######## dice_turn_ctrl ########
$ cat config.mk
export PLATFORM = sky130hd
export DESIGN_NAME = dice_turn_ctrl
export DESIGN_NICKNAME = d
export VERILOG_FILES = /design/src/rtl/dice_pkg.sv /design/src/rtl/tick_counter.sv /design/src/rtl/dice_turn_ctrl.sv
export SDC_FILE = /design/constraint.sdc
export NUM_CORES = 1
export LEC_CHECK = 0
export CORE_ASPECT_RATIO = 0.5
export CORE_MARGIN = 4
export CORE_UTILIZATION = 55
export CTS_BUF_LIST = sky130_fd_sc_hd__clkbuf_4
export DETAILED_ROUTE_END_ITERATION = 10
export PLACE_DENSITY = 0.89
export SYNTH_ARGS = -nofsm -noshare
export SYNTH_HDL_FRONTEND = slang
export SYNTH_SLANG_ARGS = --single-unit
$ cat constraint.sdc
create_clock -name clk -period 4.9 [get_ports clk]
set_input_delay 0.49 -clock clk [delete_from_list [all_inputs] [get_ports clk]]
set_output_delay 0.49 -clock clk [all_outputs]
set_load 0.02 [all_outputs]
$ cat src/rtl/dice_pkg.sv
// Shared state encoding, winner codes and score arithmetic for the dice turn controller.
package dice_pkg;

    typedef enum logic [2:0] {IDLE, ROLL, LATCH, SHOW, FINAL} state_t;

    localparam logic [1:0] WIN_NONE = 2'b00;
    localparam logic [1:0] WIN_P1   = 2'b01;
    localparam logic [1:0] WIN_P2   = 2'b10;
    localparam logic [1:0] WIN_TIE  = 2'b11;

    localparam int SCORE_W = 6;
    localparam logic [SCORE_W-1:0] SCORE_MAX = 6'd63;

    // Faces outside 1..6 are treated as a dead roll; totals clamp instead of wrapping.
    function automatic logic [SCORE_W-1:0] sat_add(input logic [SCORE_W-1:0] score,
                                                   input logic [3:0]         die);
        logic [3:0]       face;
        logic [SCORE_W:0] sum;
        face = (die >= 4'd1 && die <= 4'd6) ? die : 4'd0;
        sum  = {1'b0, score} + {{(SCORE_W-3){1'b0}}, face};
        return (sum > {1'b0, SCORE_MAX}) ? SCORE_MAX : sum[SCORE_W-1:0];
    endfunction

    function automatic logic [1:0] pick_winner(input logic [SCORE_W-1:0] s1,
                                               input logic [SCORE_W-1:0] s2);
        if (s1 > s2)
            return WIN_P1;
        else if (s2 > s1)
            return WIN_P2;
        else
            return WIN_TIE;
    endfunction

endpackage

$ cat src/rtl/tick_counter.sv
// Prescaler-tick counter shared by the roll and show windows; done marks the tick that reaches limit.
module tick_counter #(
    parameter int W = 8
) (
    input  logic         clk,
    input  logic         rst,
    input  logic         en,
    input  logic         tick,
    input  logic         clr,
    input  logic [W-1:0] limit,
    output logic         done
);

    logic [W-1:0] count_q;
    logic [W-1:0] count_d;
    logic         at_max;

    // Saturate rather than wrap so a stalled window can never re-trigger done.
    always_comb begin
        at_max  = (count_q == {W{1'b1}});
        count_d = count_q;
        if (clr)
            count_d = '0;
        else if (en && tick && !at_max)
            count_d = count_q + W'(1);
    end

    assign done = en && tick && (count_q == limit - W'(1));

    always_ff @(posedge clk or negedge rst) begin
        if (!rst)
            count_q <= '0;
        else
            count_q <= count_d;
    end

endmodule

$ cat src/rtl/dice_turn_ctrl.sv
// Two-player dice turn sequencer: grants roll windows, banks each frozen die into a score,
// counts rounds and registers the winner.
module dice_turn_ctrl
    import dice_pkg::*;
#(
    parameter int ROLL_TICKS = 2000,
    parameter int SHOW_TICKS = 1000,
    parameter int ROUNDS     = 5
) (
    input  logic               clk,
    input  logic               rst,
    input  logic               tick,
    input  logic               btn1,
    input  logic               btn2,
    input  logic [3:0]         dice1_in,
    input  logic [3:0]         dice2_in,
    output logic               roll1,
    output logic               roll2,
    output logic               turn,
    output logic               busy,
    output logic [SCORE_W-1:0] score1,
    output logic [SCORE_W-1:0] score2,
    output logic [3:0]         round,
    output logic               is_final,
    output logic [1:0]         winner
);

    localparam int CNT_MAX = (ROLL_TICKS > SHOW_TICKS) ? ROLL_TICKS : SHOW_TICKS;
    localparam int CNT_W   = $clog2(CNT_MAX + 1);
    localparam logic [CNT_W-1:0] ROLL_LIMIT  = CNT_W'(ROLL_TICKS);
    localparam logic [CNT_W-1:0] SHOW_LIMIT  = CNT_W'(SHOW_TICKS);
    localparam logic [3:0]       ROUND_LIMIT = 4'(ROUNDS);

    state_t             state_q, state_d;
    logic               roll1_q, roll1_d;
    logic               roll2_q, roll2_d;
    logic               turn_q, turn_d;
    logic               busy_q, busy_d;
    logic [SCORE_W-1:0] score1_q, score1_d;
    logic [SCORE_W-1:0] score2_q, score2_d;
    logic [3:0]         round_q, round_d;
    logic               is_final_q, is_final_d;
    logic [1:0]         winner_q, winner_d;

    logic               cnt_en;
    logic               cnt_clr;
    logic [CNT_W-1:0]   cnt_limit;
    logic               cnt_done;

    assign cnt_en    = (state_q == ROLL) || (state_q == SHOW);
    assign cnt_limit = (state_q == ROLL) ? ROLL_LIMIT : SHOW_LIMIT;
    assign cnt_clr   = (state_d != state_q);

    tick_counter #(.W(CNT_W)) u_tick_counter (
        .clk   (clk),
        .rst   (rst),
        .en    (cnt_en),
        .tick  (tick),
        .clr   (cnt_clr),
        .limit (cnt_limit),
        .done  (cnt_done)
    );

    always_comb begin
        state_d    = state_q;
        roll1_d    = roll1_q;
        roll2_d    = roll2_q;
        turn_d     = turn_q;
        score1_d   = score1_q;
        score2_d   = score2_q;
        round_d    = round_q;
        is_final_d = is_final_q;
        winner_d   = winner_q;

        case (state_q)
            IDLE: begin
                if ((!turn_q && btn1) || (turn_q && btn2)) begin
                    state_d = ROLL;
                    roll1_d = !turn_q;
                    roll2_d = turn_q;
                end
            end
            ROLL: begin
                if (cnt_done) begin
                    state_d = LATCH;
                    roll1_d = 1'b0;
                    roll2_d = 1'b0;
                end
            end
            LATCH: begin
                if (!turn_q)
                    score1_d = sat_add(score1_q, dice1_in);
                else
                    score2_d = sat_add(score2_q, dice2_in);
                state_d = SHOW;
            end
            SHOW: begin
                if (cnt_done) begin
                    turn_d  = !turn_q;
                    round_d = turn_q ? round_q + 4'd1 : round_q;
                    if (round_d == ROUND_LIMIT) begin
                        state_d    = FINAL;
                        is_final_d = 1'b1;
                        winner_d   = pick_winner(score1_q, score2_q);
                    end else begin
                        state_d = IDLE;
                    end
                end
            end
            FINAL: begin
                // Only a two-handed press restarts, so a stray single press cannot wipe the result.
                if (btn1 && btn2) begin
                    state_d    = IDLE;
                    turn_d     = 1'b0;
                    score1_d   = '0;
                    score2_d   = '0;
                    round_d    = '0;
                    is_final_d = 1'b0;
                    winner_d   = WIN_NONE;
                end
            end
            default: state_d = IDLE;
        endcase

        busy_d = (state_d != IDLE);
    end

    always_ff @(posedge clk or negedge rst) begin
        if (!rst) begin
            state_q    <= IDLE;
            roll1_q    <= 1'b0;
            roll2_q    <= 1'b0;
            turn_q     <= 1'b0;
            busy_q     <= 1'b0;
            score1_q   <= '0;
            score2_q   <= '0;
            round_q    <= '0;
            is_final_q <= 1'b0;
            winner_q   <= WIN_NONE;
        end else begin
            state_q    <= state_d;
            roll1_q    <= roll1_d;
            roll2_q    <= roll2_d;
            turn_q     <= turn_d;
            busy_q     <= busy_d;
            score1_q   <= score1_d;
            score2_q   <= score2_d;
            round_q    <= round_d;
            is_final_q <= is_final_d;
            winner_q   <= winner_d;
        end
    end

    assign roll1    = roll1_q;
    assign roll2    = roll2_q;
    assign turn     = turn_q;
    assign busy     = busy_q;
    assign score1   = score1_q;
    assign score2   = score2_q;
    assign round    = round_q;
    assign is_final = is_final_q;
    assign winner   = winner_q;

endmodule

==> impl_metrics.xml <==
<?xml version="1.0" encoding="UTF-8"?>
<metrics>
  <group name="outcome">
    <metric name="status" unit="">complete, no violations</metric>
  </group>
  <group name="sta">
    <metric name="period_used_share" unit="">0.519</metric>
    <metric name="maxClockFrequency" unit="MHz">393</metric>
    <metric name="final.min_clock_period" unit="ns">2.54</metric>
  </group>
  <group name="pwr">
    <metric name="powerDensity" unit="nW/µm²">239</metric>
    <metric name="p_switching" unit="µW">219</metric>
    <metric name="switching_share" unit="">0.316</metric>
    <metric name="clock_power_share" unit="">0.246</metric>
  </group>
  <group name="placed_design">
    <metric name="post_dp_cell_area" unit="µm²">2840</metric>
  </group>
  <group name="global_routing">
    <metric name="grt_most_used_layer" unit="">met2</metric>
    <metric name="global_route.usage.total" unit="">0.215</metric>
    <metric name="global_route.usage.met3" unit="">0.0413</metric>
  </group>
  <group name="detailed_routing">
    <metric name="routed-wl-met2" unit="mm">2.69</metric>
    <metric name="drc_errors" unit="">0</metric>
    <metric name="post_drt_via_cell_ratio" unit="">5.77</metric>
    <metric name="wirelength_met1" unit="mm">2.31</metric>
    <metric name="drt_first_iter_violations" unit="">101</metric>
  </group>
  <group name="clock_tree">
    <metric name="clock-sinks" unit="">37</metric>
    <metric name="cts_buffers" unit="">5</metric>
  </group>
  <group name="layout">
    <metric name="final.clkbuf_count" unit="">8</metric>
    <metric name="buffers_excl_clock" unit="">36</metric>
    <metric name="bufAreaShareNonClock" unit="">0.123</metric>
  </group>
  <group name="critical_path">
    <metric name="critPathMaxStageDelay" unit="ns">0.63</metric>
    <metric name="crit_family" unit="">simple AND/OR/NAND/NOR gates</metric>
    <metric name="startpoint_type" unit="">flop</metric>
    <metric name="crit_path_max_fanout" unit="">16</metric>
  </group>
  <group name="yosys">
    <metric name="yosys.area_share.adder" unit="">0.0983</metric>
    <metric name="postSynthSeqShare" unit="">0.379</metric>
    <metric name="syn_area_per_cell" unit="µm²">9.08</metric>
    <metric name="count_leader_synth" unit="">dfrtp_1</metric>
    <metric name="post_synth_mux_area_share" unit="">0.0179</metric>
    <metric name="ys_seq_elements" unit="">37</metric>
  </group>
  <group name="run">
    <metric name="cap_violations" unit="">0</metric>
  </group>
</metrics>
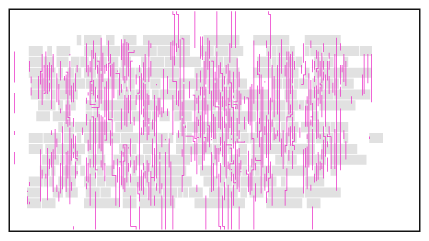
dice_turn_ctrl/met2.png
Drawn at 4 px/µm. Cells faint in the background.
The wires run mostly vertical. The layer holds 51% of the routed length. 297 nets have wire on it.
GR met2 Demand/Resource: 0.387
wire length after detailed routing: 5.30 mm

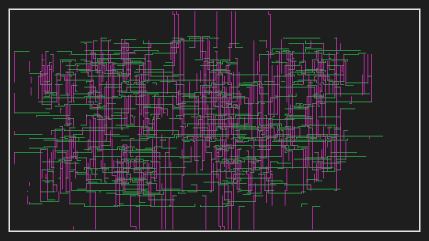
dice_turn_ctrl/metal_stack.png
Drawn at 4 px/µm. Two of the layers only.
Green is met1, wire length 2310 µm. Magenta is met2, wire length 2690 µm.

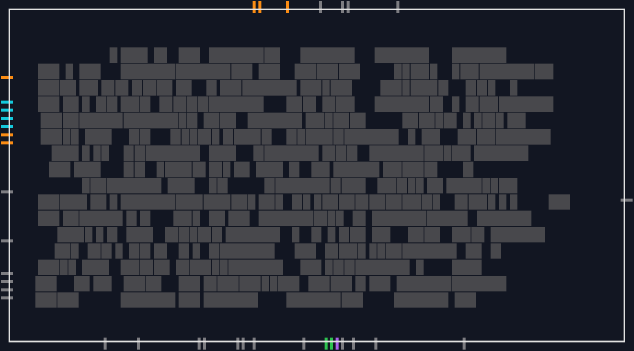
dice_turn_ctrl/pins.png
Drawn at 6 px/µm. Pins as bars across the die edge, other pins in grey.
Cyan is `dice2_in`, pins 4, direction input, edge left. Purple is `btn1`, pins 1, direction input, edge bottom. Orange is `score2`, pins 6, direction output, edge 3 left, 3 top. Green is `winner`, pins 2, direction output, edge bottom.
All pins by edge: 15 bottom, 13 left, 7 top, 1 right.
Port-buffer cells: 35
Horiz. Die Dim: 102 µm
vertical die dimension: 55.1 µm


######## icg_ctrl ########
`src/rtl/icg_ctrl.sv`:
```
// Idle-based clock-gate sequencer: drives one shared gate-cell enable from N requesters plus busy.
// Optional gated-cycle statistics counter is built when ICG_CTRL_STATS_EN is defined.
module icg_ctrl #(
  parameter int N_REQ       = 4,
  parameter int IDLE_CYCLES = 16,
  parameter int WAKE_CYCLES = 2,
  parameter int CNT_W       = 8
) (
  input  logic             clk,
  input  logic             rstn,
  input  logic [N_REQ-1:0] req,
  output logic [N_REQ-1:0] ack,
  input  logic             busy,
  input  logic             force_on,
  output logic             icg_en,
  output logic             gated,
  input  logic             stats_clr,
  output logic [31:0]      gated_cycles
);

  typedef enum logic [1:0] {
    S_ON    = 2'd0,
    S_COUNT = 2'd1,
    S_OFF   = 2'd2,
    S_WAKE  = 2'd3
  } state_t;

  localparam logic [CNT_W-1:0] IDLE_LAST = CNT_W'(IDLE_CYCLES - 1);
  localparam logic [CNT_W-1:0] WAKE_LAST = CNT_W'(WAKE_CYCLES - 1);

  state_t           r_state;
  state_t           w_state_nxt;
  logic [CNT_W-1:0] r_cnt;
  logic [CNT_W-1:0] w_cnt_nxt;
  logic             r_icg_en;
  logic             r_gated;
  logic [N_REQ-1:0] r_ack;
  logic             w_active;
  logic             w_clk_running;

  assign w_active      = (|req) | busy | force_on;
  assign w_clk_running = (r_state == S_ON) || (r_state == S_COUNT);

  always_ff @(posedge clk or negedge rstn) begin
    if (!rstn) begin
      r_state <= S_ON;
      r_cnt   <= '0;
    end else begin
      r_state <= w_state_nxt;
      r_cnt   <= w_cnt_nxt;
    end
  end

  // WAKE ignores activity on purpose: once the enable rises the gate must settle before any ack.
  always_comb begin
    w_state_nxt = r_state;
    w_cnt_nxt   = r_cnt;
    unique case (r_state)
      S_ON: begin
        if (!w_active) begin
          w_state_nxt = S_COUNT;
          w_cnt_nxt   = '0;
        end
      end
      S_COUNT: begin
        if (w_active) begin
          w_state_nxt = S_ON;
        end else if (r_cnt == IDLE_LAST) begin
          w_state_nxt = S_OFF;
        end else begin
          w_cnt_nxt = r_cnt + CNT_W'(1);
        end
      end
      S_OFF: begin
        if (w_active) begin
          w_state_nxt = S_WAKE;
          w_cnt_nxt   = '0;
        end
      end
      S_WAKE: begin
        if (r_cnt == WAKE_LAST) begin
          w_state_nxt = S_ON;
        end else begin
          w_cnt_nxt = r_cnt + CNT_W'(1);
        end
      end
      default: begin
        w_state_nxt = S_ON;
        w_cnt_nxt   = '0;
      end
    endcase
  end

  // Enable and status are decoded from the next state so they line up with the state register.
  always_ff @(posedge clk or negedge rstn) begin
    if (!rstn) begin
      r_icg_en <= 1'b1;
      r_gated  <= 1'b0;
      r_ack    <= '0;
    end else begin
      r_icg_en <= (w_state_nxt != S_OFF);
      r_gated  <= (w_state_nxt == S_OFF);
      r_ack    <= w_clk_running ? req : '0;
    end
  end

  assign icg_en = r_icg_en;
  assign gated  = r_gated;
  assign ack    = r_ack;

`ifdef ICG_CTRL_STATS_EN
  logic [31:0] r_gated_cycles;

  // Clear beats increment; the counter saturates instead of wrapping.
  always_ff @(posedge clk or negedge rstn) begin
    if (!rstn) begin
      r_gated_cycles <= '0;
    end else if (stats_clr) begin
      r_gated_cycles <= '0;
    end else if (r_gated && (r_gated_cycles != 32'hFFFF_FFFF)) begin
      r_gated_cycles <= r_gated_cycles + 32'd1;
    end
  end

  assign gated_cycles = r_gated_cycles;
`else
  logic w_unused_stats_clr;

  assign w_unused_stats_clr = stats_clr;
  assign gated_cycles       = '0;
`endif

endmodule

```
`config.mk`:
```
export PLATFORM = sky130hd
export DESIGN_NAME = icg_ctrl
export DESIGN_NICKNAME = d
export VERILOG_FILES = /design/src/rtl/icg_ctrl.sv
export SDC_FILE = /design/constraint.sdc
export NUM_CORES = 1
export LEC_CHECK = 0
export CAP_MARGIN = 25
export CORE_MARGIN = 10
export CORE_UTILIZATION = 37
export CTS_CLUSTER_DIAMETER = 30
export DETAILED_ROUTE_END_ITERATION = 16
export GPL_ROUTABILITY_DRIVEN = 1
export PLACE_DENSITY = 0.71
export REMOVE_ABC_BUFFERS = 1
export SYNTH_ARGS = -nofsm -noshare
export SYNTH_HDL_FRONTEND = slang
export SYNTH_SLANG_ARGS = --single-unit
```
`constraint.sdc`:
```
create_clock -name clk -period 3.7 [get_ports clk]
set_input_delay 0.37 -clock clk [delete_from_list [all_inputs] [get_ports clk]]
set_output_delay 0.37 -clock clk [all_outputs]
set_load 0.03 [all_outputs]
```
==> impl_metrics.xml <==
<?xml version="1.0" encoding="UTF-8"?>
<metrics>
  <group name="run">
    <metric name="openroad.warnings" unit="">27</metric>
  </group>
  <group name="outcome">
    <metric name="status" unit="">complete, no violations</metric>
  </group>
  <group name="layout">
    <metric name="num-fill-cells" unit="">273</metric>
    <metric name="layout.core_utilization" unit="">0.412</metric>
    <metric name="n_all_inverters" unit="">2</metric>
  </group>
  <group name="critical_path">
    <metric name="crit_path_max_fanout" unit="">6</metric>
    <metric name="startpoint_type" unit="">input pin</metric>
    <metric name="critPathRequiredTime" unit="ns">3.92</metric>
    <metric name="cp.buffers_inverters" unit="">1</metric>
    <metric name="timing_worst_setup_path_type" unit="">in2reg</metric>
  </group>
  <group name="clock_tree">
    <metric name="postCtsSetupRepairBufs" unit="">0</metric>
    <metric name="clock.latency.late_pin" unit="ns">0.29</metric>
  </group>
  <group name="floorplan">
    <metric name="std_cell_core_area" unit="µm²">2760</metric>
  </group>
  <group name="placed_design">
    <metric name="dp.cells" unit="">149</metric>
  </group>
  <group name="global_routing">
    <metric name="grt_max_degree" unit="">17</metric>
  </group>
  <group name="pwr">
    <metric name="share_seq_of_total_power" unit="">0.456</metric>
    <metric name="power_leader" unit="">registers</metric>
    <metric name="combinationalPowerShare" unit="">0.286</metric>
  </group>
  <group name="yosys">
    <metric name="count_of_flip_flops_with_a_built_in_enable_after_synthesis" unit="">0</metric>
    <metric name="async_flop_share" unit="">1.00</metric>
    <metric name="ys_dominant_reg_cell" unit="">dfrtp_1</metric>
  </group>
  <group name="detailed_routing">
    <metric name="post_drt_via_cell_ratio" unit="">4.95</metric>
  </group>
  <group name="sta">
    <metric name="period_used_share" unit="">0.566</metric>
  </group>
</metrics>
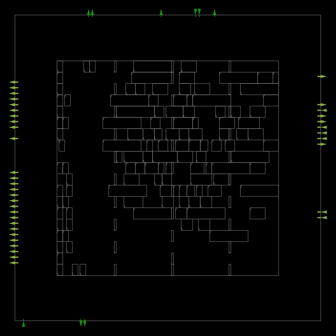
icg_ctrl/final_placement.png
inserted tap cell count: 31
non-filler cells, final: 153
site row count: 19
sequential cell count of the final layout: 16
flop share of the area: 0.354

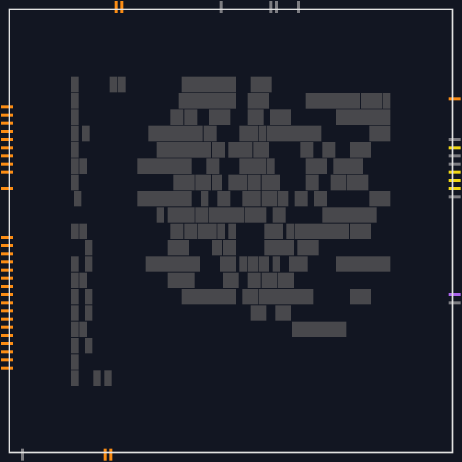
icg_ctrl/pins.png
Drawn at 6 px/µm. Pins as bars across the die edge, other pins in grey.
Purple is `rstn`, pins 1, direction input, edge right. Yellow is `req`, pins 4, direction input, edge right. Orange is `gated_cycles`, pins 32, direction output, edge 27 left, 2 top, 2 bottom, 1 right.
All pins by edge: 27 left, 11 right, 6 top, 3 bottom.
vertical die dimension: 73.6 µm
Port-buffer cells: 13
Horiz. Die Dim: 73.6 µm

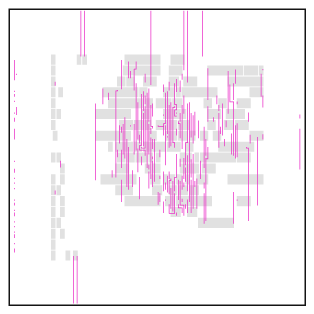
icg_ctrl/met2.png
Drawn at 4 px/µm. Cells faint in the background.
The layer holds 43% of the routed length. The longest straight run is 24.8 µm. The wires run mostly vertical. 121 nets have wire on it. The layer carries 957 µm of wire.


######## mac_dot_pipe ########
## src/rtl/mac_pkg.sv

```systemverilog
// Shared types and arithmetic helpers for the dot-product MAC; MAC_SAT_EN turns wrapping adds into saturating adds.
// Helpers work on XW-bit containers with a run-time field width so any ACC_WIDTH below XW can use them.
package mac_pkg;

    localparam int XW = 64;

    typedef enum logic [1:0] {IDLE, ACCUM, DRAIN, OUT} mac_state_t;

    function automatic logic [XW-1:0] low_mask(input int unsigned w);
        return ~({XW{1'b1}} << w);
    endfunction

    // Extends a pw-bit product held in the low bits of p across the whole container.
    function automatic logic [XW-1:0] ext_prod(input logic [XW-1:0] p,
                                               input int unsigned  pw,
                                               input logic         sgn);
        logic [XW-1:0] m;
        logic          msb;
        m   = low_mask(pw);
        msb = |(p & (XW'(1) << (pw - 1)));
        return (sgn && msb) ? (p | ~m) : (p & m);
    endfunction

    // w-bit add with overflow flag; the result is confined to the low w bits.
    function automatic logic [XW-1:0] add_ovf(input  logic [XW-1:0] a,
                                              input  logic [XW-1:0] b,
                                              input  int unsigned   w,
                                              input  logic          sgn,
                                              output logic          ovf);
        logic [XW-1:0] m;
        logic [XW-1:0] top;
        logic [XW-1:0] sum;
        m   = low_mask(w);
        top = XW'(1) << (w - 1);
        sum = (a & m) + (b & m);
        if (sgn) begin
            ovf = ((a & top) == (b & top)) && ((sum & top) != (a & top));
        end else begin
            ovf = (sum & ~m) != '0;
        end
`ifdef MAC_SAT_EN
        // Clamp toward the side the operands pushed: min is 100..0, max is 011..1 (signed) or 11..1.
        if (ovf) begin
            sum = sgn ? (((a & top) != '0) ? top : (m >> 1)) : m;
        end
`endif
        return sum & m;
    endfunction

endpackage

```

## src/rtl/mac_mult_stage.sv

```systemverilog
// Registered DATA_WIDTH x DATA_WIDTH multiplier with a valid tag; one cycle latency, no backpressure.
// The product is 2*DATA_WIDTH wide and held between valid beats.
module mac_mult_stage
    import mac_pkg::*;
#(
    parameter int DATA_WIDTH = 4,
    parameter int SIGNED     = 0
) (
    input  logic                    clk,
    input  logic                    reset_n,
    input  logic                    in_vld,
    input  logic [DATA_WIDTH-1:0]   in_a,
    input  logic [DATA_WIDTH-1:0]   in_b,
    output logic                    out_vld,
    output logic [2*DATA_WIDTH-1:0] out_prod
);

    localparam int PW = 2 * DATA_WIDTH;

    logic [PW-1:0] a_ext;
    logic [PW-1:0] b_ext;
    logic [PW-1:0] prod_d;
    logic [PW-1:0] prod_q;
    logic          vld_d;
    logic          vld_q;

    // Multiplying the extended operands modulo 2^PW yields the exact two's-complement product.
    always_comb begin
        a_ext  = {{DATA_WIDTH{(SIGNED != 0) & in_a[DATA_WIDTH-1]}}, in_a};
        b_ext  = {{DATA_WIDTH{(SIGNED != 0) & in_b[DATA_WIDTH-1]}}, in_b};
        prod_d = in_vld ? (a_ext * b_ext) : prod_q;
        vld_d  = in_vld;
    end

    always_ff @(posedge clk or negedge reset_n) begin
        if (!reset_n) begin
            prod_q <= '0;
            vld_q  <= 1'b0;
        end else begin
            prod_q <= prod_d;
            vld_q  <= vld_d;
        end
    end

    assign out_vld  = vld_q;
    assign out_prod = prod_q;

endmodule

```

## src/rtl/mac_dot_pipe.sv

```systemverilog
// Dot-product MAC: cfg_len (a,b) products summed onto bias; MAC_SAT_EN selects saturating accumulation.
// Result valid on the 2nd edge after the last beat; in_ready low from then until the result is taken.
module mac_dot_pipe
    import mac_pkg::*;
#(
    parameter int   DATA_WIDTH = 4,
    parameter int   ACC_WIDTH  = 16,
    parameter int   MAX_LEN    = 16,
    parameter int   SIGNED     = 0,
    localparam int  LEN_W      = $clog2(MAX_LEN + 1)
) (
    input  logic                  clk,
    input  logic                  reset_n,
    input  logic [LEN_W-1:0]      cfg_len,
    input  logic [ACC_WIDTH-1:0]  bias,
    input  logic                  in_valid,
    output logic                  in_ready,
    input  logic [DATA_WIDTH-1:0] in_a,
    input  logic [DATA_WIDTH-1:0] in_b,
    output logic                  out_valid,
    input  logic                  out_ready,
    output logic [ACC_WIDTH-1:0]  out_data,
    output logic                  out_ovf
);

    localparam int PW = 2 * DATA_WIDTH;

    generate
        if (ACC_WIDTH < PW || ACC_WIDTH >= XW) begin : g_bad_width
            $error("mac_dot_pipe: ACC_WIDTH must be >= 2*DATA_WIDTH and < 64");
        end
    endgenerate

    mac_state_t            state_q, state_d;
    logic [LEN_W-1:0]      len_q, len_d;
    logic [LEN_W-1:0]      cnt_q, cnt_d;
    logic [ACC_WIDTH-1:0]  acc_q, acc_d;
    logic                  ovf_q, ovf_d;
    logic                  out_valid_q, out_valid_d;
    logic [ACC_WIDTH-1:0]  out_data_q, out_data_d;
    logic                  out_ovf_q, out_ovf_d;

    logic                  beat_acc;
    logic                  prod_vld;
    logic [PW-1:0]         prod;
    logic [ACC_WIDTH-1:0]  prod_ext;
    logic [ACC_WIDTH-1:0]  sum_val;
    logic                  add_of;
    logic [LEN_W-1:0]      eff_len;

    assign in_ready = reset_n && (state_q == IDLE || state_q == ACCUM);
    assign beat_acc = in_valid && in_ready;

    mac_mult_stage #(
        .DATA_WIDTH (DATA_WIDTH),
        .SIGNED     (SIGNED)
    ) u_mult (
        .clk      (clk),
        .reset_n  (reset_n),
        .in_vld   (beat_acc),
        .in_a     (in_a),
        .in_b     (in_b),
        .out_vld  (prod_vld),
        .out_prod (prod)
    );

    always_comb begin
        if (cfg_len == '0) begin
            eff_len = LEN_W'(1);
        end else if (cfg_len > LEN_W'(MAX_LEN)) begin
            eff_len = LEN_W'(MAX_LEN);
        end else begin
            eff_len = cfg_len;
        end
    end

    always_comb begin
        state_d     = state_q;
        len_d       = len_q;
        cnt_d       = cnt_q;
        acc_d       = acc_q;
        ovf_d       = ovf_q;
        out_valid_d = out_valid_q;
        out_data_d  = out_data_q;
        out_ovf_d   = out_ovf_q;
        add_of      = 1'b0;

        prod_ext = ACC_WIDTH'(ext_prod(XW'(prod), PW, SIGNED != 0));
        sum_val  = ACC_WIDTH'(add_ovf(XW'(acc_q), XW'(prod_ext), ACC_WIDTH, SIGNED != 0, add_of));

        // The registered product of each beat lands one edge behind its handshake.
        if (prod_vld) begin
            acc_d = sum_val;
            ovf_d = ovf_q | add_of;
        end

        unique case (state_q)
            IDLE: begin
                if (beat_acc) begin
                    len_d   = eff_len;
                    cnt_d   = LEN_W'(1);
                    acc_d   = bias;
                    ovf_d   = 1'b0;
                    state_d = (eff_len == LEN_W'(1)) ? DRAIN : ACCUM;
                end
            end
            ACCUM: begin
                if (beat_acc) begin
                    cnt_d = cnt_q + LEN_W'(1);
                    if (cnt_d == len_q) begin
                        state_d = DRAIN;
                    end
                end
            end
            DRAIN: begin
                // Publish only once the last product has been folded into acc.
                if (!prod_vld) begin
                    out_data_d  = acc_q;
                    out_ovf_d   = ovf_q;
                    out_valid_d = 1'b1;
                    state_d     = OUT;
                end
            end
            OUT: begin
                if (out_ready) begin
                    out_valid_d = 1'b0;
                    state_d     = IDLE;
                end
            end
            default: state_d = IDLE;
        endcase
    end

    always_ff @(posedge clk or negedge reset_n) begin
        if (!reset_n) begin
            state_q     <= IDLE;
            len_q       <= '0;
            cnt_q       <= '0;
            acc_q       <= '0;
            ovf_q       <= 1'b0;
            out_valid_q <= 1'b0;
            out_data_q  <= '0;
            out_ovf_q   <= 1'b0;
        end else begin
            state_q     <= state_d;
            len_q       <= len_d;
            cnt_q       <= cnt_d;
            acc_q       <= acc_d;
            ovf_q       <= ovf_d;
            out_valid_q <= out_valid_d;
            out_data_q  <= out_data_d;
            out_ovf_q   <= out_ovf_d;
        end
    end

    assign out_valid = out_valid_q;
    assign out_data  = out_data_q;
    assign out_ovf   = out_ovf_q;

endmodule
```

## config.mk

```make
export PLATFORM = sky130hd
export DESIGN_NAME = mac_dot_pipe
export DESIGN_NICKNAME = d
export VERILOG_FILES = /design/src/rtl/mac_pkg.sv /design/src/rtl/mac_mult_stage.sv /design/src/rtl/mac_dot_pipe.sv
export SDC_FILE = /design/constraint.sdc
export NUM_CORES = 1
export LEC_CHECK = 0
export CAP_MARGIN = 15
export CORE_UTILIZATION = 30
export CTS_CLUSTER_DIAMETER = 100
export DETAILED_ROUTE_END_ITERATION = 10
export GPL_ROUTABILITY_DRIVEN = 1
export MAX_ROUTING_LAYER = met4
export PLACE_DENSITY = 0.56
export SYNTH_ARGS = -nofsm -noshare
export SYNTH_HDL_FRONTEND = slang
export SYNTH_SLANG_ARGS = --single-unit
```

## constraint.sdc

```tcl
create_clock -name clk -period 5.35 [get_ports clk]
set_input_delay 1.3375 -clock clk [delete_from_list [all_inputs] [get_ports clk]]
set_output_delay 1.3375 -clock clk [all_outputs]
set_load 0.005 [all_outputs]
```

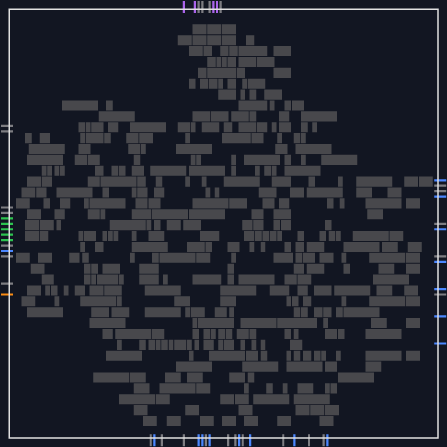
mac_dot_pipe/pins.png
Drawn at 4 px/µm. Pins as bars across the die edge, other pins in grey.
Orange is `out_valid`, pins 1, direction output, edge left. Green is `cfg_len`, pins 5, direction input, edge left. Blue is `out_data`, pins 16, direction output, edge 8 bottom, 7 right, 1 left. Purple is `in_a`, pins 4, direction input, edge top.
All pins by edge: 18 bottom, 14 left, 12 right, 8 top.

==> impl_metrics.xml <==
<?xml version="1.0" encoding="UTF-8"?>
<metrics>
  <group name="yosys">
    <metric name="synth_cells" unit="">332</metric>
    <metric name="synth_cell_type_count" unit="">43</metric>
    <metric name="count_leader_synth" unit="">dfrtp_1</metric>
    <metric name="ys_cells" unit="">332</metric>
    <metric name="netlist.area_leader.share" unit="">0.425</metric>
    <metric name="yosys.area_share.simple" unit="">0.152</metric>
    <metric name="syn_area_per_cell" unit="µm²">9.93</metric>
    <metric name="ys_seq_elements" unit="">56</metric>
    <metric name="top_area_cell" unit="">dfrtp_1</metric>
  </group>
  <group name="sta">
    <metric name="setup_total_negative_slack" unit="ns">0</metric>
  </group>
  <group name="clock_tree">
    <metric name="clockBufferDepth" unit="">2</metric>
    <metric name="ctsHtreeMaxLevel" unit="">2</metric>
    <metric name="cts_buffers" unit="">5</metric>
    <metric name="clock-sinks" unit="">56</metric>
  </group>
  <group name="floorplan">
    <metric name="std_cell_core_area" unit="µm²">10500</metric>
    <metric name="num_rows" unit="">37</metric>
  </group>
  <group name="critical_path">
    <metric name="arrival" unit="ns">4.26</metric>
    <metric name="crit_path_cell_trace" unit="">clkdlybuf4s50_1 -&gt; nand2_1 -&gt; fa_1 -&gt; inv_1 -&gt; fa_1 -&gt; ha_1 -&gt; a21o_1 -&gt; a21oi_1 -&gt; o21bai_1 -&gt; a21oi_1 -&gt; xor2_1 -&gt; o21ai_0</metric>
    <metric name="timing_worst_setup_path_type" unit="">in2reg</metric>
    <metric name="r2r_startpoint" unit="">acc_q[0]</metric>
    <metric name="critPathRequiredTime" unit="ns">5.54</metric>
  </group>
  <group name="global_routing">
    <metric name="globalRouteOverflowTotal" unit="">0</metric>
    <metric name="grt_first_pass_wirelength" unit="mm">11.7</metric>
    <metric name="global_route.usage.total" unit="">0.131</metric>
    <metric name="grt_max_degree" unit="">60</metric>
    <metric name="grtUsageMet2" unit="">0.218</metric>
  </group>
  <group name="placed_design">
    <metric name="post_dp_cell_area" unit="µm²">3960</metric>
    <metric name="detailed_placer_s_ending_hpwl" unit="mm">5.21</metric>
  </group>
  <group name="detailed_routing">
    <metric name="drt_first_iter_violations" unit="">88</metric>
    <metric name="wl_met3" unit="µm">229</metric>
    <metric name="wirelength_met1" unit="mm">3.30</metric>
    <metric name="drt_wl_total" unit="mm">6.81</metric>
    <metric name="post_drt_via_cell_ratio" unit="">4.79</metric>
  </group>
  <group name="pwr">
    <metric name="clock_power_share" unit="">0.125</metric>
    <metric name="seq-power" unit="µW">770</metric>
    <metric name="p_clk" unit="µW">249</metric>
    <metric name="switching_share" unit="">0.372</metric>
    <metric name="cell_leakage_power" unit="nW">1.77</metric>
    <metric name="p_int" unit="mW">1.25</metric>
    <metric name="powerDensity" unit="nW/µm²">493</metric>
    <metric name="p_switching" unit="µW">743</metric>
  </group>
  <group name="layout">
    <metric name="n_all_inverters" unit="">12</metric>
    <metric name="final-clk-cell-share" unit="">0.0238</metric>
    <metric name="layout.core_utilization" unit="">0.386</metric>
    <metric name="regArea" unit="µm²">1400</metric>
    <metric name="final_layout_top_logic_cells" unit="">56 x dfrtp_1, 50 x nand2_1, 50 x clkdlybuf4s50_1, 25 x ha_1, 24 x a21oi_1</metric>
    <metric name="sequential_cell_total" unit="">56</metric>
    <metric name="area.share.sequential" unit="">0.346</metric>
  </group>
  <group name="worst_hold_path">
    <metric name="worstHoldEndpoint" unit="">u_mult.out_prod[2]</metric>
    <metric name="min_path_cells" unit="">2</metric>
  </group>
  <group name="run">
    <metric name="cap_violations" unit="">0</metric>
  </group>
  <group name="outcome">
    <metric name="status" unit="">complete, no violations</metric>
  </group>
</metrics>

######## br_resolve_flat ########
br_resolve_flat/zoom.png
Window x 44 to 84, y 32 to 72 µm. Cells in grey, sequential cells in the stronger grey; small squares are vias.
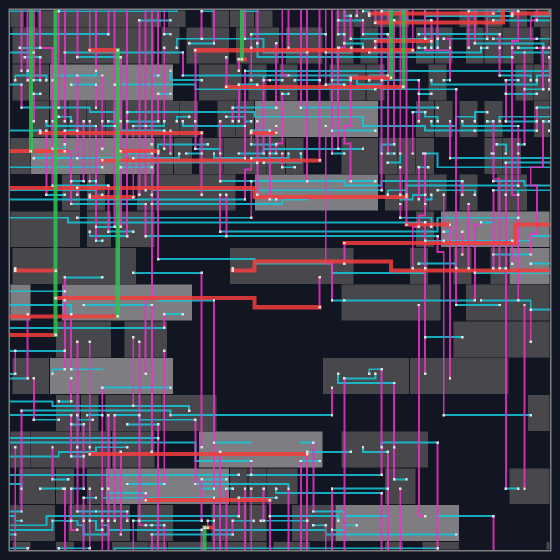
br_resolve_flat/metal_stack.png
Drawn at 3 px/µm. Two of the layers only.
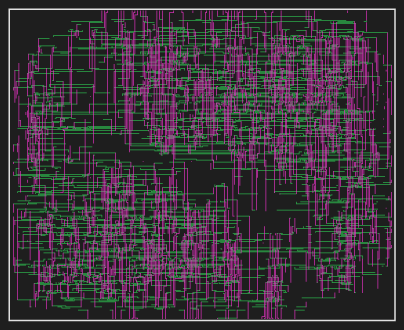
br_resolve_flat/final_placement.png
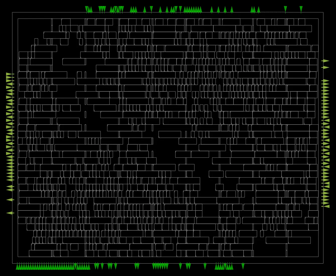
`config.mk`:
```
export PLATFORM = sky130hd
export DESIGN_NAME = br_resolve_flat
export DESIGN_NICKNAME = d
export VERILOG_FILES = /design/src/rtl/br_resolve_if.sv /design/src/rtl/br_resolve.sv /design/src/flat_wrapper.sv
export SDC_FILE = /design/constraint.sdc
export NUM_CORES = 1
export LEC_CHECK = 0
export ABC_AREA = 1
export CAP_MARGIN = 15
export CORE_ASPECT_RATIO = 0.8
export CORE_MARGIN = 2
export CORE_UTILIZATION = 47
export DETAILED_ROUTE_END_ITERATION = 10
export PLACE_DENSITY = 0.91
export SLEW_MARGIN = 40
export SYNTH_ARGS = -nofsm -noshare
export SYNTH_HDL_FRONTEND = slang
export SYNTH_SLANG_ARGS = --single-unit
```
`constraint.sdc`:
```
create_clock -name clk_i -period 1.7 [get_ports clk_i]
set_clock_uncertainty 0.05 [all_clocks]
set_input_delay 0.51 -clock clk_i [delete_from_list [all_inputs] [get_ports clk_i]]
set_output_delay 0.51 -clock clk_i [all_outputs]
set_load 0.02 [all_outputs]
```
`src/rtl/br_resolve_if.sv`:
```
// Redirect channel from the branch resolution stage to fetch.
//
// Handshake: the master raises redirect_valid_o with redirect_pc_o and keeps
// both stable until a cycle where redirect_ready_i=1 is seen at the rising
// clock edge; that edge completes the transfer. The slave may drive
// redirect_ready_i independently of redirect_valid_o.
interface br_resolve_if;
  logic        redirect_valid_o;
  logic [31:0] redirect_pc_o;
  logic        redirect_ready_i;

  modport master (
    output redirect_valid_o,
    output redirect_pc_o,
    input  redirect_ready_i
  );

  modport slave (
    input  redirect_valid_o,
    input  redirect_pc_o,
    output redirect_ready_i
  );
endinterface

```
`src/rtl/br_resolve.sv`:
```
// Branch resolution stage: decodes taken/not-taken from funct3 and the
// comparator flags, issues a registered redirect to fetch, then holds
// flush/stall for a fixed number of cycles while younger work is squashed.
// Also keeps counters of accepted branches and issued redirects.
module br_resolve #(
  parameter int unsigned FLUSH_CYCLES = 2,
  parameter int unsigned CNT_W        = 32
) (
  input  logic             clk_i,
  input  logic             rst_ni,
  input  logic             br_valid_i,
  input  logic             br_jump_i,
  input  logic [2:0]       br_funct3_i,
  input  logic             br_equal_i,
  input  logic             br_less_i,
  input  logic [31:0]      pc_i,
  input  logic [31:0]      br_target_i,
  output logic             br_unsigned_o,
  output logic             br_taken_o,
  output logic             flush_o,
  output logic             stall_o,
  output logic             misalign_o,
  output logic             illegal_o,
  output logic [CNT_W-1:0] br_count_o,
  output logic [CNT_W-1:0] taken_count_o,
  output logic [1:0]       dbg_state_o,
  br_resolve_if.master     redir
);

  typedef enum logic [1:0] {
    IDLE     = 2'd0,
    REDIRECT = 2'd1,
    FLUSH    = 2'd2
  } state_t;

  state_t      state_q, state_d;
  logic [3:0]  flush_cnt_q, flush_cnt_d;
  logic [31:0] redirect_pc_q;
  logic        cond_taken;
  logic        accept;
  logic        taken;
  logic        illegal_f3;
  logic        target_misaligned;
  logic        go_redirect;
  logic        go_misalign;

  // The PC of the branch is not needed here; the target arrives precomputed.
  logic        unused_pc;
  assign unused_pc = ^pc_i;

  // funct3[1] selects unsigned compare for BLTU/BGEU.
  assign br_unsigned_o = br_funct3_i[1];

  // Conditional-branch taken decode from funct3 and comparator flags.
  always_comb begin
    cond_taken = 1'b0;
    case (br_funct3_i)
      3'b000:  cond_taken = br_equal_i;
      3'b001:  cond_taken = !br_equal_i;
      3'b100:  cond_taken = br_less_i;
      3'b101:  cond_taken = !br_less_i;
      3'b110:  cond_taken = br_less_i;
      3'b111:  cond_taken = !br_less_i;
      default: cond_taken = 1'b0;
    endcase
  end

  // New branches are only taken in while idle; otherwise upstream is stalled.
  assign accept            = (state_q == IDLE) && (br_valid_i || br_jump_i);
  assign taken             = br_jump_i || cond_taken;
  assign illegal_f3        = !br_jump_i && (br_funct3_i[2:1] == 2'b01);
  assign target_misaligned = (br_target_i[1:0] != 2'b00);
  assign go_redirect       = accept && taken && !target_misaligned;
  assign go_misalign       = accept && taken && target_misaligned;

  // Next-state logic: redirect until fetch accepts, then count down the flush.
  always_comb begin
    state_d     = state_q;
    flush_cnt_d = flush_cnt_q;
    case (state_q)
      IDLE: begin
        if (go_redirect) state_d = REDIRECT;
      end
      REDIRECT: begin
        if (redir.redirect_ready_i) begin
          state_d     = FLUSH;
          flush_cnt_d = 4'(FLUSH_CYCLES - 1);
        end
      end
      FLUSH: begin
        if (flush_cnt_q == 4'd0) state_d = IDLE;
        else                     flush_cnt_d = flush_cnt_q - 4'd1;
      end
      default: state_d = IDLE;
    endcase
  end

  // State register and flush countdown.
  always_ff @(posedge clk_i or negedge rst_ni) begin
    if (!rst_ni) begin
      state_q     <= IDLE;
      flush_cnt_q <= 4'd0;
    end else begin
      state_q     <= state_d;
      flush_cnt_q <= flush_cnt_d;
    end
  end

  // Registered result pulses, redirect target capture and statistics.
  always_ff @(posedge clk_i or negedge rst_ni) begin
    if (!rst_ni) begin
      br_taken_o    <= 1'b0;
      misalign_o    <= 1'b0;
      illegal_o     <= 1'b0;
      redirect_pc_q <= 32'd0;
      br_count_o    <= '0;
      taken_count_o <= '0;
    end else begin
      br_taken_o <= go_redirect;
      misalign_o <= go_misalign;
      illegal_o  <= accept && illegal_f3;
      if (go_redirect) begin
        redirect_pc_q <= br_target_i;
        taken_count_o <= taken_count_o + CNT_W'(1);
      end
      if (accept) br_count_o <= br_count_o + CNT_W'(1);
    end
  end

  assign redir.redirect_valid_o = (state_q == REDIRECT);
  assign redir.redirect_pc_o    = redirect_pc_q;
  assign flush_o                = (state_q != IDLE);
  assign stall_o                = (state_q != IDLE);
  assign dbg_state_o            = state_q;

endmodule

```
`src/flat_wrapper.sv`:
```
// flat-port wrapper written by rule: the top's interface ports become plain ports
module br_resolve_flat 
#(
  parameter int unsigned FLUSH_CYCLES = 2,
  parameter int unsigned CNT_W        = 32
)
  (clk_i, rst_ni, br_valid_i, br_jump_i, br_funct3_i, br_equal_i, br_less_i, pc_i, br_target_i, br_unsigned_o, br_taken_o, flush_o, stall_o, misalign_o, illegal_o, br_count_o, taken_count_o, dbg_state_o, redir_redirect_valid_o, redir_redirect_pc_o, redir_redirect_ready_i);
  br_resolve_if redir_i ();
  input  logic clk_i;
  input  logic rst_ni;
  input  logic br_valid_i;
  input  logic br_jump_i;
  input  logic [2:0] br_funct3_i;
  input  logic br_equal_i;
  input  logic br_less_i;
  input  logic [31:0] pc_i;
  input  logic [31:0] br_target_i;
  output logic br_unsigned_o;
  output logic br_taken_o;
  output logic flush_o;
  output logic stall_o;
  output logic misalign_o;
  output logic illegal_o;
  output logic [CNT_W-1:0] br_count_o;
  output logic [CNT_W-1:0] taken_count_o;
  output logic [1:0] dbg_state_o;
  output wire logic [$bits(redir_i.redirect_valid_o)-1:0] redir_redirect_valid_o;
  output wire logic [$bits(redir_i.redirect_pc_o)-1:0] redir_redirect_pc_o;
  input wire logic [$bits(redir_i.redirect_ready_i)-1:0] redir_redirect_ready_i;
  assign redir_redirect_valid_o = redir_i.redirect_valid_o;
  assign redir_redirect_pc_o = redir_i.redirect_pc_o;
  assign redir_i.redirect_ready_i = redir_redirect_ready_i;
  br_resolve #(.FLUSH_CYCLES(FLUSH_CYCLES), .CNT_W(CNT_W)) u_core (.clk_i(clk_i), .rst_ni(rst_ni), .br_valid_i(br_valid_i), .br_jump_i(br_jump_i), .br_funct3_i(br_funct3_i), .br_equal_i(br_equal_i), .br_less_i(br_less_i), .pc_i(pc_i), .br_target_i(br_target_i), .br_unsigned_o(br_unsigned_o), .br_taken_o(br_taken_o), .flush_o(flush_o), .stall_o(stall_o), .misalign_o(misalign_o), .illegal_o(illegal_o), .br_count_o(br_count_o), .taken_count_o(taken_count_o), .dbg_state_o(dbg_state_o), .redir(redir_i));
endmodule
```
==> impl_metrics.xml <==
<?xml version="1.0" encoding="UTF-8"?>
<metrics>
  <group name="placed_design">
    <metric name="detailed_placer_s_ending_hpwl" unit="mm">12.4</metric>
    <metric name="routabilityCongestion" unit="">0.950</metric>
  </group>
  <group name="sta">
    <metric name="finalSetupViolations" unit="">1</metric>
    <metric name="worst_slack" unit="ns">-0.0215</metric>
  </group>
  <group name="critical_path">
    <metric name="worst_path_max_delay_cell" unit="">clkdlybuf4s50_1</metric>
    <metric name="critPathMaxStageDelay" unit="ns">0.43</metric>
    <metric name="crit_path_frequent_cell" unit="">nand2_1</metric>
    <metric name="timing.reg2reg.setup_slack" unit="ns">-0.01</metric>
  </group>
  <group name="floorplan">
    <metric name="dieWidth" unit="µm">128</metric>
  </group>
  <group name="clock_tree">
    <metric name="clock.latency.late_pin" unit="ns">0.35</metric>
    <metric name="cts_tree" unit="">yes</metric>
    <metric name="cts.clk_slew.worst_paths" unit="ns">0.07</metric>
  </group>
  <group name="run">
    <metric name="openroad.warnings" unit="">60</metric>
  </group>
  <group name="pwr">
    <metric name="powerComb" unit="mW">3.64</metric>
    <metric name="power_leader" unit="">combinational logic</metric>
    <metric name="powerDensity" unit="nW/µm²">1050</metric>
    <metric name="peakVddDrop" unit="V">0.000676</metric>
    <metric name="clock_power_share" unit="">0.231</metric>
  </group>
  <group name="yosys">
    <metric name="synth_cell_type_count" unit="">28</metric>
  </group>
  <group name="layout">
    <metric name="biggestCellCategory" unit="">combinational gates</metric>
    <metric name="layout.core_utilization" unit="">0.722</metric>
    <metric name="layout.cell_area.non_filler" unit="µm²">8740</metric>
    <metric name="logic_gates" unit="">653</metric>
    <metric name="antennaDiodeCount" unit="">0</metric>
  </group>
  <group name="outcome">
    <metric name="status" unit="">finished, violations left</metric>
    <metric name="failing_checks" unit="">negative setup slack</metric>
  </group>
  <group name="worst_hold_path">
    <metric name="min_path_type" unit="">in2async</metric>
  </group>
  <group name="global_routing">
    <metric name="grt_first_pass_wirelength" unit="mm">27.0</metric>
  </group>
</metrics>
About br_resolve_flat/zoom.png:
Cyan is met1. Red is met3. Magenta is met2. Green is met4.
Sequential cells in the window: 10. Netlist names of flops here include `u_core.br_count_o` (5), `u_core.taken_count_o` (5). Most frequent: nand2_1 (41), nor2_1 (10). 110 logic cells have their middle in the window.

About br_resolve_flat/metal_stack.png:
Magenta is met2, wire length 8640 µm. Green is met1, wire length 8190 µm.
total routing usage reported by global routing: 0.257
wire length after detailed routing: 18.6 mm
Routed WL per cell: 15.1 µm
Via Count: 6237

About br_resolve_flat/final_placement.png:
non-filler cells, final: 1232
sequential cell count of the final layout: 105


######## core_dispatch_queue ########
[config.mk]
export PLATFORM = sky130hd
export DESIGN_NAME = core_dispatch_queue
export DESIGN_NICKNAME = d
export VERILOG_FILES = /design/src/rtl/uarch_pkg.sv /design/src/rtl/core_dispatch_slot_check.sv /design/src/rtl/core_dispatch_queue.sv
export SDC_FILE = /design/constraint.sdc
export NUM_CORES = 1
export LEC_CHECK = 0
export CAP_MARGIN = 20
export CORE_AREA = 4 4 197 199
export DETAILED_ROUTE_END_ITERATION = 12
export DIE_AREA = 0 0 201 203
export GPL_TIMING_DRIVEN = 0
export RECOVER_POWER = 50
export SYNTH_ARGS = -nofsm -noshare
export SYNTH_HDL_FRONTEND = slang
export SYNTH_HIERARCHICAL = 1
export SYNTH_SLANG_ARGS = --single-unit
export TNS_END_PERCENT = 5
[constraint.sdc]
create_clock -name clk -period 10.4 [get_ports clk]
set_input_delay 1.56 -clock clk [delete_from_list [all_inputs] [get_ports clk]]
set_output_delay 1.56 -clock clk [all_outputs]
set_load 0.02 [all_outputs]
[src/rtl/uarch_pkg.sv]
// Shared micro-architecture types: decoded instruction, register masks and the
// predicate that identifies ops routed to the single shared mul/ldst/branch unit.
package uarch_pkg;

    localparam int NUM_REGS = 16;

    typedef logic [NUM_REGS-1:0]         hword;
    typedef logic [$clog2(NUM_REGS)-1:0] reg_num;

    typedef struct packed {
        logic alu;
        logic mul;
        logic ldst;
        logic branch;
    } insn_ctrl;

    typedef struct packed {
        insn_ctrl ctrl;
        reg_num   rd;
        reg_num   ra;
        reg_num   rb;
        logic     writes_rd;
        logic     uses_ra;
        logic     uses_rb;
    } insn_decode;

    function automatic logic is_single(input insn_decode dec);
        return dec.ctrl.mul | dec.ctrl.ldst | dec.ctrl.branch;
    endfunction

    function automatic hword reg_onehot(input reg_num r);
        return hword'(1) << r;
    endfunction

endpackage

[src/rtl/core_dispatch_slot_check.sv]
// Hazard check for one dispatch slot against the scoreboard and the older
// slots of the same issue group.
module core_dispatch_slot_check
    import uarch_pkg::*;
(
    input  insn_decode dec,
    input  hword       busy_mask,
    input  hword       prior_wmask,
    input  logic       prior_single,
    output logic       ok
);

    hword pending;
    logic src_hazard;
    logic waw_hazard;
    logic unit_hazard;

    always_comb begin
        pending     = busy_mask | prior_wmask;
        src_hazard  = (dec.uses_ra && pending[dec.ra]) || (dec.uses_rb && pending[dec.rb]);
        waw_hazard  = dec.writes_rd && prior_wmask[dec.rd];
        // prior_single already folds in single_busy from the top level
        unit_hazard = is_single(dec) && prior_single;
        ok          = !(src_hazard || waw_hazard || unit_hazard);
    end

endmodule

[src/rtl/core_dispatch_queue.sv]
// In-order dispatch queue: accepts whole decode groups, issues up to WIDTH of the
// oldest entries per cycle subject to hazards, and registers the issue outputs.
module core_dispatch_queue
    import uarch_pkg::*;
#(
    parameter int WIDTH = 2,
    parameter int DEPTH = 8
) (
    input  logic                           clk,
    input  logic                           rst_n,
    input  logic                           flush,
    input  logic       [WIDTH-1:0]         in_valid,
    input  insn_decode [WIDTH-1:0]         in_dec,
    output logic                           in_ready,
    input  hword                           busy_mask,
    input  logic                           single_busy,
    output logic       [WIDTH-1:0]         start_alu,
    output insn_decode [WIDTH-1:0]         dec_alu,
    output logic                           start_single,
    output insn_decode                     dec_single,
    output hword                           issue_wmask,
    output logic [$clog2(WIDTH+1)-1:0]     issue_count
);

    localparam int AW = $clog2(DEPTH);
    localparam int CW = $clog2(DEPTH + 1);
    localparam int NW = $clog2(WIDTH + 1);

    typedef logic [AW-1:0] ptr_t;
    typedef logic [CW-1:0] cnt_t;
    typedef logic [NW-1:0] num_t;

    insn_decode mem [DEPTH];
    ptr_t       head;
    ptr_t       tail;
    cnt_t       count;

    logic                     enq_fire;
    num_t                     enq_num;
    num_t                     deq_num;
    insn_decode [WIDTH-1:0]   slot_dec;
    hword       [WIDTH-1:0]   prior_wmask;
    logic       [WIDTH-1:0]   prior_single;
    logic       [WIDTH-1:0]   slot_ok;
    logic       [WIDTH-1:0]   issue;
    logic       [WIDTH-1:0]   alu_nxt;
    logic                     single_nxt;
    insn_decode               single_dec_nxt;
    hword                     wmask_nxt;

    // Input handshake: a group transfers on any cycle with in_ready && |in_valid
    // (and no flush). in_ready depends only on occupancy, never on in_valid.
    assign in_ready = (count <= cnt_t'(DEPTH - WIDTH));
    assign enq_fire = in_ready && (|in_valid) && !flush;

    always_comb begin
        enq_num = '0;
        for (int i = 0; i < WIDTH; i++) begin
            enq_num = enq_num + num_t'(in_valid[i]);
        end
    end

    // Slot view of the oldest entries and the accumulated state of older slots.
    always_comb begin
        hword acc_wmask;
        logic acc_single;
        acc_wmask  = '0;
        acc_single = single_busy;
        for (int k = 0; k < WIDTH; k++) begin
            slot_dec[k]     = mem[ptr_t'(head + ptr_t'(k))];
            prior_wmask[k]  = acc_wmask;
            prior_single[k] = acc_single;
            if (slot_dec[k].writes_rd) acc_wmask = acc_wmask | reg_onehot(slot_dec[k].rd);
            acc_single = acc_single | is_single(slot_dec[k]);
        end
    end

    for (genvar k = 0; k < WIDTH; k++) begin : g_slot
        core_dispatch_slot_check u_check (
            .dec          (slot_dec[k]),
            .busy_mask    (busy_mask),
            .prior_wmask  (prior_wmask[k]),
            .prior_single (prior_single[k]),
            .ok           (slot_ok[k])
        );
    end

    // Strict in-order issue: a blocked slot stops every younger slot.
    always_comb begin
        logic chain;
        chain          = 1'b1;
        issue          = '0;
        deq_num        = '0;
        alu_nxt        = '0;
        single_nxt     = 1'b0;
        single_dec_nxt = slot_dec[0];
        wmask_nxt      = '0;
        for (int k = 0; k < WIDTH; k++) begin
            chain    = chain && slot_ok[k] && (cnt_t'(k) < count);
            issue[k] = chain;
            if (chain) begin
                deq_num = deq_num + num_t'(1);
                if (slot_dec[k].ctrl.alu) alu_nxt[k] = 1'b1;
                if (is_single(slot_dec[k])) begin
                    single_nxt     = 1'b1;
                    single_dec_nxt = slot_dec[k];
                end
                if (slot_dec[k].writes_rd) wmask_nxt = wmask_nxt | reg_onehot(slot_dec[k].rd);
            end
        end
    end

    always_ff @(posedge clk or negedge rst_n) begin
        if (!rst_n) begin
            head         <= '0;
            tail         <= '0;
            count        <= '0;
            start_alu    <= '0;
            start_single <= 1'b0;
            issue_wmask  <= '0;
            issue_count  <= '0;
        end else if (flush) begin
            head         <= '0;
            tail         <= '0;
            count        <= '0;
            start_alu    <= '0;
            start_single <= 1'b0;
            issue_wmask  <= '0;
            issue_count  <= '0;
        end else begin
            head         <= head + ptr_t'(deq_num);
            if (enq_fire) tail <= tail + ptr_t'(enq_num);
            count        <= count + (enq_fire ? cnt_t'(enq_num) : cnt_t'(0)) - cnt_t'(deq_num);
            start_alu    <= alu_nxt;
            start_single <= single_nxt;
            issue_wmask  <= wmask_nxt;
            issue_count  <= deq_num;
        end
    end

    // Payload only; qualified by the start/valid state above.
    always_ff @(posedge clk) begin
        dec_alu    <= slot_dec;
        dec_single <= single_dec_nxt;
        for (int i = 0; i < WIDTH; i++) begin
            if (enq_fire && in_valid[i]) mem[ptr_t'(tail + ptr_t'(i))] <= in_dec[i];
        end
    end

endmodule

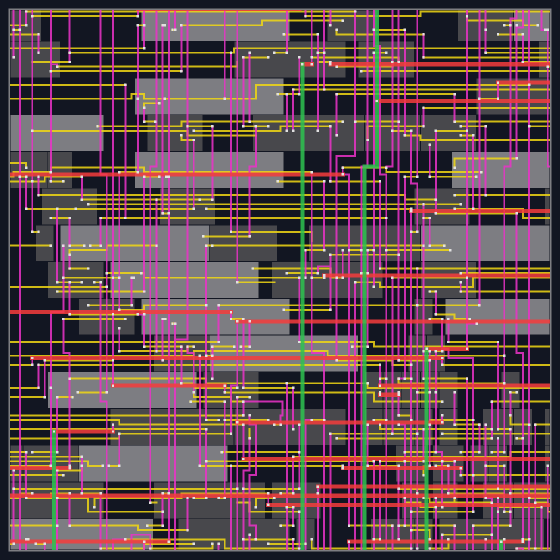
core_dispatch_queue/zoom.png
Window x 80 to 120, y 82 to 122 µm. Cells in grey, sequential cells in the stronger grey; small squares are vias.
Magenta is met2. Red is met3. Green is met4. Yellow is met1.
Netlist names of flops here include `mem` (14). Most frequent: clkbuf_1 (17), edfxtp_1 (14), mux2_2 (13). Sequential cells in the window: 14. 71 logic cells have their middle in the window.

==> impl_metrics.xml <==
<?xml version="1.0" encoding="UTF-8"?>
<metrics>
  <group name="outcome">
    <metric name="status" unit="">finished, violations left</metric>
    <metric name="failing_checks" unit="">max-capacitance violations, max-slew violations</metric>
  </group>
  <group name="global_routing">
    <metric name="grt_first_pass_wirelength" unit="mm">58.2</metric>
    <metric name="gr-usage-met1" unit="">0.254</metric>
  </group>
  <group name="yosys">
    <metric name="ys_cells" unit="">864</metric>
    <metric name="yosys-top-cells-area" unit="">edfxtp_1 35%, mux2_2 17%, mux4_2 15%</metric>
    <metric name="ys_sh_aoi" unit="">0.0375</metric>
    <metric name="yosys.area_share.simple" unit="">0.0528</metric>
    <metric name="yosys-top-cells-count" unit="">190 x mux2_2, 152 x edfxtp_1, 85 x mux4_2, 57 x dfxtp_1, 57 x nor2_1</metric>
  </group>
  <group name="critical_path">
    <metric name="critPathRequiredTime" unit="ns">10.82</metric>
    <metric name="critPathMaxStageDelay" unit="ns">0.83</metric>
  </group>
  <group name="layout">
    <metric name="bufAreaShareNonClock" unit="">0.106</metric>
    <metric name="design.final.nets" unit="">1148</metric>
    <metric name="regArea" unit="µm²">6480</metric>
    <metric name="num-fill-cells" unit="">3312</metric>
    <metric name="logic_gates" unit="">586</metric>
  </group>
  <group name="run">
    <metric name="cap_violations" unit="">3</metric>
  </group>
  <group name="pwr">
    <metric name="switching_share" unit="">0.330</metric>
  </group>
  <group name="floorplan">
    <metric name="dieWidth" unit="µm">201</metric>
    <metric name="pin_count" unit="">139</metric>
  </group>
  <group name="sta">
    <metric name="finalSetupViolations" unit="">0</metric>
    <metric name="worst_slack" unit="ns">2.39</metric>
    <metric name="timing_max_transition_violations_final" unit="">48</metric>
    <metric name="setup_total_negative_slack" unit="ns">0</metric>
    <metric name="period_used_share" unit="">0.770</metric>
  </group>
  <group name="clock_tree">
    <metric name="ctsHtreeMaxLevel" unit="">1</metric>
    <metric name="cts_buffers" unit="">26</metric>
  </group>
</metrics>

######## jar_sram_burst_flat ########
jar_sram_burst_flat/metal_stack.png
Drawn at 4 px/µm. Two of the layers only.
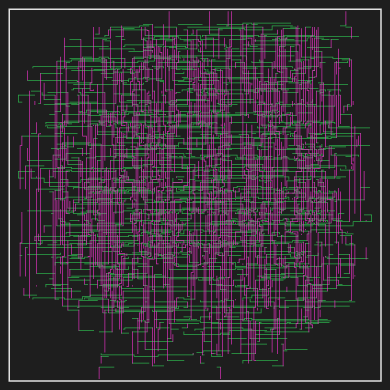
jar_sram_burst_flat/final_placement.png
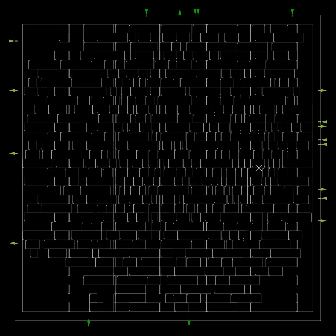
<file path="config.mk">
export PLATFORM = sky130hd
export DESIGN_NAME = jar_sram_burst_flat
export DESIGN_NICKNAME = d
export VERILOG_FILES = /design/src/rtl/jar_sram_burst_if.sv /design/src/rtl/jar_sram_burst.sv /design/src/flat_wrapper.sv
export SDC_FILE = /design/constraint.sdc
export NUM_CORES = 1
export LEC_CHECK = 0
export CORE_MARGIN = 2
export CORE_UTILIZATION = 60
export CTS_CLUSTER_DIAMETER = 150
export DETAILED_ROUTE_END_ITERATION = 6
export PLACE_DENSITY = 0.85
export SLEW_MARGIN = 20
export SYNTH_ARGS = -nofsm -noshare
export SYNTH_HDL_FRONTEND = slang
export SYNTH_SLANG_ARGS = --single-unit
</file>
<file path="constraint.sdc">
create_clock -name clk -period 2.3 [get_ports clk]
set_input_delay 0.575 -clock clk [delete_from_list [all_inputs] [get_ports clk]]
set_output_delay 0.575 -clock clk [all_outputs]
set_load 0.02 [all_outputs]
</file>
<file path="src/rtl/jar_sram_burst_if.sv">
// Pin-side bus of the burst scratch SRAM: control strobes, shared
// address/data nibble bus, and the gated data/status outputs.
interface jar_sram_burst_if #(
  parameter int DW = 8,
  parameter int NW = 4
);
  logic          we;
  logic          oe;
  logic          commit;
  logic [NW-1:0] addr_data;
  logic [DW-1:0] io_out;
  logic          word_ready;
  logic          wrapped;

  // Tile-side driver of the pins
  modport master (
    output we, oe, commit, addr_data,
    input  io_out, word_ready, wrapped
  );

  // The SRAM block itself
  modport slave (
    input  we, oe, commit, addr_data,
    output io_out, word_ready, wrapped
  );
endinterface

</file>
<file path="src/rtl/jar_sram_burst.sv">
// Nibble-serial scratch SRAM with a shared auto-incrementing burst pointer.
// Words are assembled NW bits at a time in a holding register (low nibble
// first) and committed to / loaded from a DEPTH-entry register file. One
// action per clock, selected by {we,oe,commit}.
module jar_sram_burst #(
  parameter int DW    = 8,
  parameter int NW    = 4,
  parameter int AW    = 3,
  parameter int DEPTH = 8
) (
  input  logic            clk,
  input  logic            rst_n,
  jar_sram_burst_if.slave bus
);

  localparam int NPW = DW / NW;              // nibbles per word
  localparam int CW  = $clog2(NPW + 1);      // nib_cnt must reach NPW
  localparam int SW  = 1 + CW + AW;          // status word width

  localparam logic [2:0] OP_PTR_SET  = 3'b111;
  localparam logic [2:0] OP_BURST_RD = 3'b110;
  localparam logic [2:0] OP_BURST_WR = 3'b101;
  localparam logic [2:0] OP_SHIFT    = 3'b100;
  localparam logic [2:0] OP_STATUS   = 3'b011;
  localparam logic [2:0] OP_READ     = 3'b010;
  localparam logic [2:0] OP_WRITE    = 3'b001;

  logic [DW-1:0] data_tmp_q, data_tmp_d;
  logic [AW-1:0] ptr_q,      ptr_d;
  logic [CW-1:0] nib_cnt_q,  nib_cnt_d;
  logic          wrapped_q,  wrapped_d;
  logic [DW-1:0] mem_q [DEPTH];
  logic [DW-1:0] mem_d [DEPTH];

  logic [2:0]    op;
  logic [AW-1:0] addr;
  logic          addr_ok;
  logic          ptr_last;
  logic [AW-1:0] ptr_adv;
  logic [SW-1:0] status_word;

  assign op       = {bus.we, bus.oe, bus.commit};
  assign addr     = bus.addr_data[AW-1:0];
  // Widened compare so it stays meaningful when DEPTH == 2**AW
  assign addr_ok  = ({1'b0, addr} < (AW+1)'(DEPTH));
  // Wrap on DEPTH-1 explicitly so non-power-of-two depths never run past the end
  assign ptr_last = (ptr_q == AW'(DEPTH - 1));
  assign ptr_adv  = ptr_last ? '0 : ptr_q + 1'b1;
  assign status_word = {wrapped_q, nib_cnt_q, ptr_q};

  // Next-state decode: exactly one action per cycle
  always_comb begin
    data_tmp_d = data_tmp_q;
    ptr_d      = ptr_q;
    nib_cnt_d  = nib_cnt_q;
    wrapped_d  = wrapped_q;
    for (int i = 0; i < DEPTH; i++) begin
      mem_d[i] = mem_q[i];
    end

    case (op)
      OP_PTR_SET: begin
        ptr_d     = addr_ok ? addr : '0;
        wrapped_d = 1'b0;
      end
      OP_BURST_RD: begin
        data_tmp_d = mem_q[ptr_q];
        ptr_d      = ptr_adv;
        wrapped_d  = wrapped_q | ptr_last;
      end
      OP_BURST_WR: begin
        mem_d[ptr_q] = data_tmp_q;
        ptr_d        = ptr_adv;
        wrapped_d    = wrapped_q | ptr_last;
        nib_cnt_d    = '0;
      end
      OP_SHIFT: begin
        // New nibble enters at the top so the first one shifted ends up lowest;
        // shift form also covers the DW == NW case without an empty slice
        data_tmp_d = (data_tmp_q >> NW) | (DW'(bus.addr_data) << (DW - NW));
        nib_cnt_d  = (nib_cnt_q == CW'(NPW)) ? nib_cnt_q : nib_cnt_q + 1'b1;
      end
      OP_STATUS: begin
        data_tmp_d = DW'(status_word);
      end
      OP_READ: begin
        data_tmp_d = addr_ok ? mem_q[addr] : '0;
        nib_cnt_d  = '0;
      end
      OP_WRITE: begin
        if (addr_ok) begin
          mem_d[addr] = data_tmp_q;
        end
        nib_cnt_d = '0;
      end
      default: begin
        // idle: hold everything
      end
    endcase
  end

  // Control/holding state, cleared asynchronously so a burst in flight is dropped
  always_ff @(posedge clk or negedge rst_n) begin
    if (!rst_n) begin
      data_tmp_q <= '0;
      ptr_q      <= '0;
      nib_cnt_q  <= '0;
      wrapped_q  <= 1'b0;
    end else begin
      data_tmp_q <= data_tmp_d;
      ptr_q      <= ptr_d;
      nib_cnt_q  <= nib_cnt_d;
      wrapped_q  <= wrapped_d;
    end
  end

  // Storage array; cleared on reset, so it is built from flops rather than RAM
  always_ff @(posedge clk or negedge rst_n) begin
    if (!rst_n) begin
      for (int i = 0; i < DEPTH; i++) begin
        mem_q[i] <= '0;
      end
    end else begin
      for (int i = 0; i < DEPTH; i++) begin
        mem_q[i] <= mem_d[i];
      end
    end
  end

  assign bus.io_out     = bus.oe ? data_tmp_q : '0;
  assign bus.word_ready = (nib_cnt_q == CW'(NPW));
  assign bus.wrapped    = wrapped_q;

endmodule

</file>
<file path="src/flat_wrapper.sv">
// flat-port wrapper written by rule: the top's interface ports become plain ports
module jar_sram_burst_flat 
#(
  parameter int DW    = 8,
  parameter int NW    = 4,
  parameter int AW    = 3,
  parameter int DEPTH = 8
)
  (clk, rst_n, bus_we, bus_oe, bus_commit, bus_addr_data, bus_io_out, bus_word_ready, bus_wrapped);
  jar_sram_burst_if #(.DW(DW), .NW(NW)) bus_i ();
  input  logic clk;
  input  logic rst_n;
  input wire logic [$bits(bus_i.we)-1:0] bus_we;
  input wire logic [$bits(bus_i.oe)-1:0] bus_oe;
  input wire logic [$bits(bus_i.commit)-1:0] bus_commit;
  input wire logic [$bits(bus_i.addr_data)-1:0] bus_addr_data;
  output wire logic [$bits(bus_i.io_out)-1:0] bus_io_out;
  output wire logic [$bits(bus_i.word_ready)-1:0] bus_word_ready;
  output wire logic [$bits(bus_i.wrapped)-1:0] bus_wrapped;
  assign bus_i.we = bus_we;
  assign bus_i.oe = bus_oe;
  assign bus_i.commit = bus_commit;
  assign bus_i.addr_data = bus_addr_data;
  assign bus_io_out = bus_i.io_out;
  assign bus_word_ready = bus_i.word_ready;
  assign bus_wrapped = bus_i.wrapped;
  jar_sram_burst #(.DW(DW), .NW(NW), .AW(AW), .DEPTH(DEPTH)) u_core (.clk(clk), .rst_n(rst_n), .bus(bus_i));
endmodule
</file>
==> impl_metrics.xml <==
<?xml version="1.0" encoding="UTF-8"?>
<metrics>
  <group name="outcome">
    <metric name="status" unit="">finished, violations left</metric>
    <metric name="failing_checks" unit="">design-rule violations</metric>
  </group>
  <group name="yosys">
    <metric name="count_leader_synth" unit="">dfrtp_1</metric>
  </group>
  <group name="critical_path">
    <metric name="worst_path_max_delay_cell" unit="">clkdlybuf4s50_1</metric>
    <metric name="crit_path_max_fanout" unit="">4</metric>
  </group>
  <group name="clock_tree">
    <metric name="clock-sinks" unit="">78</metric>
    <metric name="cts-hold-fix-buffers" unit="">0</metric>
    <metric name="postCtsSetupRepairBufs" unit="">0</metric>
    <metric name="cts_buffers" unit="">9</metric>
    <metric name="root_buffer" unit="">clkbuf_8</metric>
  </group>
  <group name="detailed_routing">
    <metric name="drt_wl_total" unit="mm">13.4</metric>
    <metric name="drc_errors" unit="">1</metric>
  </group>
  <group name="layout">
    <metric name="final.clkbuf_count" unit="">11</metric>
  </group>
  <group name="global_routing">
    <metric name="globalRouteOverflowTotal" unit="">0</metric>
    <metric name="grt_antenna_before_repair" unit="">0</metric>
  </group>
  <group name="placed_design">
    <metric name="routabilityCongestion" unit="">0.977</metric>
  </group>
</metrics>
## Picture notes: jar_sram_burst_flat/metal_stack.png
Magenta is met2, wire length 6260 µm. Green is met1, wire length 5210 µm.

## Picture notes: jar_sram_burst_flat/final_placement.png
inserted tap cell count: 102
Finished Core Util: 0.748
sequential cell count of the final layout: 78
flop share of the area: 0.341
non-filler cells, final: 582


######## stack_ctrl ########
stack_ctrl/met2.png
Drawn at 6 px/µm. Cells faint in the background.
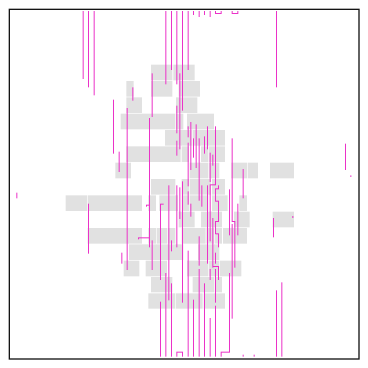
stack_ctrl/pins.png
Drawn at 8 px/µm. Pins as bars across the die edge, other pins in grey.
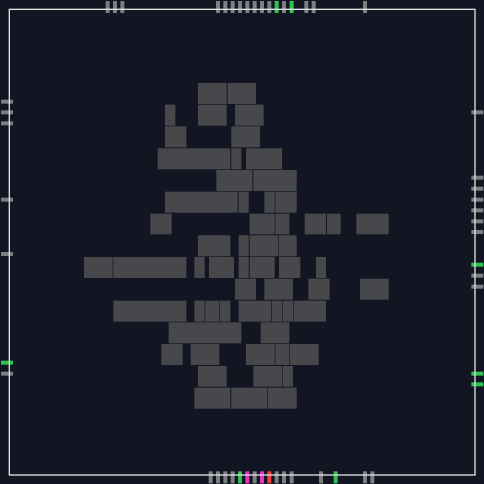
==> src/rtl/stack_pkg.sv <==
// Shared definitions for the LIFO stack command controller and its wrapper.
package stack_pkg;

    localparam logic [1:0] OP_NOP   = 2'b00;
    localparam logic [1:0] OP_PUSH  = 2'b01;
    localparam logic [1:0] OP_POP   = 2'b10;
    localparam logic [1:0] OP_CLEAR = 2'b11;

    typedef enum logic [0:0] {
        ST_IDLE = 1'b0,
        ST_RESP = 1'b1
    } state_t;

endpackage

==> src/rtl/stack_ctrl.sv <==
// Command-side controller for the LIFO storage block: owns the stack pointer,
// strobes push/pop into storage and returns popped words over a response port.
module stack_ctrl
    import stack_pkg::*;
#(
    parameter int WIDTH = 8,
    parameter int DEPTH = 2
) (
    input  logic             clk,
    input  logic             rst,
    input  logic             cmd_valid,
    output logic             cmd_ready,
    input  logic [1:0]       cmd_op,
    input  logic [WIDTH-1:0] cmd_data,
    output logic             rsp_valid,
    input  logic             rsp_ready,
    output logic [WIDTH-1:0] rsp_data,
    output logic             stk_push,
    output logic             stk_pop,
    output logic [DEPTH-1:0] stk_pointer,
    output logic [WIDTH-1:0] stk_data_in,
    input  logic [WIDTH-1:0] stk_data_out,
    output logic [DEPTH-1:0] level,
    output logic             full,
    output logic             empty,
    output logic             overflow,
    output logic             underflow,
    input  logic             err_clr,
    output state_t           dbg_state
);

    localparam logic [DEPTH-1:0] FULL_LVL = DEPTH'(DEPTH);

    state_t           state;
    logic [DEPTH-1:0] pointer;
    logic             accept;
    logic             do_push;
    logic             do_pop;
    logic             do_clear;
    logic             push_ovf;
    logic             pop_unf;

    // Handshakes: a transfer happens on a rising edge where valid && ready;
    // valid never waits on ready, and an offered response holds until taken.
    assign cmd_ready = (state == ST_IDLE);
    assign accept    = cmd_valid && cmd_ready && !rst;

    assign full  = (pointer == FULL_LVL);
    assign empty = (pointer == '0);

    assign do_push  = accept && (cmd_op == OP_PUSH)  && !full;
    assign do_pop   = accept && (cmd_op == OP_POP)   && !empty;
    assign do_clear = accept && (cmd_op == OP_CLEAR);
    assign push_ovf = accept && (cmd_op == OP_PUSH)  && full;
    assign pop_unf  = accept && (cmd_op == OP_POP)   && empty;

    assign stk_push    = do_push;
    assign stk_pop     = do_pop;
    assign stk_pointer = pointer;
    assign stk_data_in = cmd_data;
    assign level       = pointer;
    assign rsp_valid   = (state == ST_RESP);
    assign rsp_data    = stk_data_out;
    assign dbg_state   = state;

    always_ff @(posedge clk or posedge rst) begin
        if (rst) begin
            pointer <= '0;
            state   <= ST_IDLE;
        end else begin
            if (do_push) begin
                pointer <= pointer + 1'b1;
            end else if (do_pop) begin
                pointer <= pointer - 1'b1;
            end else if (do_clear) begin
                pointer <= '0;
            end

            case (state)
                ST_IDLE: if (do_pop)    state <= ST_RESP;
                ST_RESP: if (rsp_ready) state <= ST_IDLE;
                default:                state <= ST_IDLE;
            endcase
        end
    end

    // A set event in the same cycle as err_clr keeps the flag raised.
    always_ff @(posedge clk or posedge rst) begin
        if (rst) begin
            overflow  <= 1'b0;
            underflow <= 1'b0;
        end else begin
            if (push_ovf)     overflow <= 1'b1;
            else if (err_clr) overflow <= 1'b0;

            if (pop_unf)      underflow <= 1'b1;
            else if (err_clr) underflow <= 1'b0;
        end
    end

endmodule

==> config.mk <==
export PLATFORM = sky130hd
export DESIGN_NAME = stack_ctrl
export DESIGN_NICKNAME = d
export VERILOG_FILES = /design/src/rtl/stack_pkg.sv /design/src/rtl/stack_ctrl.sv
export SDC_FILE = /design/constraint.sdc
export NUM_CORES = 1
export LEC_CHECK = 0
export CAP_MARGIN = 40
export CORE_MARGIN = 8
export CORE_UTILIZATION = 25
export CTS_CLUSTER_DIAMETER = 60
export DETAILED_ROUTE_END_ITERATION = 8
export PLACE_DENSITY = 0.72
export SLEW_MARGIN = 20
export SYNTH_ARGS = -nofsm -noshare
export SYNTH_HDL_FRONTEND = slang
export SYNTH_SLANG_ARGS = --single-unit
==> constraint.sdc <==
create_clock -name clk -period 2.7 [get_ports clk]
set_clock_uncertainty 0.2 [all_clocks]
set_input_delay 0.54 -clock clk [delete_from_list [all_inputs] [get_ports clk]]
set_output_delay 0.54 -clock clk [all_outputs]
set_load 0.02 [all_outputs]
==> impl_metrics.xml <==
<?xml version="1.0" encoding="UTF-8"?>
<metrics>
  <group name="layout">
    <metric name="regArea" unit="µm²">125</metric>
    <metric name="final.clkbuf_count" unit="">4</metric>
    <metric name="layout.core_utilization" unit="">0.342</metric>
    <metric name="final-clk-cell-share" unit="">0.0455</metric>
    <metric name="sequential_cell_total" unit="">5</metric>
    <metric name="buffers_excl_clock" unit="">24</metric>
    <metric name="final_common_cell" unit="">clkdlybuf4s50_1</metric>
    <metric name="logic_gates" unit="">18</metric>
    <metric name="biggestCellCategory" unit="">buffers</metric>
  </group>
  <group name="clock_tree">
    <metric name="postCtsSetupRepairBufs" unit="">0</metric>
    <metric name="cts_tree" unit="">yes</metric>
    <metric name="clock-sinks" unit="">5</metric>
    <metric name="root_buffer" unit="">clkbuf_4</metric>
    <metric name="clock.latency.late_pin" unit="ns">0.23</metric>
    <metric name="cts_repair_resize_count" unit="">10</metric>
  </group>
  <group name="yosys">
    <metric name="postSynthSeqShare" unit="">0.283</metric>
    <metric name="synth_cells" unit="">50</metric>
    <metric name="synth_cell_type_count" unit="">17</metric>
    <metric name="yosys.area_share.adder" unit="">0.0567</metric>
    <metric name="mapped_area" unit="µm²">442</metric>
    <metric name="async_flop_share" unit="">1.00</metric>
  </group>
  <group name="detailed_routing">
    <metric name="drt_first_iter_violations" unit="">1</metric>
    <metric name="wirelength_met1" unit="µm">341</metric>
    <metric name="drt.antenna.violating_nets" unit="">0</metric>
    <metric name="highest_layer" unit="">met4</metric>
    <metric name="firstDrtPassIters" unit="">3</metric>
    <metric name="routed-wl-met2" unit="µm">625</metric>
  </group>
  <group name="floorplan">
    <metric name="dieArea" unit="µm²">3370</metric>
    <metric name="std_cell_core_area" unit="µm²">1690</metric>
  </group>
  <group name="sta">
    <metric name="report.final.hold_viol_count" unit="">0</metric>
    <metric name="period_used_share" unit="">0.949</metric>
    <metric name="fin_hold_ws" unit="ns">0.0601</metric>
    <metric name="relSlewSlack" unit="">0.841</metric>
    <metric name="tightest_slew" unit="ns">0.237</metric>
  </group>
  <group name="critical_path">
    <metric name="critPathMaxStageDelay" unit="ns">0.48</metric>
    <metric name="critPathRequiredTime" unit="ns">1.96</metric>
    <metric name="ff2ff_path_depth" unit="">5</metric>
    <metric name="timing_worst_setup_path_type" unit="">in2out</metric>
    <metric name="cp.depth" unit="">4</metric>
    <metric name="cp.buffers_inverters" unit="">2</metric>
    <metric name="r2r_startpoint" unit="">dbg_state</metric>
  </group>
  <group name="pwr">
    <metric name="powerComb" unit="µW">312</metric>
    <metric name="clock_power_share" unit="">0.165</metric>
    <metric name="p_switching" unit="µW">207</metric>
    <metric name="powerDensity" unit="nW/µm²">874</metric>
    <metric name="p_int" unit="µW">299</metric>
    <metric name="peakVddDrop" unit="V">0.000302</metric>
  </group>
  <group name="global_routing">
    <metric name="global_route.usage.met3" unit="">0.0331</metric>
    <metric name="grt_max_degree" unit="">6</metric>
    <metric name="globalRouteOverflowTotal" unit="">0</metric>
    <metric name="grt_most_used_layer" unit="">met2</metric>
  </group>
  <group name="outcome">
    <metric name="status" unit="">complete, no violations</metric>
  </group>
</metrics>
Notes on stack_ctrl/met2.png above:
The longest straight run is 26.9 µm. The layer carries 626 µm of wire. The layer holds 57% of the routed length. The wires run mostly vertical.
Via Count: 310
GR met2 Demand/Resource: 0.129
wire length after detailed routing: 1.09 mm

Notes on stack_ctrl/pins.png above:
Green is `rsp_data`, pins 8, direction output, edge 3 right, 2 bottom, 2 top, 1 left. Magenta is `cmd_op`, pins 2, direction input, edge bottom. Red is `rsp_ready`, pins 1, direction input, edge bottom.
Port-buffer cells: 19
Horiz. Die Dim: 58.0 µm


######## pulse_burst_ctrl ########
[src/rtl/pulse_pkg.sv]
// Shared types and default timing constants for the pulse_gen family.
package pulse_pkg;

    typedef enum logic [1:0] {
        ST_IDLE = 2'd0,
        ST_ARM  = 2'd1,
        ST_RUN  = 2'd2
    } state_t;

    // 1 ms pulse width and 1 s max period at a 50 MHz clock.
    localparam int unsigned DUTY_DEF       = 50000;
    localparam int unsigned PERIOD_MAX_DEF = 50000000;

endpackage

[src/rtl/pulse_edge_wdog.sv]
// Registers gen_pulse once, flags its falling edge, and runs a watchdog that
// expires on the PERIOD_MAX-th enabled cycle without a pulse edge.
module pulse_edge_wdog
    import pulse_pkg::*;
#(
    parameter int unsigned PERIOD_MAX = PERIOD_MAX_DEF
) (
    input  logic clk,
    input  logic reset_n,
    input  logic gen_pulse,
    input  logic wd_clr,
    input  logic wd_en,
    output logic fall,
    output logic expire
);

    localparam int unsigned WD_W = $clog2(PERIOD_MAX + 1);

    logic            gp_q, gp_d;
    logic [WD_W-1:0] wd_q, wd_d;
    logic            rise;

    always_comb begin
        gp_d   = gen_pulse;
        rise   = gen_pulse & ~gp_q;
        fall   = ~gen_pulse & gp_q;
        // An edge in the final cycle restarts the count instead of expiring.
        expire = wd_en && !(rise || fall) && (wd_q == WD_W'(PERIOD_MAX - 1));
        wd_d   = wd_q;
        if (wd_clr || rise || fall) begin
            wd_d = '0;
        end else if (wd_en && (wd_q != WD_W'(PERIOD_MAX))) begin
            wd_d = wd_q + WD_W'(1);
        end
    end

    always_ff @(posedge clk or negedge reset_n) begin
        if (!reset_n) begin
            gp_q <= 1'b0;
            wd_q <= '0;
        end else begin
            gp_q <= gp_d;
            wd_q <= wd_d;
        end
    end

endmodule

[src/rtl/pulse_burst_ctrl.sv]
// Burst sequencer for pulse_gen: validates a request, runs the generator for
// cfg_count pulses, then parks it. All outputs registered; abort and watchdog.
module pulse_burst_ctrl
    import pulse_pkg::*;
#(
    parameter int unsigned N          = 26,
    parameter int unsigned DUTY       = DUTY_DEF,
    parameter int unsigned PERIOD_MAX = PERIOD_MAX_DEF,
    parameter int unsigned CNT_W      = 8
) (
    input  logic             clk,
    input  logic             reset_n,
    input  logic             cfg_valid,
    output logic             cfg_ready,
    input  logic [N-1:0]     cfg_interval,
    input  logic [CNT_W-1:0] cfg_count,
    input  logic             abort,
    output logic [N-1:0]     gen_period,
    output logic             gen_rst_n,
    input  logic             gen_pulse,
    output logic             busy,
    output logic [CNT_W-1:0] pulse_cnt,
    output logic             done,
    output logic             aborted,
    output logic             cfg_err,
    output logic             wdog_err
);

    state_t           state_q, state_d;
    logic [N-1:0]     period_q, period_d;
    logic [CNT_W-1:0] target_q, target_d;
    logic [CNT_W-1:0] cnt_q, cnt_d;
    logic             gen_rst_n_q, gen_rst_n_d;
    logic             cfg_ready_q, cfg_ready_d;
    logic             busy_q, busy_d;
    logic             done_q, done_d;
    logic             aborted_q, aborted_d;
    logic             cfg_err_q, cfg_err_d;
    logic             wdog_err_q, wdog_err_d;

    logic             pulse_fall, wd_expire;
    logic [N:0]       req_sum;
    logic             req_bad;
    logic [CNT_W-1:0] cnt_inc;
    logic             stop;

    pulse_edge_wdog #(
        .PERIOD_MAX (PERIOD_MAX)
    ) u_edge_wdog (
        .clk       (clk),
        .reset_n   (reset_n),
        .gen_pulse (gen_pulse),
        .wd_clr    (state_q == ST_ARM),
        .wd_en     (state_q == ST_RUN),
        .fall      (pulse_fall),
        .expire    (wd_expire)
    );

    always_comb begin
        // One extra bit so a large interval cannot wrap past the limit.
        req_sum     = {1'b0, cfg_interval} + (N+1)'(DUTY);
        req_bad     = (cfg_interval == '0) || (cfg_count == '0) ||
                      (req_sum >= (N+1)'(PERIOD_MAX));
        cnt_inc     = cnt_q + CNT_W'(1);

        state_d     = state_q;
        period_d    = period_q;
        target_d    = target_q;
        cnt_d       = cnt_q;
        gen_rst_n_d = 1'b0;
        cfg_ready_d = 1'b0;
        busy_d      = 1'b0;
        done_d      = 1'b0;
        aborted_d   = 1'b0;
        cfg_err_d   = 1'b0;
        wdog_err_d  = 1'b0;
        stop        = 1'b0;

        case (state_q)
            ST_IDLE: begin
                cfg_ready_d = 1'b1;
                if (cfg_valid && cfg_ready_q) begin
                    if (req_bad) begin
                        cfg_err_d = 1'b1;
                    end else begin
                        period_d    = cfg_interval;
                        target_d    = cfg_count;
                        cnt_d       = '0;
                        state_d     = ST_ARM;
                        cfg_ready_d = 1'b0;
                        busy_d      = 1'b1;
                    end
                end
            end
            ST_ARM: begin
                if (abort) begin
                    aborted_d = 1'b1;
                    stop      = 1'b1;
                end else begin
                    state_d     = ST_RUN;
                    gen_rst_n_d = 1'b1;
                    busy_d      = 1'b1;
                end
            end
            ST_RUN: begin
                gen_rst_n_d = 1'b1;
                busy_d      = 1'b1;
                if (abort) begin
                    aborted_d = 1'b1;
                    stop      = 1'b1;
                end else if (wd_expire) begin
                    aborted_d  = 1'b1;
                    wdog_err_d = 1'b1;
                    stop       = 1'b1;
                end else if (pulse_fall) begin
                    cnt_d = cnt_inc;
                    if (cnt_inc == target_q) begin
                        done_d = 1'b1;
                        stop   = 1'b1;
                    end
                end
            end
            default: begin
                stop = 1'b1;
            end
        endcase

        if (stop) begin
            state_d     = ST_IDLE;
            gen_rst_n_d = 1'b0;
            busy_d      = 1'b0;
            cfg_ready_d = 1'b1;
        end
    end

    always_ff @(posedge clk or negedge reset_n) begin
        if (!reset_n) begin
            state_q     <= ST_IDLE;
            period_q    <= '0;
            target_q    <= '0;
            cnt_q       <= '0;
            gen_rst_n_q <= 1'b0;
            cfg_ready_q <= 1'b1;
            busy_q      <= 1'b0;
            done_q      <= 1'b0;
            aborted_q   <= 1'b0;
            cfg_err_q   <= 1'b0;
            wdog_err_q  <= 1'b0;
        end else begin
            state_q     <= state_d;
            period_q    <= period_d;
            target_q    <= target_d;
            cnt_q       <= cnt_d;
            gen_rst_n_q <= gen_rst_n_d;
            cfg_ready_q <= cfg_ready_d;
            busy_q      <= busy_d;
            done_q      <= done_d;
            aborted_q   <= aborted_d;
            cfg_err_q   <= cfg_err_d;
            wdog_err_q  <= wdog_err_d;
        end
    end

    assign cfg_ready  = cfg_ready_q;
    assign gen_period = period_q;
    assign gen_rst_n  = gen_rst_n_q;
    assign busy       = busy_q;
    assign pulse_cnt  = cnt_q;
    assign done       = done_q;
    assign aborted    = aborted_q;
    assign cfg_err    = cfg_err_q;
    assign wdog_err   = wdog_err_q;

endmodule

[config.mk]
export PLATFORM = sky130hd
export DESIGN_NAME = pulse_burst_ctrl
export DESIGN_NICKNAME = d
export VERILOG_FILES = /design/src/rtl/pulse_pkg.sv /design/src/rtl/pulse_edge_wdog.sv /design/src/rtl/pulse_burst_ctrl.sv
export SDC_FILE = /design/constraint.sdc
export NUM_CORES = 1
export LEC_CHECK = 0
export ABC_AREA = 1
export CAP_MARGIN = 10
export CORE_ASPECT_RATIO = 0.6
export CORE_MARGIN = 4
export CORE_UTILIZATION = 49
export CTS_CLUSTER_SIZE = 28
export DETAILED_ROUTE_END_ITERATION = 8
export PLACE_DENSITY = 0.77
export REMOVE_ABC_BUFFERS = 1
export SYNTH_ARGS = -nofsm -noshare
export SYNTH_HDL_FRONTEND = slang
export SYNTH_HIERARCHICAL = 1
export SYNTH_SLANG_ARGS = --single-unit
[constraint.sdc]
create_clock -name clk -period 2.1 [get_ports clk]
set_clock_uncertainty 0.1 [all_clocks]
set_input_delay 0.42 -clock clk [delete_from_list [all_inputs] [get_ports clk]]
set_output_delay 0.42 -clock clk [all_outputs]
set_load 0.02 [all_outputs]
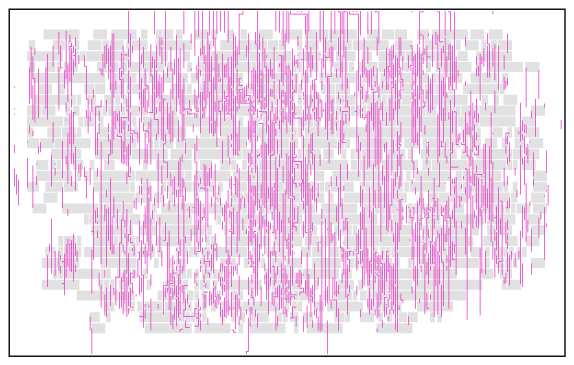
pulse_burst_ctrl/met2.png
Drawn at 4 px/µm. Cells faint in the background.
The wires run mostly vertical. 816 nets have wire on it. The layer holds 44% of the routed length. The layer carries 7280 µm of wire.
Via Count: 5661
wire length after detailed routing: 16.7 mm
GR met2 Demand/Resource: 0.413

==> impl_metrics.xml <==
<?xml version="1.0" encoding="UTF-8"?>
<metrics>
  <group name="outcome">
    <metric name="status" unit="">finished, violations left</metric>
    <metric name="failing_checks" unit="">negative setup slack</metric>
  </group>
  <group name="sta">
    <metric name="final.min_clock_period" unit="ns">2.11</metric>
    <metric name="finalSetupViolations" unit="">1</metric>
    <metric name="tightest_slew" unit="ns">0.472</metric>
    <metric name="grt_setup_unrepaired" unit="">yes</metric>
    <metric name="worst_slack" unit="ns">-0.0141</metric>
    <metric name="relSlewSlack" unit="">0.685</metric>
    <metric name="setup_total_negative_slack" unit="ns">-0.0141</metric>
  </group>
  <group name="worst_hold_path">
    <metric name="min_path_type" unit="">in2reg</metric>
  </group>
  <group name="clock_tree">
    <metric name="cts-hold-fix-buffers" unit="">1</metric>
    <metric name="postCtsSetupRepairBufs" unit="">11</metric>
  </group>
  <group name="critical_path">
    <metric name="timing_worst_setup_path_type" unit="">reg2reg</metric>
    <metric name="crit_path_cell_trace" unit="">ha_4 -&gt; inv_1 -&gt; nand2_1 -&gt; nand3_2 -&gt; nor4_4 -&gt; nand3_1 -&gt; nor2_1 -&gt; nand3_2 -&gt; nand3_4 -&gt; inv_1 -&gt; nand3_1 -&gt; o21ai_1</metric>
    <metric name="critPathRequiredTime" unit="ns">2.23</metric>
  </group>
  <group name="yosys">
    <metric name="netlist.area_leader.share" unit="">0.384</metric>
    <metric name="async_flop_share" unit="">1.00</metric>
  </group>
  <group name="floorplan">
    <metric name="dieArea" unit="µm²">12000</metric>
  </group>
  <group name="pwr">
    <metric name="p_int" unit="mW">4.37</metric>
  </group>
  <group name="placed_design">
    <metric name="dpl_worst_slack" unit="ns">-0.677</metric>
    <metric name="place.port_buffers" unit="">79</metric>
  </group>
  <group name="detailed_routing">
    <metric name="post_drt_via_cell_ratio" unit="">5.31</metric>
    <metric name="drt-wirelength-per-cell" unit="µm">15.7</metric>
  </group>
  <group name="global_routing">
    <metric name="gr-usage-met1" unit="">0.397</metric>
    <metric name="grt_max_degree" unit="">46</metric>
  </group>
  <group name="layout">
    <metric name="syn_to_final_growth" unit="%">48.4</metric>
  </group>
</metrics>

######## universal_shift_reg ########
universal_shift_reg/metal_stack.png
Drawn at 6 px/µm. Two of the layers only.
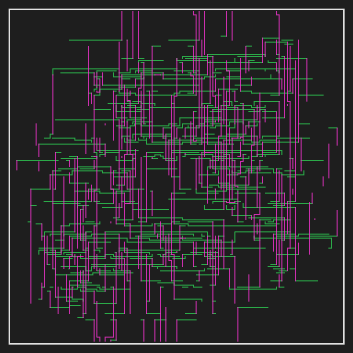
universal_shift_reg/pins.png
Drawn at 8 px/µm. Pins as bars across the die edge, other pins in grey.
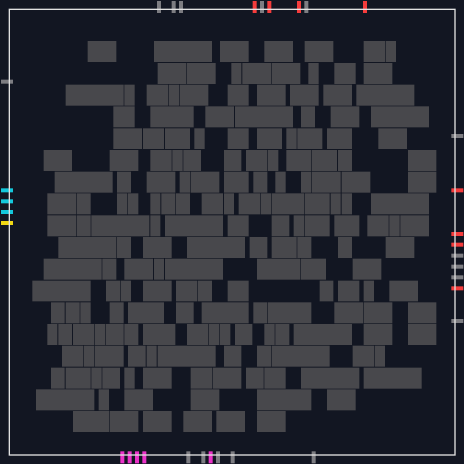
universal_shift_reg/met2.png
Drawn at 6 px/µm. Cells faint in the background.
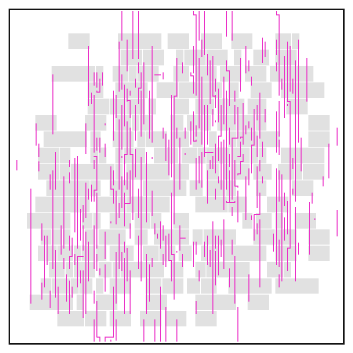
`src/rtl/universal_shift_reg_pkg.sv`:
```
// Shared definitions for the universal shift register: mode codes and FSM states.
package universal_shift_reg_pkg;

  localparam logic [2:0] MODE_SHL = 3'd0;
  localparam logic [2:0] MODE_SHR = 3'd1;
  localparam logic [2:0] MODE_ROL = 3'd2;
  localparam logic [2:0] MODE_ROR = 3'd3;
  localparam logic [2:0] MODE_ASR = 3'd4;

  typedef enum logic [0:0] {
    StIdle  = 1'b0,
    StShift = 1'b1
  } state_e;

  // Codes 5-7 run as HOLD: they step the counter but move no data.
  function automatic logic is_shift_mode(logic [2:0] mode);
    return mode <= MODE_ASR;
  endfunction

endpackage

```
`src/rtl/universal_shift_reg_step.sv`:
```
// Combinational single-step shifter: one 1-bit shift/rotate of value per mode.
module universal_shift_reg_step
  import universal_shift_reg_pkg::*;
#(
  parameter int unsigned WIDTH = 8
) (
  input  logic [WIDTH-1:0] value,
  input  logic [2:0]       mode,
  input  logic             fill,
  output logic [WIDTH-1:0] next_value,
  output logic             out_bit
);

  // Select next value and departing bit; reserved modes pass the value through.
  always_comb begin
    next_value = value;
    out_bit    = 1'b0;
    case (mode)
      MODE_SHL: begin
        next_value = {value[WIDTH-2:0], fill};
        out_bit    = value[WIDTH-1];
      end
      MODE_SHR: begin
        next_value = {fill, value[WIDTH-1:1]};
        out_bit    = value[0];
      end
      MODE_ROL: begin
        next_value = {value[WIDTH-2:0], value[WIDTH-1]};
        out_bit    = value[WIDTH-1];
      end
      MODE_ROR: begin
        next_value = {value[0], value[WIDTH-1:1]};
        out_bit    = value[0];
      end
      MODE_ASR: begin
        next_value = {value[WIDTH-1], value[WIDTH-1:1]};
        out_bit    = value[0];
      end
      default: ;
    endcase
  end

endmodule

```
`src/rtl/universal_shift_reg.sv`:
```
// Multi-mode shift register with busy/done handshake, one bit per cycle.
module universal_shift_reg
  import universal_shift_reg_pkg::*;
#(
  parameter int unsigned WIDTH = 8,
  parameter int unsigned CNT_W = $clog2(WIDTH + 1) + 1
) (
  input  logic             clk,
  input  logic             reset,
  input  logic             load,
  input  logic [WIDTH-1:0] data_in,
  input  logic             start,
  input  logic [2:0]       mode,
  input  logic [CNT_W-1:0] amount,
  input  logic             serial_in,
  input  logic             pause,
  output logic [WIDTH-1:0] data_out,
  output logic             serial_out,
  output logic             busy,
  output logic             done
);

  state_e           state_q, state_d;
  logic [CNT_W-1:0] cnt_q, cnt_d;
  logic [2:0]       mode_q, mode_d;
  logic [WIDTH-1:0] data_q, data_d;
  logic             so_q, so_d;
  logic             done_q, done_d;

  logic [WIDTH-1:0] step_value;
  logic             step_out;

  universal_shift_reg_step #(
    .WIDTH (WIDTH)
  ) u_step (
    .value      (data_q),
    .mode       (mode_q),
    .fill       (serial_in),
    .next_value (step_value),
    .out_bit    (step_out)
  );

  // Next-state logic: load/start decode in IDLE, one step per unpaused edge in SHIFT.
  always_comb begin
    state_d = state_q;
    cnt_d   = cnt_q;
    mode_d  = mode_q;
    data_d  = data_q;
    so_d    = so_q;
    done_d  = 1'b0;
    unique case (state_q)
      StIdle: begin
        if (load) begin
          data_d = data_in;
        end else if (start) begin
          if (amount == '0) begin
            done_d = 1'b1;
          end else begin
            mode_d  = mode;
            cnt_d   = amount;
            state_d = StShift;
          end
        end
      end
      StShift: begin
        if (!pause) begin
          data_d = step_value;
          // HOLD modes shift nothing out, so serial_out keeps its last value.
          if (is_shift_mode(mode_q)) begin
            so_d = step_out;
          end
          cnt_d = cnt_q - CNT_W'(1);
          if (cnt_q == CNT_W'(1)) begin
            state_d = StIdle;
            done_d  = 1'b1;
          end
        end
      end
      default: state_d = StIdle;
    endcase
  end

  // State registers with synchronous reset; reset aborts any operation without done.
  always_ff @(posedge clk) begin
    if (reset) begin
      state_q <= StIdle;
      cnt_q   <= '0;
      mode_q  <= MODE_SHL;
      data_q  <= '0;
      so_q    <= 1'b0;
      done_q  <= 1'b0;
    end else begin
      state_q <= state_d;
      cnt_q   <= cnt_d;
      mode_q  <= mode_d;
      data_q  <= data_d;
      so_q    <= so_d;
      done_q  <= done_d;
    end
  end

  // Registered outputs; busy and done are mutually exclusive by construction.
  always_comb begin
    data_out   = data_q;
    serial_out = so_q;
    busy       = (state_q == StShift);
    done       = done_q;
  end

endmodule
```
`config.mk`:
```
export PLATFORM = sky130hd
export DESIGN_NAME = universal_shift_reg
export DESIGN_NICKNAME = d
export VERILOG_FILES = /design/src/rtl/universal_shift_reg_pkg.sv /design/src/rtl/universal_shift_reg_step.sv /design/src/rtl/universal_shift_reg.sv
export SDC_FILE = /design/constraint.sdc
export NUM_CORES = 1
export LEC_CHECK = 0
export ABC_AREA = 0
export CAP_MARGIN = 20
export CORE_MARGIN = 2
export CORE_UTILIZATION = 50
export CTS_CLUSTER_DIAMETER = 30
export DETAILED_ROUTE_END_ITERATION = 6
export PLACE_DENSITY = 0.81
export SLEW_MARGIN = 20
export SYNTH_ARGS = -nofsm -noshare
export SYNTH_HDL_FRONTEND = slang
export SYNTH_HIERARCHICAL = 1
export SYNTH_SLANG_ARGS = --single-unit
```
`constraint.sdc`:
```
create_clock -name clk -period 2.66 [get_ports clk]
set_input_delay 0.266 -clock clk [delete_from_list [all_inputs] [get_ports clk]]
set_output_delay 0.266 -clock clk [all_outputs]
set_load 0.01 [all_outputs]
```
==> impl_metrics.xml <==
<?xml version="1.0" encoding="UTF-8"?>
<metrics>
  <group name="outcome">
    <metric name="status" unit="">complete, no violations</metric>
  </group>
  <group name="pwr">
    <metric name="powerDensity" unit="nW/µm²">437</metric>
    <metric name="cell_leakage_power" unit="nW">0.611</metric>
    <metric name="clock_power_share" unit="">0.215</metric>
  </group>
  <group name="placed_design">
    <metric name="dp.cells" unit="">212</metric>
    <metric name="place.port_buffers" unit="">32</metric>
    <metric name="routabilityCongestion" unit="">0.777</metric>
  </group>
  <group name="layout">
    <metric name="layout.cell_area.non_filler" unit="µm²">1670</metric>
    <metric name="layout.core_utilization" unit="">0.669</metric>
    <metric name="final_layout_top_logic_cells" unit="">32 x clkdlybuf4s50_1, 19 x nor2_1, 19 x dfxtp_1, 16 x mux2i_1, 12 x nand2_1</metric>
    <metric name="num-fill-cells" unit="">218</metric>
    <metric name="regArea" unit="µm²">380</metric>
    <metric name="combined_area_of_the_multi_input_logic_cells" unit="µm²">867</metric>
    <metric name="antennaDiodeCount" unit="">0</metric>
  </group>
  <group name="yosys">
    <metric name="postSynthSeqShare" unit="">0.287</metric>
    <metric name="netlist.area_leader.share" unit="">0.287</metric>
    <metric name="ys_seq_elements" unit="">19</metric>
    <metric name="mapped_area" unit="µm²">1330</metric>
  </group>
  <group name="detailed_routing">
    <metric name="highest_layer" unit="">met4</metric>
    <metric name="firstDrtPassIters" unit="">4</metric>
    <metric name="drt.antenna.violating_nets" unit="">0</metric>
    <metric name="drc_errors" unit="">0</metric>
    <metric name="drt_first_iter_violations" unit="">27</metric>
  </group>
  <group name="floorplan">
    <metric name="num_rows" unit="">18</metric>
    <metric name="dieArea" unit="µm²">3080</metric>
    <metric name="floorplan.core_util" unit="">0.531</metric>
  </group>
  <group name="critical_path">
    <metric name="cp.buffers_inverters" unit="">2</metric>
    <metric name="critPathMaxStageDelay" unit="ns">0.58</metric>
    <metric name="endpoint" unit="">busy</metric>
  </group>
  <group name="run">
    <metric name="openroad.warnings" unit="">27</metric>
  </group>
  <group name="clock_tree">
    <metric name="postCtsSetupRepairBufs" unit="">0</metric>
    <metric name="clock-sinks" unit="">19</metric>
  </group>
  <group name="sta">
    <metric name="setup_total_negative_slack" unit="ns">0</metric>
    <metric name="clock_skew_after_layout" unit="ns">0.0117</metric>
    <metric name="timing_max_transition_violations_final" unit="">0</metric>
    <metric name="period_used_share" unit="">0.712</metric>
    <metric name="report.final.hold_viol_count" unit="">0</metric>
  </group>
  <group name="global_routing">
    <metric name="grt_antenna_before_repair" unit="">0</metric>
  </group>
</metrics>
## Picture notes: universal_shift_reg/metal_stack.png
Magenta is met2, wire length 1490 µm. Green is met1, wire length 1430 µm.
Via Count: 1268
total routing usage reported by global routing: 0.212
wire length after detailed routing: 3.08 mm
Routed WL per cell: 14.2 µm

## Picture notes: universal_shift_reg/pins.png
Cyan is `mode`, pins 3, direction input, edge left. Red is `data_out`, pins 8, direction output, edge 4 top, 4 right. Magenta is `amount`, pins 5, direction input, edge bottom. Yellow is `serial_out`, pins 1, direction output, edge left.
All pins by edge: 10 bottom, 9 top, 9 right, 5 left.
vertical die dimension: 55.5 µm
Horiz. Die Dim: 55.5 µm

## Picture notes: universal_shift_reg/met2.png
172 nets have wire on it. The layer holds 48% of the routed length. The layer carries 1490 µm of wire. The longest straight run is 24.5 µm.


######## trsq_seq ########
trsq_seq/pins.png
Drawn at 4 px/µm. Pins as bars across the die edge, other pins in grey.
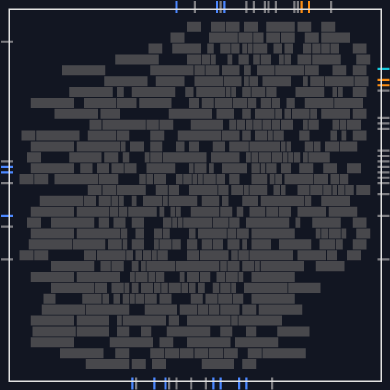
trsq_seq/metal_stack.png
Drawn at 4 px/µm. Two of the layers only.
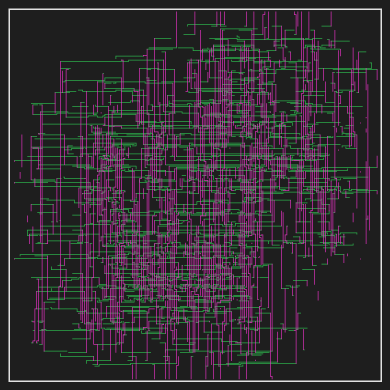
<file path="src/rtl/trsq_pkg.sv">
// Shared types and helpers for the TRSQ program sequencer: next-PC select
// encoding, interrupt vector arithmetic and a lowest-set-bit encoder.
package trsq_pkg;

    typedef enum logic [3:0] {
        NPC_RESET,
        NPC_JMP,
        NPC_CALL,
        NPC_RET,
        NPC_RETI,
        NPC_IRQ,
        NPC_HALT,
        NPC_SKIP,
        NPC_INC
    } npc_sel_e;

    function automatic int irq_vector(int base, int shift, int ch);
        return base + (ch << shift);
    endfunction

    // Index of the lowest set bit; 0 when nothing is set (callers qualify).
    function automatic logic [2:0] lsb_index(logic [7:0] v);
        logic [2:0] idx;
        idx = 3'd0;
        for (int i = 7; i >= 0; i--) begin
            if (v[i]) idx = 3'(i);
        end
        return idx;
    endfunction

endpackage

</file>
<file path="src/rtl/trsq_pc_stack.sv">
// Return-address LIFO shared by calls and interrupt entry. A push when full
// and a pop when empty leave the contents untouched; the caller flags them.
module trsq_pc_stack
    import trsq_pkg::*;
#(
    parameter int PC_W        = 13,
    parameter int STACK_DEPTH = 4
) (
    input  logic            CLK_ip,
    input  logic            reset_ip,
    input  logic            push,
    input  logic            pop,
    input  logic [PC_W-1:0] din,
    output logic [PC_W-1:0] dout,
    output logic            full,
    output logic            empty
);

    localparam int SP_W  = $clog2(STACK_DEPTH + 1);
    localparam int IDX_W = (STACK_DEPTH > 1) ? $clog2(STACK_DEPTH) : 1;

    logic [PC_W-1:0]  mem [STACK_DEPTH];
    logic [SP_W-1:0]  sp;
    logic [IDX_W-1:0] top_idx;
    logic [IDX_W-1:0] wr_idx;

    assign full    = (sp == SP_W'(STACK_DEPTH));
    assign empty   = (sp == '0);
    assign top_idx = IDX_W'(sp - SP_W'(1));
    assign wr_idx  = IDX_W'(sp);
    assign dout    = empty ? '0 : mem[top_idx];

    always_ff @(posedge CLK_ip) begin
        if (reset_ip) begin
            sp <= '0;
        end else if (push && !full) begin
            sp <= sp + SP_W'(1);
        end else if (pop && !empty) begin
            sp <= sp - SP_W'(1);
        end
    end

    always_ff @(posedge CLK_ip) begin
        if (!reset_ip && push && !full) begin
            mem[wr_idx] <= din;
        end
    end

endmodule

</file>
<file path="src/rtl/trsq_seq.sv">
// TRSQ program sequencer: PC, return stack and prioritised interrupts.
// Define TRSQ_IRQ_NEST_EN to let higher-priority channels preempt an ISR.
module trsq_seq
    import trsq_pkg::*;
#(
    parameter int PC_W         = 13,
    parameter int STACK_DEPTH  = 4,
    parameter int IRQ_N        = 4,
    parameter int IRQ_VEC_BASE = 4,
    parameter int VEC_SHIFT    = 1
) (
    input  logic             CLK_ip,
    input  logic             reset_ip,
    input  logic             jmp_ip,
    input  logic             call_ip,
    input  logic             ret_ip,
    input  logic             reti_ip,
    input  logic             skip_ip,
    input  logic             halt_ip,
    input  logic [PC_W-1:0]  tgt_ip,
    input  logic [IRQ_N-1:0] irq_ip,
    input  logic             irq_en_wr_ip,
    input  logic [IRQ_N-1:0] irq_en_din_ip,
    output logic [PC_W-1:0]  pc_op,
    output logic [IRQ_N-1:0] irq_pend_op,
    output logic [IRQ_N-1:0] irq_isr_op,
    output logic             ovf_op,
    output logic             unf_op
);

    logic [IRQ_N-1:0] irq_prev, irq_en, rise, gate, elig, win_mask, isr_low_mask;
    logic [2:0]       win_idx;
    logic             irq_take;
    npc_sel_e         sel;
    logic [PC_W-1:0]  pc_inc1, pc_inc2, pc_next, push_data, stk_top, vec_pc;
    logic             push, pop, stk_full, stk_empty;

    assign rise         = irq_ip & ~irq_prev;
    assign pc_inc1      = pc_op + PC_W'(1);
    assign pc_inc2      = pc_op + PC_W'(2);
    assign elig         = irq_pend_op & irq_en & gate;
    assign irq_take     = |elig;
    assign win_idx      = lsb_index(8'(elig));
    assign win_mask     = IRQ_N'(1) << win_idx;
    assign isr_low_mask = IRQ_N'(1) << lsb_index(8'(irq_isr_op));
    assign vec_pc       = PC_W'(irq_vector(IRQ_VEC_BASE, VEC_SHIFT, int'(win_idx)));

    always_comb begin
        gate = '0;
`ifdef TRSQ_IRQ_NEST_EN
        // Channel c may preempt only if no in-service channel has index <= c.
        for (int c = 0; c < IRQ_N; c++) begin
            gate[c] = 1'b1;
            for (int j = 0; j <= c; j++) begin
                if (irq_isr_op[j]) gate[c] = 1'b0;
            end
        end
`else
        gate = {IRQ_N{irq_isr_op == '0}};
`endif
    end

    always_comb begin
        if (reset_ip)      sel = NPC_RESET;
        else if (jmp_ip)   sel = NPC_JMP;
        else if (call_ip)  sel = NPC_CALL;
        else if (ret_ip)   sel = NPC_RET;
        else if (reti_ip)  sel = NPC_RETI;
        else if (irq_take) sel = NPC_IRQ;
        else if (halt_ip)  sel = NPC_HALT;
        else if (skip_ip)  sel = NPC_SKIP;
        else               sel = NPC_INC;
    end

    always_comb begin
        pc_next   = pc_inc1;
        push      = 1'b0;
        pop       = 1'b0;
        push_data = pc_inc1;
        case (sel)
            NPC_RESET: pc_next = '0;
            NPC_JMP:   pc_next = tgt_ip;
            NPC_CALL: begin
                push    = 1'b1;
                pc_next = tgt_ip;
            end
            NPC_RET, NPC_RETI: begin
                pop     = 1'b1;
                pc_next = stk_empty ? pc_inc1 : stk_top;
            end
            NPC_IRQ: begin
                push      = 1'b1;
                push_data = skip_ip ? pc_inc2 : pc_inc1;
                pc_next   = vec_pc;
            end
            NPC_HALT:  pc_next = pc_op;
            NPC_SKIP:  pc_next = pc_inc2;
            default:   pc_next = pc_inc1;
        endcase
    end

    trsq_pc_stack #(
        .PC_W        (PC_W),
        .STACK_DEPTH (STACK_DEPTH)
    ) u_stack (
        .CLK_ip   (CLK_ip),
        .reset_ip (reset_ip),
        .push     (push),
        .pop      (pop),
        .din      (push_data),
        .dout     (stk_top),
        .full     (stk_full),
        .empty    (stk_empty)
    );

    always_ff @(posedge CLK_ip) begin
        if (reset_ip) begin
            pc_op       <= '0;
            irq_prev    <= '0;
            irq_pend_op <= '0;
            irq_isr_op  <= '0;
            irq_en      <= '0;
            ovf_op      <= 1'b0;
            unf_op      <= 1'b0;
        end else begin
            pc_op    <= pc_next;
            irq_prev <= irq_ip;
            // A fresh edge on the channel being taken keeps it pending.
            irq_pend_op <= (irq_pend_op & ~((sel == NPC_IRQ) ? win_mask : '0)) | rise;
            if (sel == NPC_IRQ)       irq_isr_op <= irq_isr_op | win_mask;
            else if (sel == NPC_RETI) irq_isr_op <= irq_isr_op & ~isr_low_mask;
            if (irq_en_wr_ip) irq_en <= irq_en_din_ip;
            if (push && stk_full) ovf_op <= 1'b1;
            if (pop && stk_empty) unf_op <= 1'b1;
        end
    end

endmodule

</file>
<file path="config.mk">
export PLATFORM = sky130hd
export DESIGN_NAME = trsq_seq
export DESIGN_NICKNAME = d
export VERILOG_FILES = /design/src/rtl/trsq_pkg.sv /design/src/rtl/trsq_pc_stack.sv /design/src/rtl/trsq_seq.sv
export SDC_FILE = /design/constraint.sdc
export NUM_CORES = 1
export LEC_CHECK = 0
export CAP_MARGIN = 20
export CORE_MARGIN = 2
export CORE_UTILIZATION = 56
export CTS_CLUSTER_DIAMETER = 60
export DETAILED_ROUTE_END_ITERATION = 6
export PLACE_DENSITY = 0.89
export SLEW_MARGIN = 20
export SYNTH_ARGS = -nofsm -noshare
export SYNTH_HDL_FRONTEND = slang
export SYNTH_SLANG_ARGS = --single-unit
</file>
<file path="constraint.sdc">
create_clock -name CLK_ip -period 3.8 [get_ports CLK_ip]
set_input_delay 0.76 -clock CLK_ip [delete_from_list [all_inputs] [get_ports CLK_ip]]
set_output_delay 0.76 -clock CLK_ip [all_outputs]
set_load 0.03 [all_outputs]
</file>
==> impl_metrics.xml <==
<?xml version="1.0" encoding="UTF-8"?>
<metrics>
  <group name="layout">
    <metric name="layoutNonFillerInstCount" unit="">528</metric>
    <metric name="n_all_inverters" unit="">10</metric>
    <metric name="syn_to_final_growth" unit="%">17.1</metric>
    <metric name="area.share.combinational" unit="">0.389</metric>
    <metric name="max_flop_register" unit="">u_stack.mem</metric>
    <metric name="design.final.nets" unit="">458</metric>
    <metric name="logic_gates" unit="">256</metric>
    <metric name="buffers_excl_clock" unit="">58</metric>
    <metric name="layout.core_utilization" unit="">0.673</metric>
  </group>
  <group name="critical_path">
    <metric name="timing_worst_setup_path_type" unit="">in2reg</metric>
    <metric name="crit_family" unit="">simple AND/OR/NAND/NOR gates</metric>
    <metric name="r2r_startpoint" unit="">irq_isr_op[0]</metric>
    <metric name="endpoint" unit="">pc_op[1]</metric>
    <metric name="timing.reg2reg.setup_slack" unit="ns">0.94</metric>
    <metric name="cp.depth" unit="">7</metric>
    <metric name="ff2ff_path_depth" unit="">5</metric>
    <metric name="startpoint_type" unit="">input pin</metric>
    <metric name="cp.buffers_inverters" unit="">1</metric>
  </group>
  <group name="clock_tree">
    <metric name="cts-hold-fix-buffers" unit="">0</metric>
    <metric name="clock.latency.late_pin" unit="ns">0.37</metric>
    <metric name="cts.clk_slew.worst_paths" unit="ns">0.09</metric>
    <metric name="ctsHtreeMaxLevel" unit="">3</metric>
    <metric name="cts_buffers" unit="">9</metric>
    <metric name="clockBufferDepth" unit="">2</metric>
  </group>
  <group name="sta">
    <metric name="fin_hold_ws" unit="ns">0.472</metric>
    <metric name="report.final.hold_viol_count" unit="">0</metric>
    <metric name="worst_slack" unit="ns">0.745</metric>
    <metric name="setup_total_negative_slack" unit="ns">0</metric>
    <metric name="maxClockFrequency" unit="MHz">327</metric>
    <metric name="finalSetupViolations" unit="">0</metric>
  </group>
  <group name="yosys">
    <metric name="ys_seq_elements" unit="">86</metric>
    <metric name="synth_cells" unit="">376</metric>
    <metric name="async_flop_share" unit="">0</metric>
    <metric name="xor_area_frac" unit="">0.0438</metric>
    <metric name="synth.yosys.warnings" unit="">0</metric>
    <metric name="ys_dominant_reg_cell" unit="">edfxtp_1</metric>
    <metric name="ys_cells" unit="">376</metric>
    <metric name="post_synth_mux_area_share" unit="">0.0894</metric>
    <metric name="post_synth_main_logic_family" unit="">AND-OR/OR-AND gates</metric>
    <metric name="postSynthSeqShare" unit="">0.510</metric>
    <metric name="top_area_cell" unit="">edfxtp_1</metric>
    <metric name="yosys-top-cells-area" unit="">edfxtp_1 36%, dfxtp_1 15%, mux4_2 6.7%</metric>
  </group>
  <group name="pwr">
    <metric name="cell_leakage_power" unit="nW">1.69</metric>
    <metric name="peakVddDrop" unit="V">0.000215</metric>
    <metric name="p_clk" unit="µW">593</metric>
    <metric name="powerComb" unit="µW">412</metric>
    <metric name="power_leader" unit="">registers</metric>
    <metric name="p_switching" unit="µW">629</metric>
    <metric name="clock_power_share" unit="">0.282</metric>
    <metric name="share_seq_of_total_power" unit="">0.522</metric>
  </group>
  <group name="detailed_routing">
    <metric name="drt.antenna.violating_nets" unit="">0</metric>
    <metric name="drt_first_iter_violations" unit="">338</metric>
    <metric name="routed-wl-met2" unit="mm">5.21</metric>
  </group>
  <group name="worst_hold_path">
    <metric name="min_path_cells" unit="">2</metric>
    <metric name="worstHoldEndpoint" unit="">unf_op</metric>
    <metric name="min_path_type" unit="">reg2reg</metric>
  </group>
  <group name="global_routing">
    <metric name="gr-usage-met1" unit="">0.307</metric>
    <metric name="grt_first_pass_wirelength" unit="mm">16.4</metric>
    <metric name="first_global_vias" unit="">3307</metric>
    <metric name="grt_max_degree" unit="">25</metric>
    <metric name="grtUsageMet2" unit="">0.436</metric>
    <metric name="grt_antenna_before_repair" unit="">0</metric>
    <metric name="global_route.usage.met3" unit="">0.0439</metric>
  </group>
  <group name="placed_design">
    <metric name="dp.cells" unit="">512</metric>
    <metric name="detailed_placer_s_ending_hpwl" unit="mm">7.21</metric>
  </group>
  <group name="outcome">
    <metric name="status" unit="">complete, no violations</metric>
  </group>
</metrics>
## Picture notes: trsq_seq/pins.png
Cyan is `irq_en_wr_ip`, pins 1, direction input, edge right. Blue is `tgt_ip`, pins 13, direction input, edge 7 bottom, 3 left, 3 top. Orange is `irq_en_din_ip`, pins 4, direction input, edge 2 top, 2 right.
All pins by edge: 17 right, 15 top, 13 bottom, 8 left.
vertical die dimension: 92.6 µm
Horiz. Die Dim: 92.6 µm
Port-buffer cells: 52

## Picture notes: trsq_seq/metal_stack.png
Magenta is met2, wire length 5210 µm. Green is met1, wire length 4230 µm.
Routed WL per cell: 19.9 µm
Via Count: 3428
total routing usage reported by global routing: 0.251
wire length after detailed routing: 10.5 mm


######## hw_stack ########
hw_stack/pins.png
Drawn at 4 px/µm. Pins as bars across the die edge, other pins in grey.
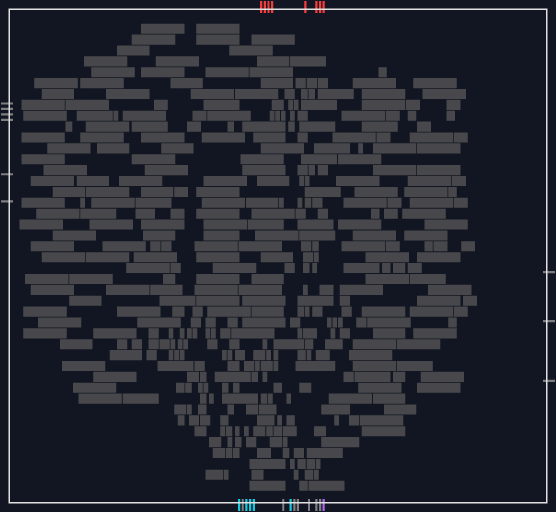
hw_stack/met2.png
Drawn at 3 px/µm. Cells faint in the background.
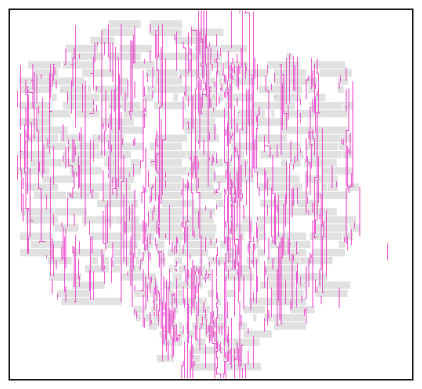
--- config.mk ---
export PLATFORM = sky130hd
export DESIGN_NAME = hw_stack
export DESIGN_NICKNAME = d
export VERILOG_FILES = /design/src/rtl/stack_pkg.sv /design/src/rtl/stack_mem.sv /design/src/rtl/hw_stack.sv
export SDC_FILE = /design/constraint.sdc
export NUM_CORES = 1
export LEC_CHECK = 0
export CORE_AREA = 2 2 132 121
export CTS_CLUSTER_DIAMETER = 50
export DETAILED_ROUTE_END_ITERATION = 7
export DIE_AREA = 0 0 134 123
export DONT_BUFFER_PORTS = 1
export SLEW_MARGIN = 20
export SYNTH_ARGS = -nofsm -noshare
export SYNTH_HDL_FRONTEND = slang
export SYNTH_SLANG_ARGS = --single-unit
--- constraint.sdc ---
create_clock -name clk -period 3.1 [get_ports clk]
set_input_delay 0.62 -clock clk [delete_from_list [all_inputs] [get_ports clk]]
set_output_delay 0.62 -clock clk [all_outputs]
set_load 0.02 [all_outputs]
--- src/rtl/stack_pkg.sv ---
// rtl/stack_pkg.sv - shared stack op encodings and default geometry
package stack_pkg;
    localparam logic [1:0] OP_IDLE = 2'b00;
    localparam logic [1:0] OP_PUSH = 2'b10;
    localparam logic [1:0] OP_POP  = 2'b01;
    localparam logic [1:0] OP_SWAP = 2'b11;

    localparam int DEFAULT_WIDTH = 8;
    localparam int DEFAULT_DEPTH = 16;
endpackage

--- src/rtl/stack_mem.sv ---
// rtl/stack_mem.sv - stack register file, one sync write port, one async read port
module stack_mem #(
    parameter int WIDTH = 8,
    parameter int DEPTH = 16,
    parameter int PTR_W = $clog2(DEPTH)
) (
    input  logic             clk,
    input  logic             we,
    input  logic [PTR_W-1:0] waddr,
    input  logic [WIDTH-1:0] wdata,
    input  logic [PTR_W-1:0] raddr,
    output logic [WIDTH-1:0] rdata
);
    logic [WIDTH-1:0] mem [DEPTH];

    // Contents are never reset; the stack pointer alone defines what is valid.
    always_ff @(posedge clk) begin
        if (we) begin
            mem[waddr] <= wdata;
        end
    end

    assign rdata = mem[raddr];
endmodule

--- src/rtl/hw_stack.sv ---
// rtl/hw_stack.sv - LIFO responder for the processor push/pop interface
module hw_stack
    import stack_pkg::*;
#(
    parameter int WIDTH = DEFAULT_WIDTH,
    parameter int DEPTH = DEFAULT_DEPTH,
    parameter int PTR_W = $clog2(DEPTH)
) (
    input  logic             clk,
    input  logic             resetN,
    input  logic             push,
    input  logic             pop,
    input  logic [WIDTH-1:0] data_in,
    output logic [WIDTH-1:0] data_out,
    output logic             full,
    output logic             empty,
    output logic [PTR_W:0]   count,
    output logic             overflow,
    output logic             underflow,
    input  logic             clear_err
);
    localparam logic [PTR_W:0] SP_MAX = (PTR_W+1)'(DEPTH);
    localparam logic [PTR_W:0] SP_ONE = (PTR_W+1)'(1);

    logic [PTR_W:0]   sp;
    logic [PTR_W:0]   sp_m1;
    logic [1:0]       op;
    logic             mem_we;
    logic [PTR_W-1:0] mem_waddr;
    logic [WIDTH-1:0] top_data;
    logic             push_err;
    logic             pop_err;

    assign op    = {push, pop};
    assign sp_m1 = sp - SP_ONE;
    assign full  = (sp == SP_MAX);
    assign empty = (sp == '0);
    assign count = sp;

    assign push_err = (op == OP_PUSH) && full;
    assign pop_err  = (op == OP_POP) && empty;

    // A swap overwrites the current top; a push writes the slot above it.
    assign mem_we    = ((op == OP_PUSH) && !full) || ((op == OP_SWAP) && !empty);
    assign mem_waddr = (op == OP_SWAP) ? sp_m1[PTR_W-1:0] : sp[PTR_W-1:0];

    stack_mem #(
        .WIDTH (WIDTH),
        .DEPTH (DEPTH),
        .PTR_W (PTR_W)
    ) u_mem (
        .clk   (clk),
        .we    (mem_we),
        .waddr (mem_waddr),
        .wdata (data_in),
        .raddr (sp_m1[PTR_W-1:0]),
        .rdata (top_data)
    );

    always_ff @(posedge clk or negedge resetN) begin
        if (!resetN) begin
            sp        <= '0;
            data_out  <= '0;
            overflow  <= 1'b0;
            underflow <= 1'b0;
        end else begin
            case (op)
                OP_PUSH: begin
                    if (!full) begin
                        sp <= sp + SP_ONE;
                    end
                end
                OP_POP: begin
                    if (!empty) begin
                        data_out <= top_data;
                        sp       <= sp_m1;
                    end
                end
                OP_SWAP: begin
                    // On an empty stack the pushed word passes straight through.
                    data_out <= empty ? data_in : top_data;
                end
                default: begin
                end
            endcase
            // An error event on the same edge as clear_err takes priority.
            overflow  <= (overflow & ~clear_err) | push_err;
            underflow <= (underflow & ~clear_err) | pop_err;
        end
    end
endmodule

==> impl_metrics.xml <==
<?xml version="1.0" encoding="UTF-8"?>
<metrics>
  <group name="outcome">
    <metric name="status" unit="">complete, no violations</metric>
  </group>
  <group name="worst_hold_path">
    <metric name="min_path_cells" unit="">0</metric>
    <metric name="min_path_type" unit="">in2reg</metric>
  </group>
  <group name="placed_design">
    <metric name="detailed_placer_s_ending_hpwl" unit="mm">8.01</metric>
  </group>
  <group name="pwr">
    <metric name="p_clk" unit="mW">1.98</metric>
    <metric name="cell_leakage_power" unit="nW">2.34</metric>
    <metric name="powerComb" unit="mW">2.55</metric>
  </group>
  <group name="floorplan">
    <metric name="dieArea" unit="µm²">16500</metric>
    <metric name="dieWidth" unit="µm">134</metric>
    <metric name="floorplan.die.height" unit="µm">123</metric>
  </group>
  <group name="sta">
    <metric name="report.final.hold_viol_count" unit="">0</metric>
    <metric name="tightest_slew" unit="ns">0.734</metric>
    <metric name="relSlewSlack" unit="">0.509</metric>
    <metric name="period_used_share" unit="">0.907</metric>
  </group>
  <group name="layout">
    <metric name="area.share.combinational" unit="">0.231</metric>
    <metric name="area.share.sequential" unit="">0.614</metric>
    <metric name="max_flop_register" unit="">u_mem.mem</metric>
    <metric name="regArea" unit="µm²">4220</metric>
    <metric name="final-clk-cell-share" unit="">0.0843</metric>
  </group>
  <group name="yosys">
    <metric name="synth_cell_type_count" unit="">40</metric>
    <metric name="post_synth_mux_area_share" unit="">0.132</metric>
    <metric name="xor_area_frac" unit="">0.0134</metric>
    <metric name="count_leader_synth" unit="">edfxtp_1</metric>
    <metric name="top_area_cell" unit="">edfxtp_1</metric>
    <metric name="yosys.area_share.adder" unit="">0.00636</metric>
    <metric name="postSynthSeqShare" unit="">0.715</metric>
  </group>
  <group name="critical_path">
    <metric name="endpoint" unit="">empty</metric>
    <metric name="timing.reg2reg.setup_slack" unit="ns">0.35</metric>
    <metric name="cp.buffers_inverters" unit="">2</metric>
  </group>
  <group name="clock_tree">
    <metric name="cts_tree" unit="">yes</metric>
    <metric name="clockBufferDepth" unit="">2</metric>
    <metric name="cts-hold-fix-buffers" unit="">1</metric>
    <metric name="cts_buffers" unit="">17</metric>
  </group>
  <group name="detailed_routing">
    <metric name="post_drt_via_cell_ratio" unit="">5.18</metric>
    <metric name="drt.antenna.violating_nets" unit="">0</metric>
    <metric name="highest_layer" unit="">met4</metric>
    <metric name="drc_errors" unit="">0</metric>
  </group>
  <group name="global_routing">
    <metric name="gr-usage-met1" unit="">0.206</metric>
    <metric name="grt_first_pass_wirelength" unit="mm">18.7</metric>
  </group>
</metrics>
About hw_stack/pins.png:
Cyan is `count`, pins 5, direction output, edge bottom. Purple is `overflow`, pins 1, direction output, edge bottom. Red is `data_out`, pins 8, direction output, edge top.
All pins by edge: 13 bottom, 8 top, 6 left, 3 right.

About hw_stack/met2.png:
The longest straight run is 75.3 µm. The wires run mostly vertical. 324 nets have wire on it. The layer holds 50% of the routed length. The layer carries 5930 µm of wire.
GR met2 Demand/Resource: 0.253
wire length after detailed routing: 11.7 mm
Via Count: 3069



==> layout pictures side by side <==
PDN straps and rails.
panel A
Drawn at 8 px/µm. Pins as bars on the die edge. Tap cells in grey.
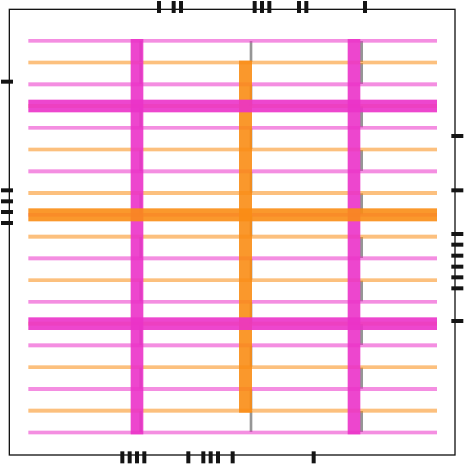
panel B
Drawn at 6 px/µm. Pins as bars on the die edge. Tap cells in grey.
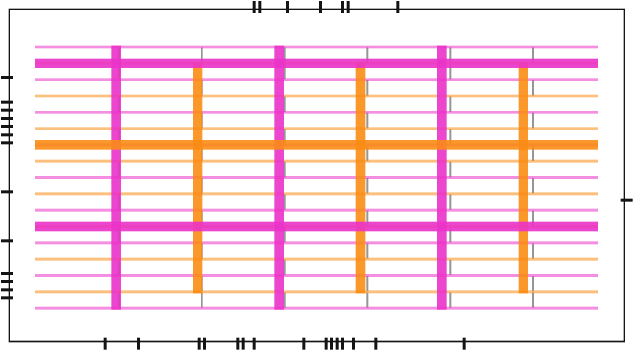
panel C
Drawn at 8 px/µm. Pins as bars on the die edge. Tap cells in grey.
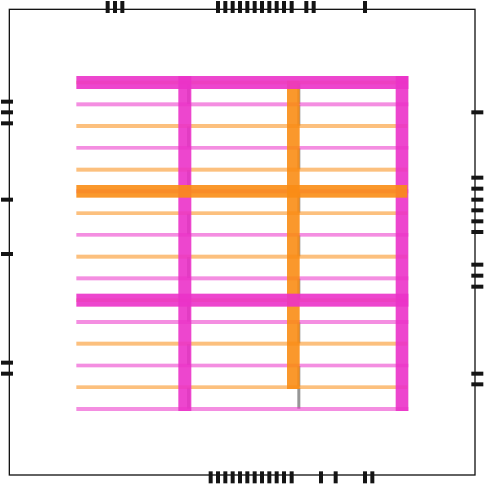
| picture | from |
|---|---|
| panel B | dice_turn_ctrl |
| panel A | universal_shift_reg |
| panel C | stack_ctrl |
Of these, most pins: panel C
Of these, largest die: panel B


==> screenshots <==
Metal 2.
Plate I
Drawn at 3 px/µm. Cells faint in the background.
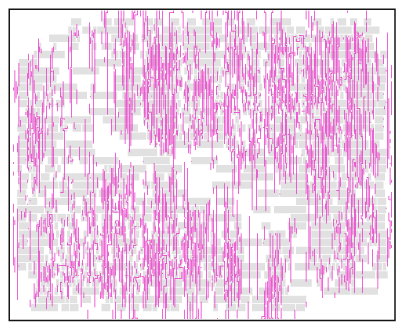
Plate II
Drawn at 4 px/µm. Cells faint in the background.
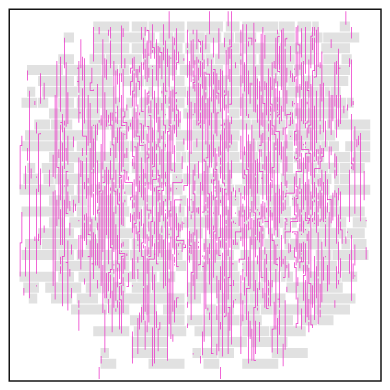
Plate III
Drawn at 4 px/µm. Cells faint in the background.
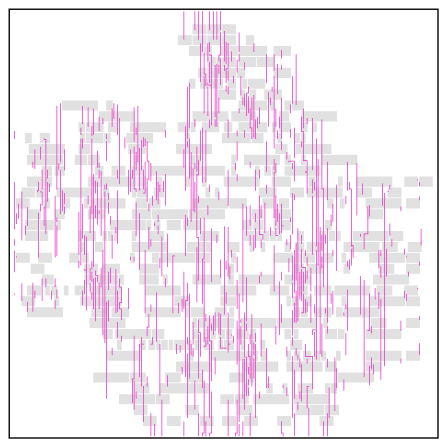
Plate IV
Drawn at 2 px/µm. Cells faint in the background.
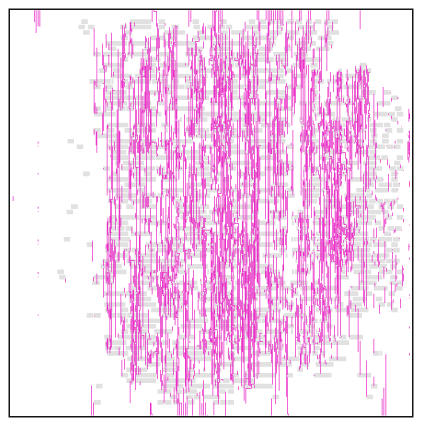
Plate V
Drawn at 4 px/µm. Cells faint in the background.
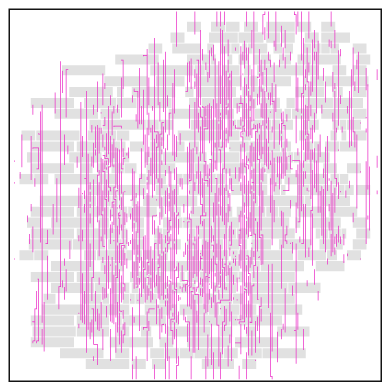
The one with the largest die is Plate IV.
jar_sram_burst_flat -> Plate II
core_dispatch_queue -> Plate IV
br_resolve_flat -> Plate I
mac_dot_pipe -> Plate III
trsq_seq -> Plate V

No activity file was given, so power comes from the tool's default toggle rates.
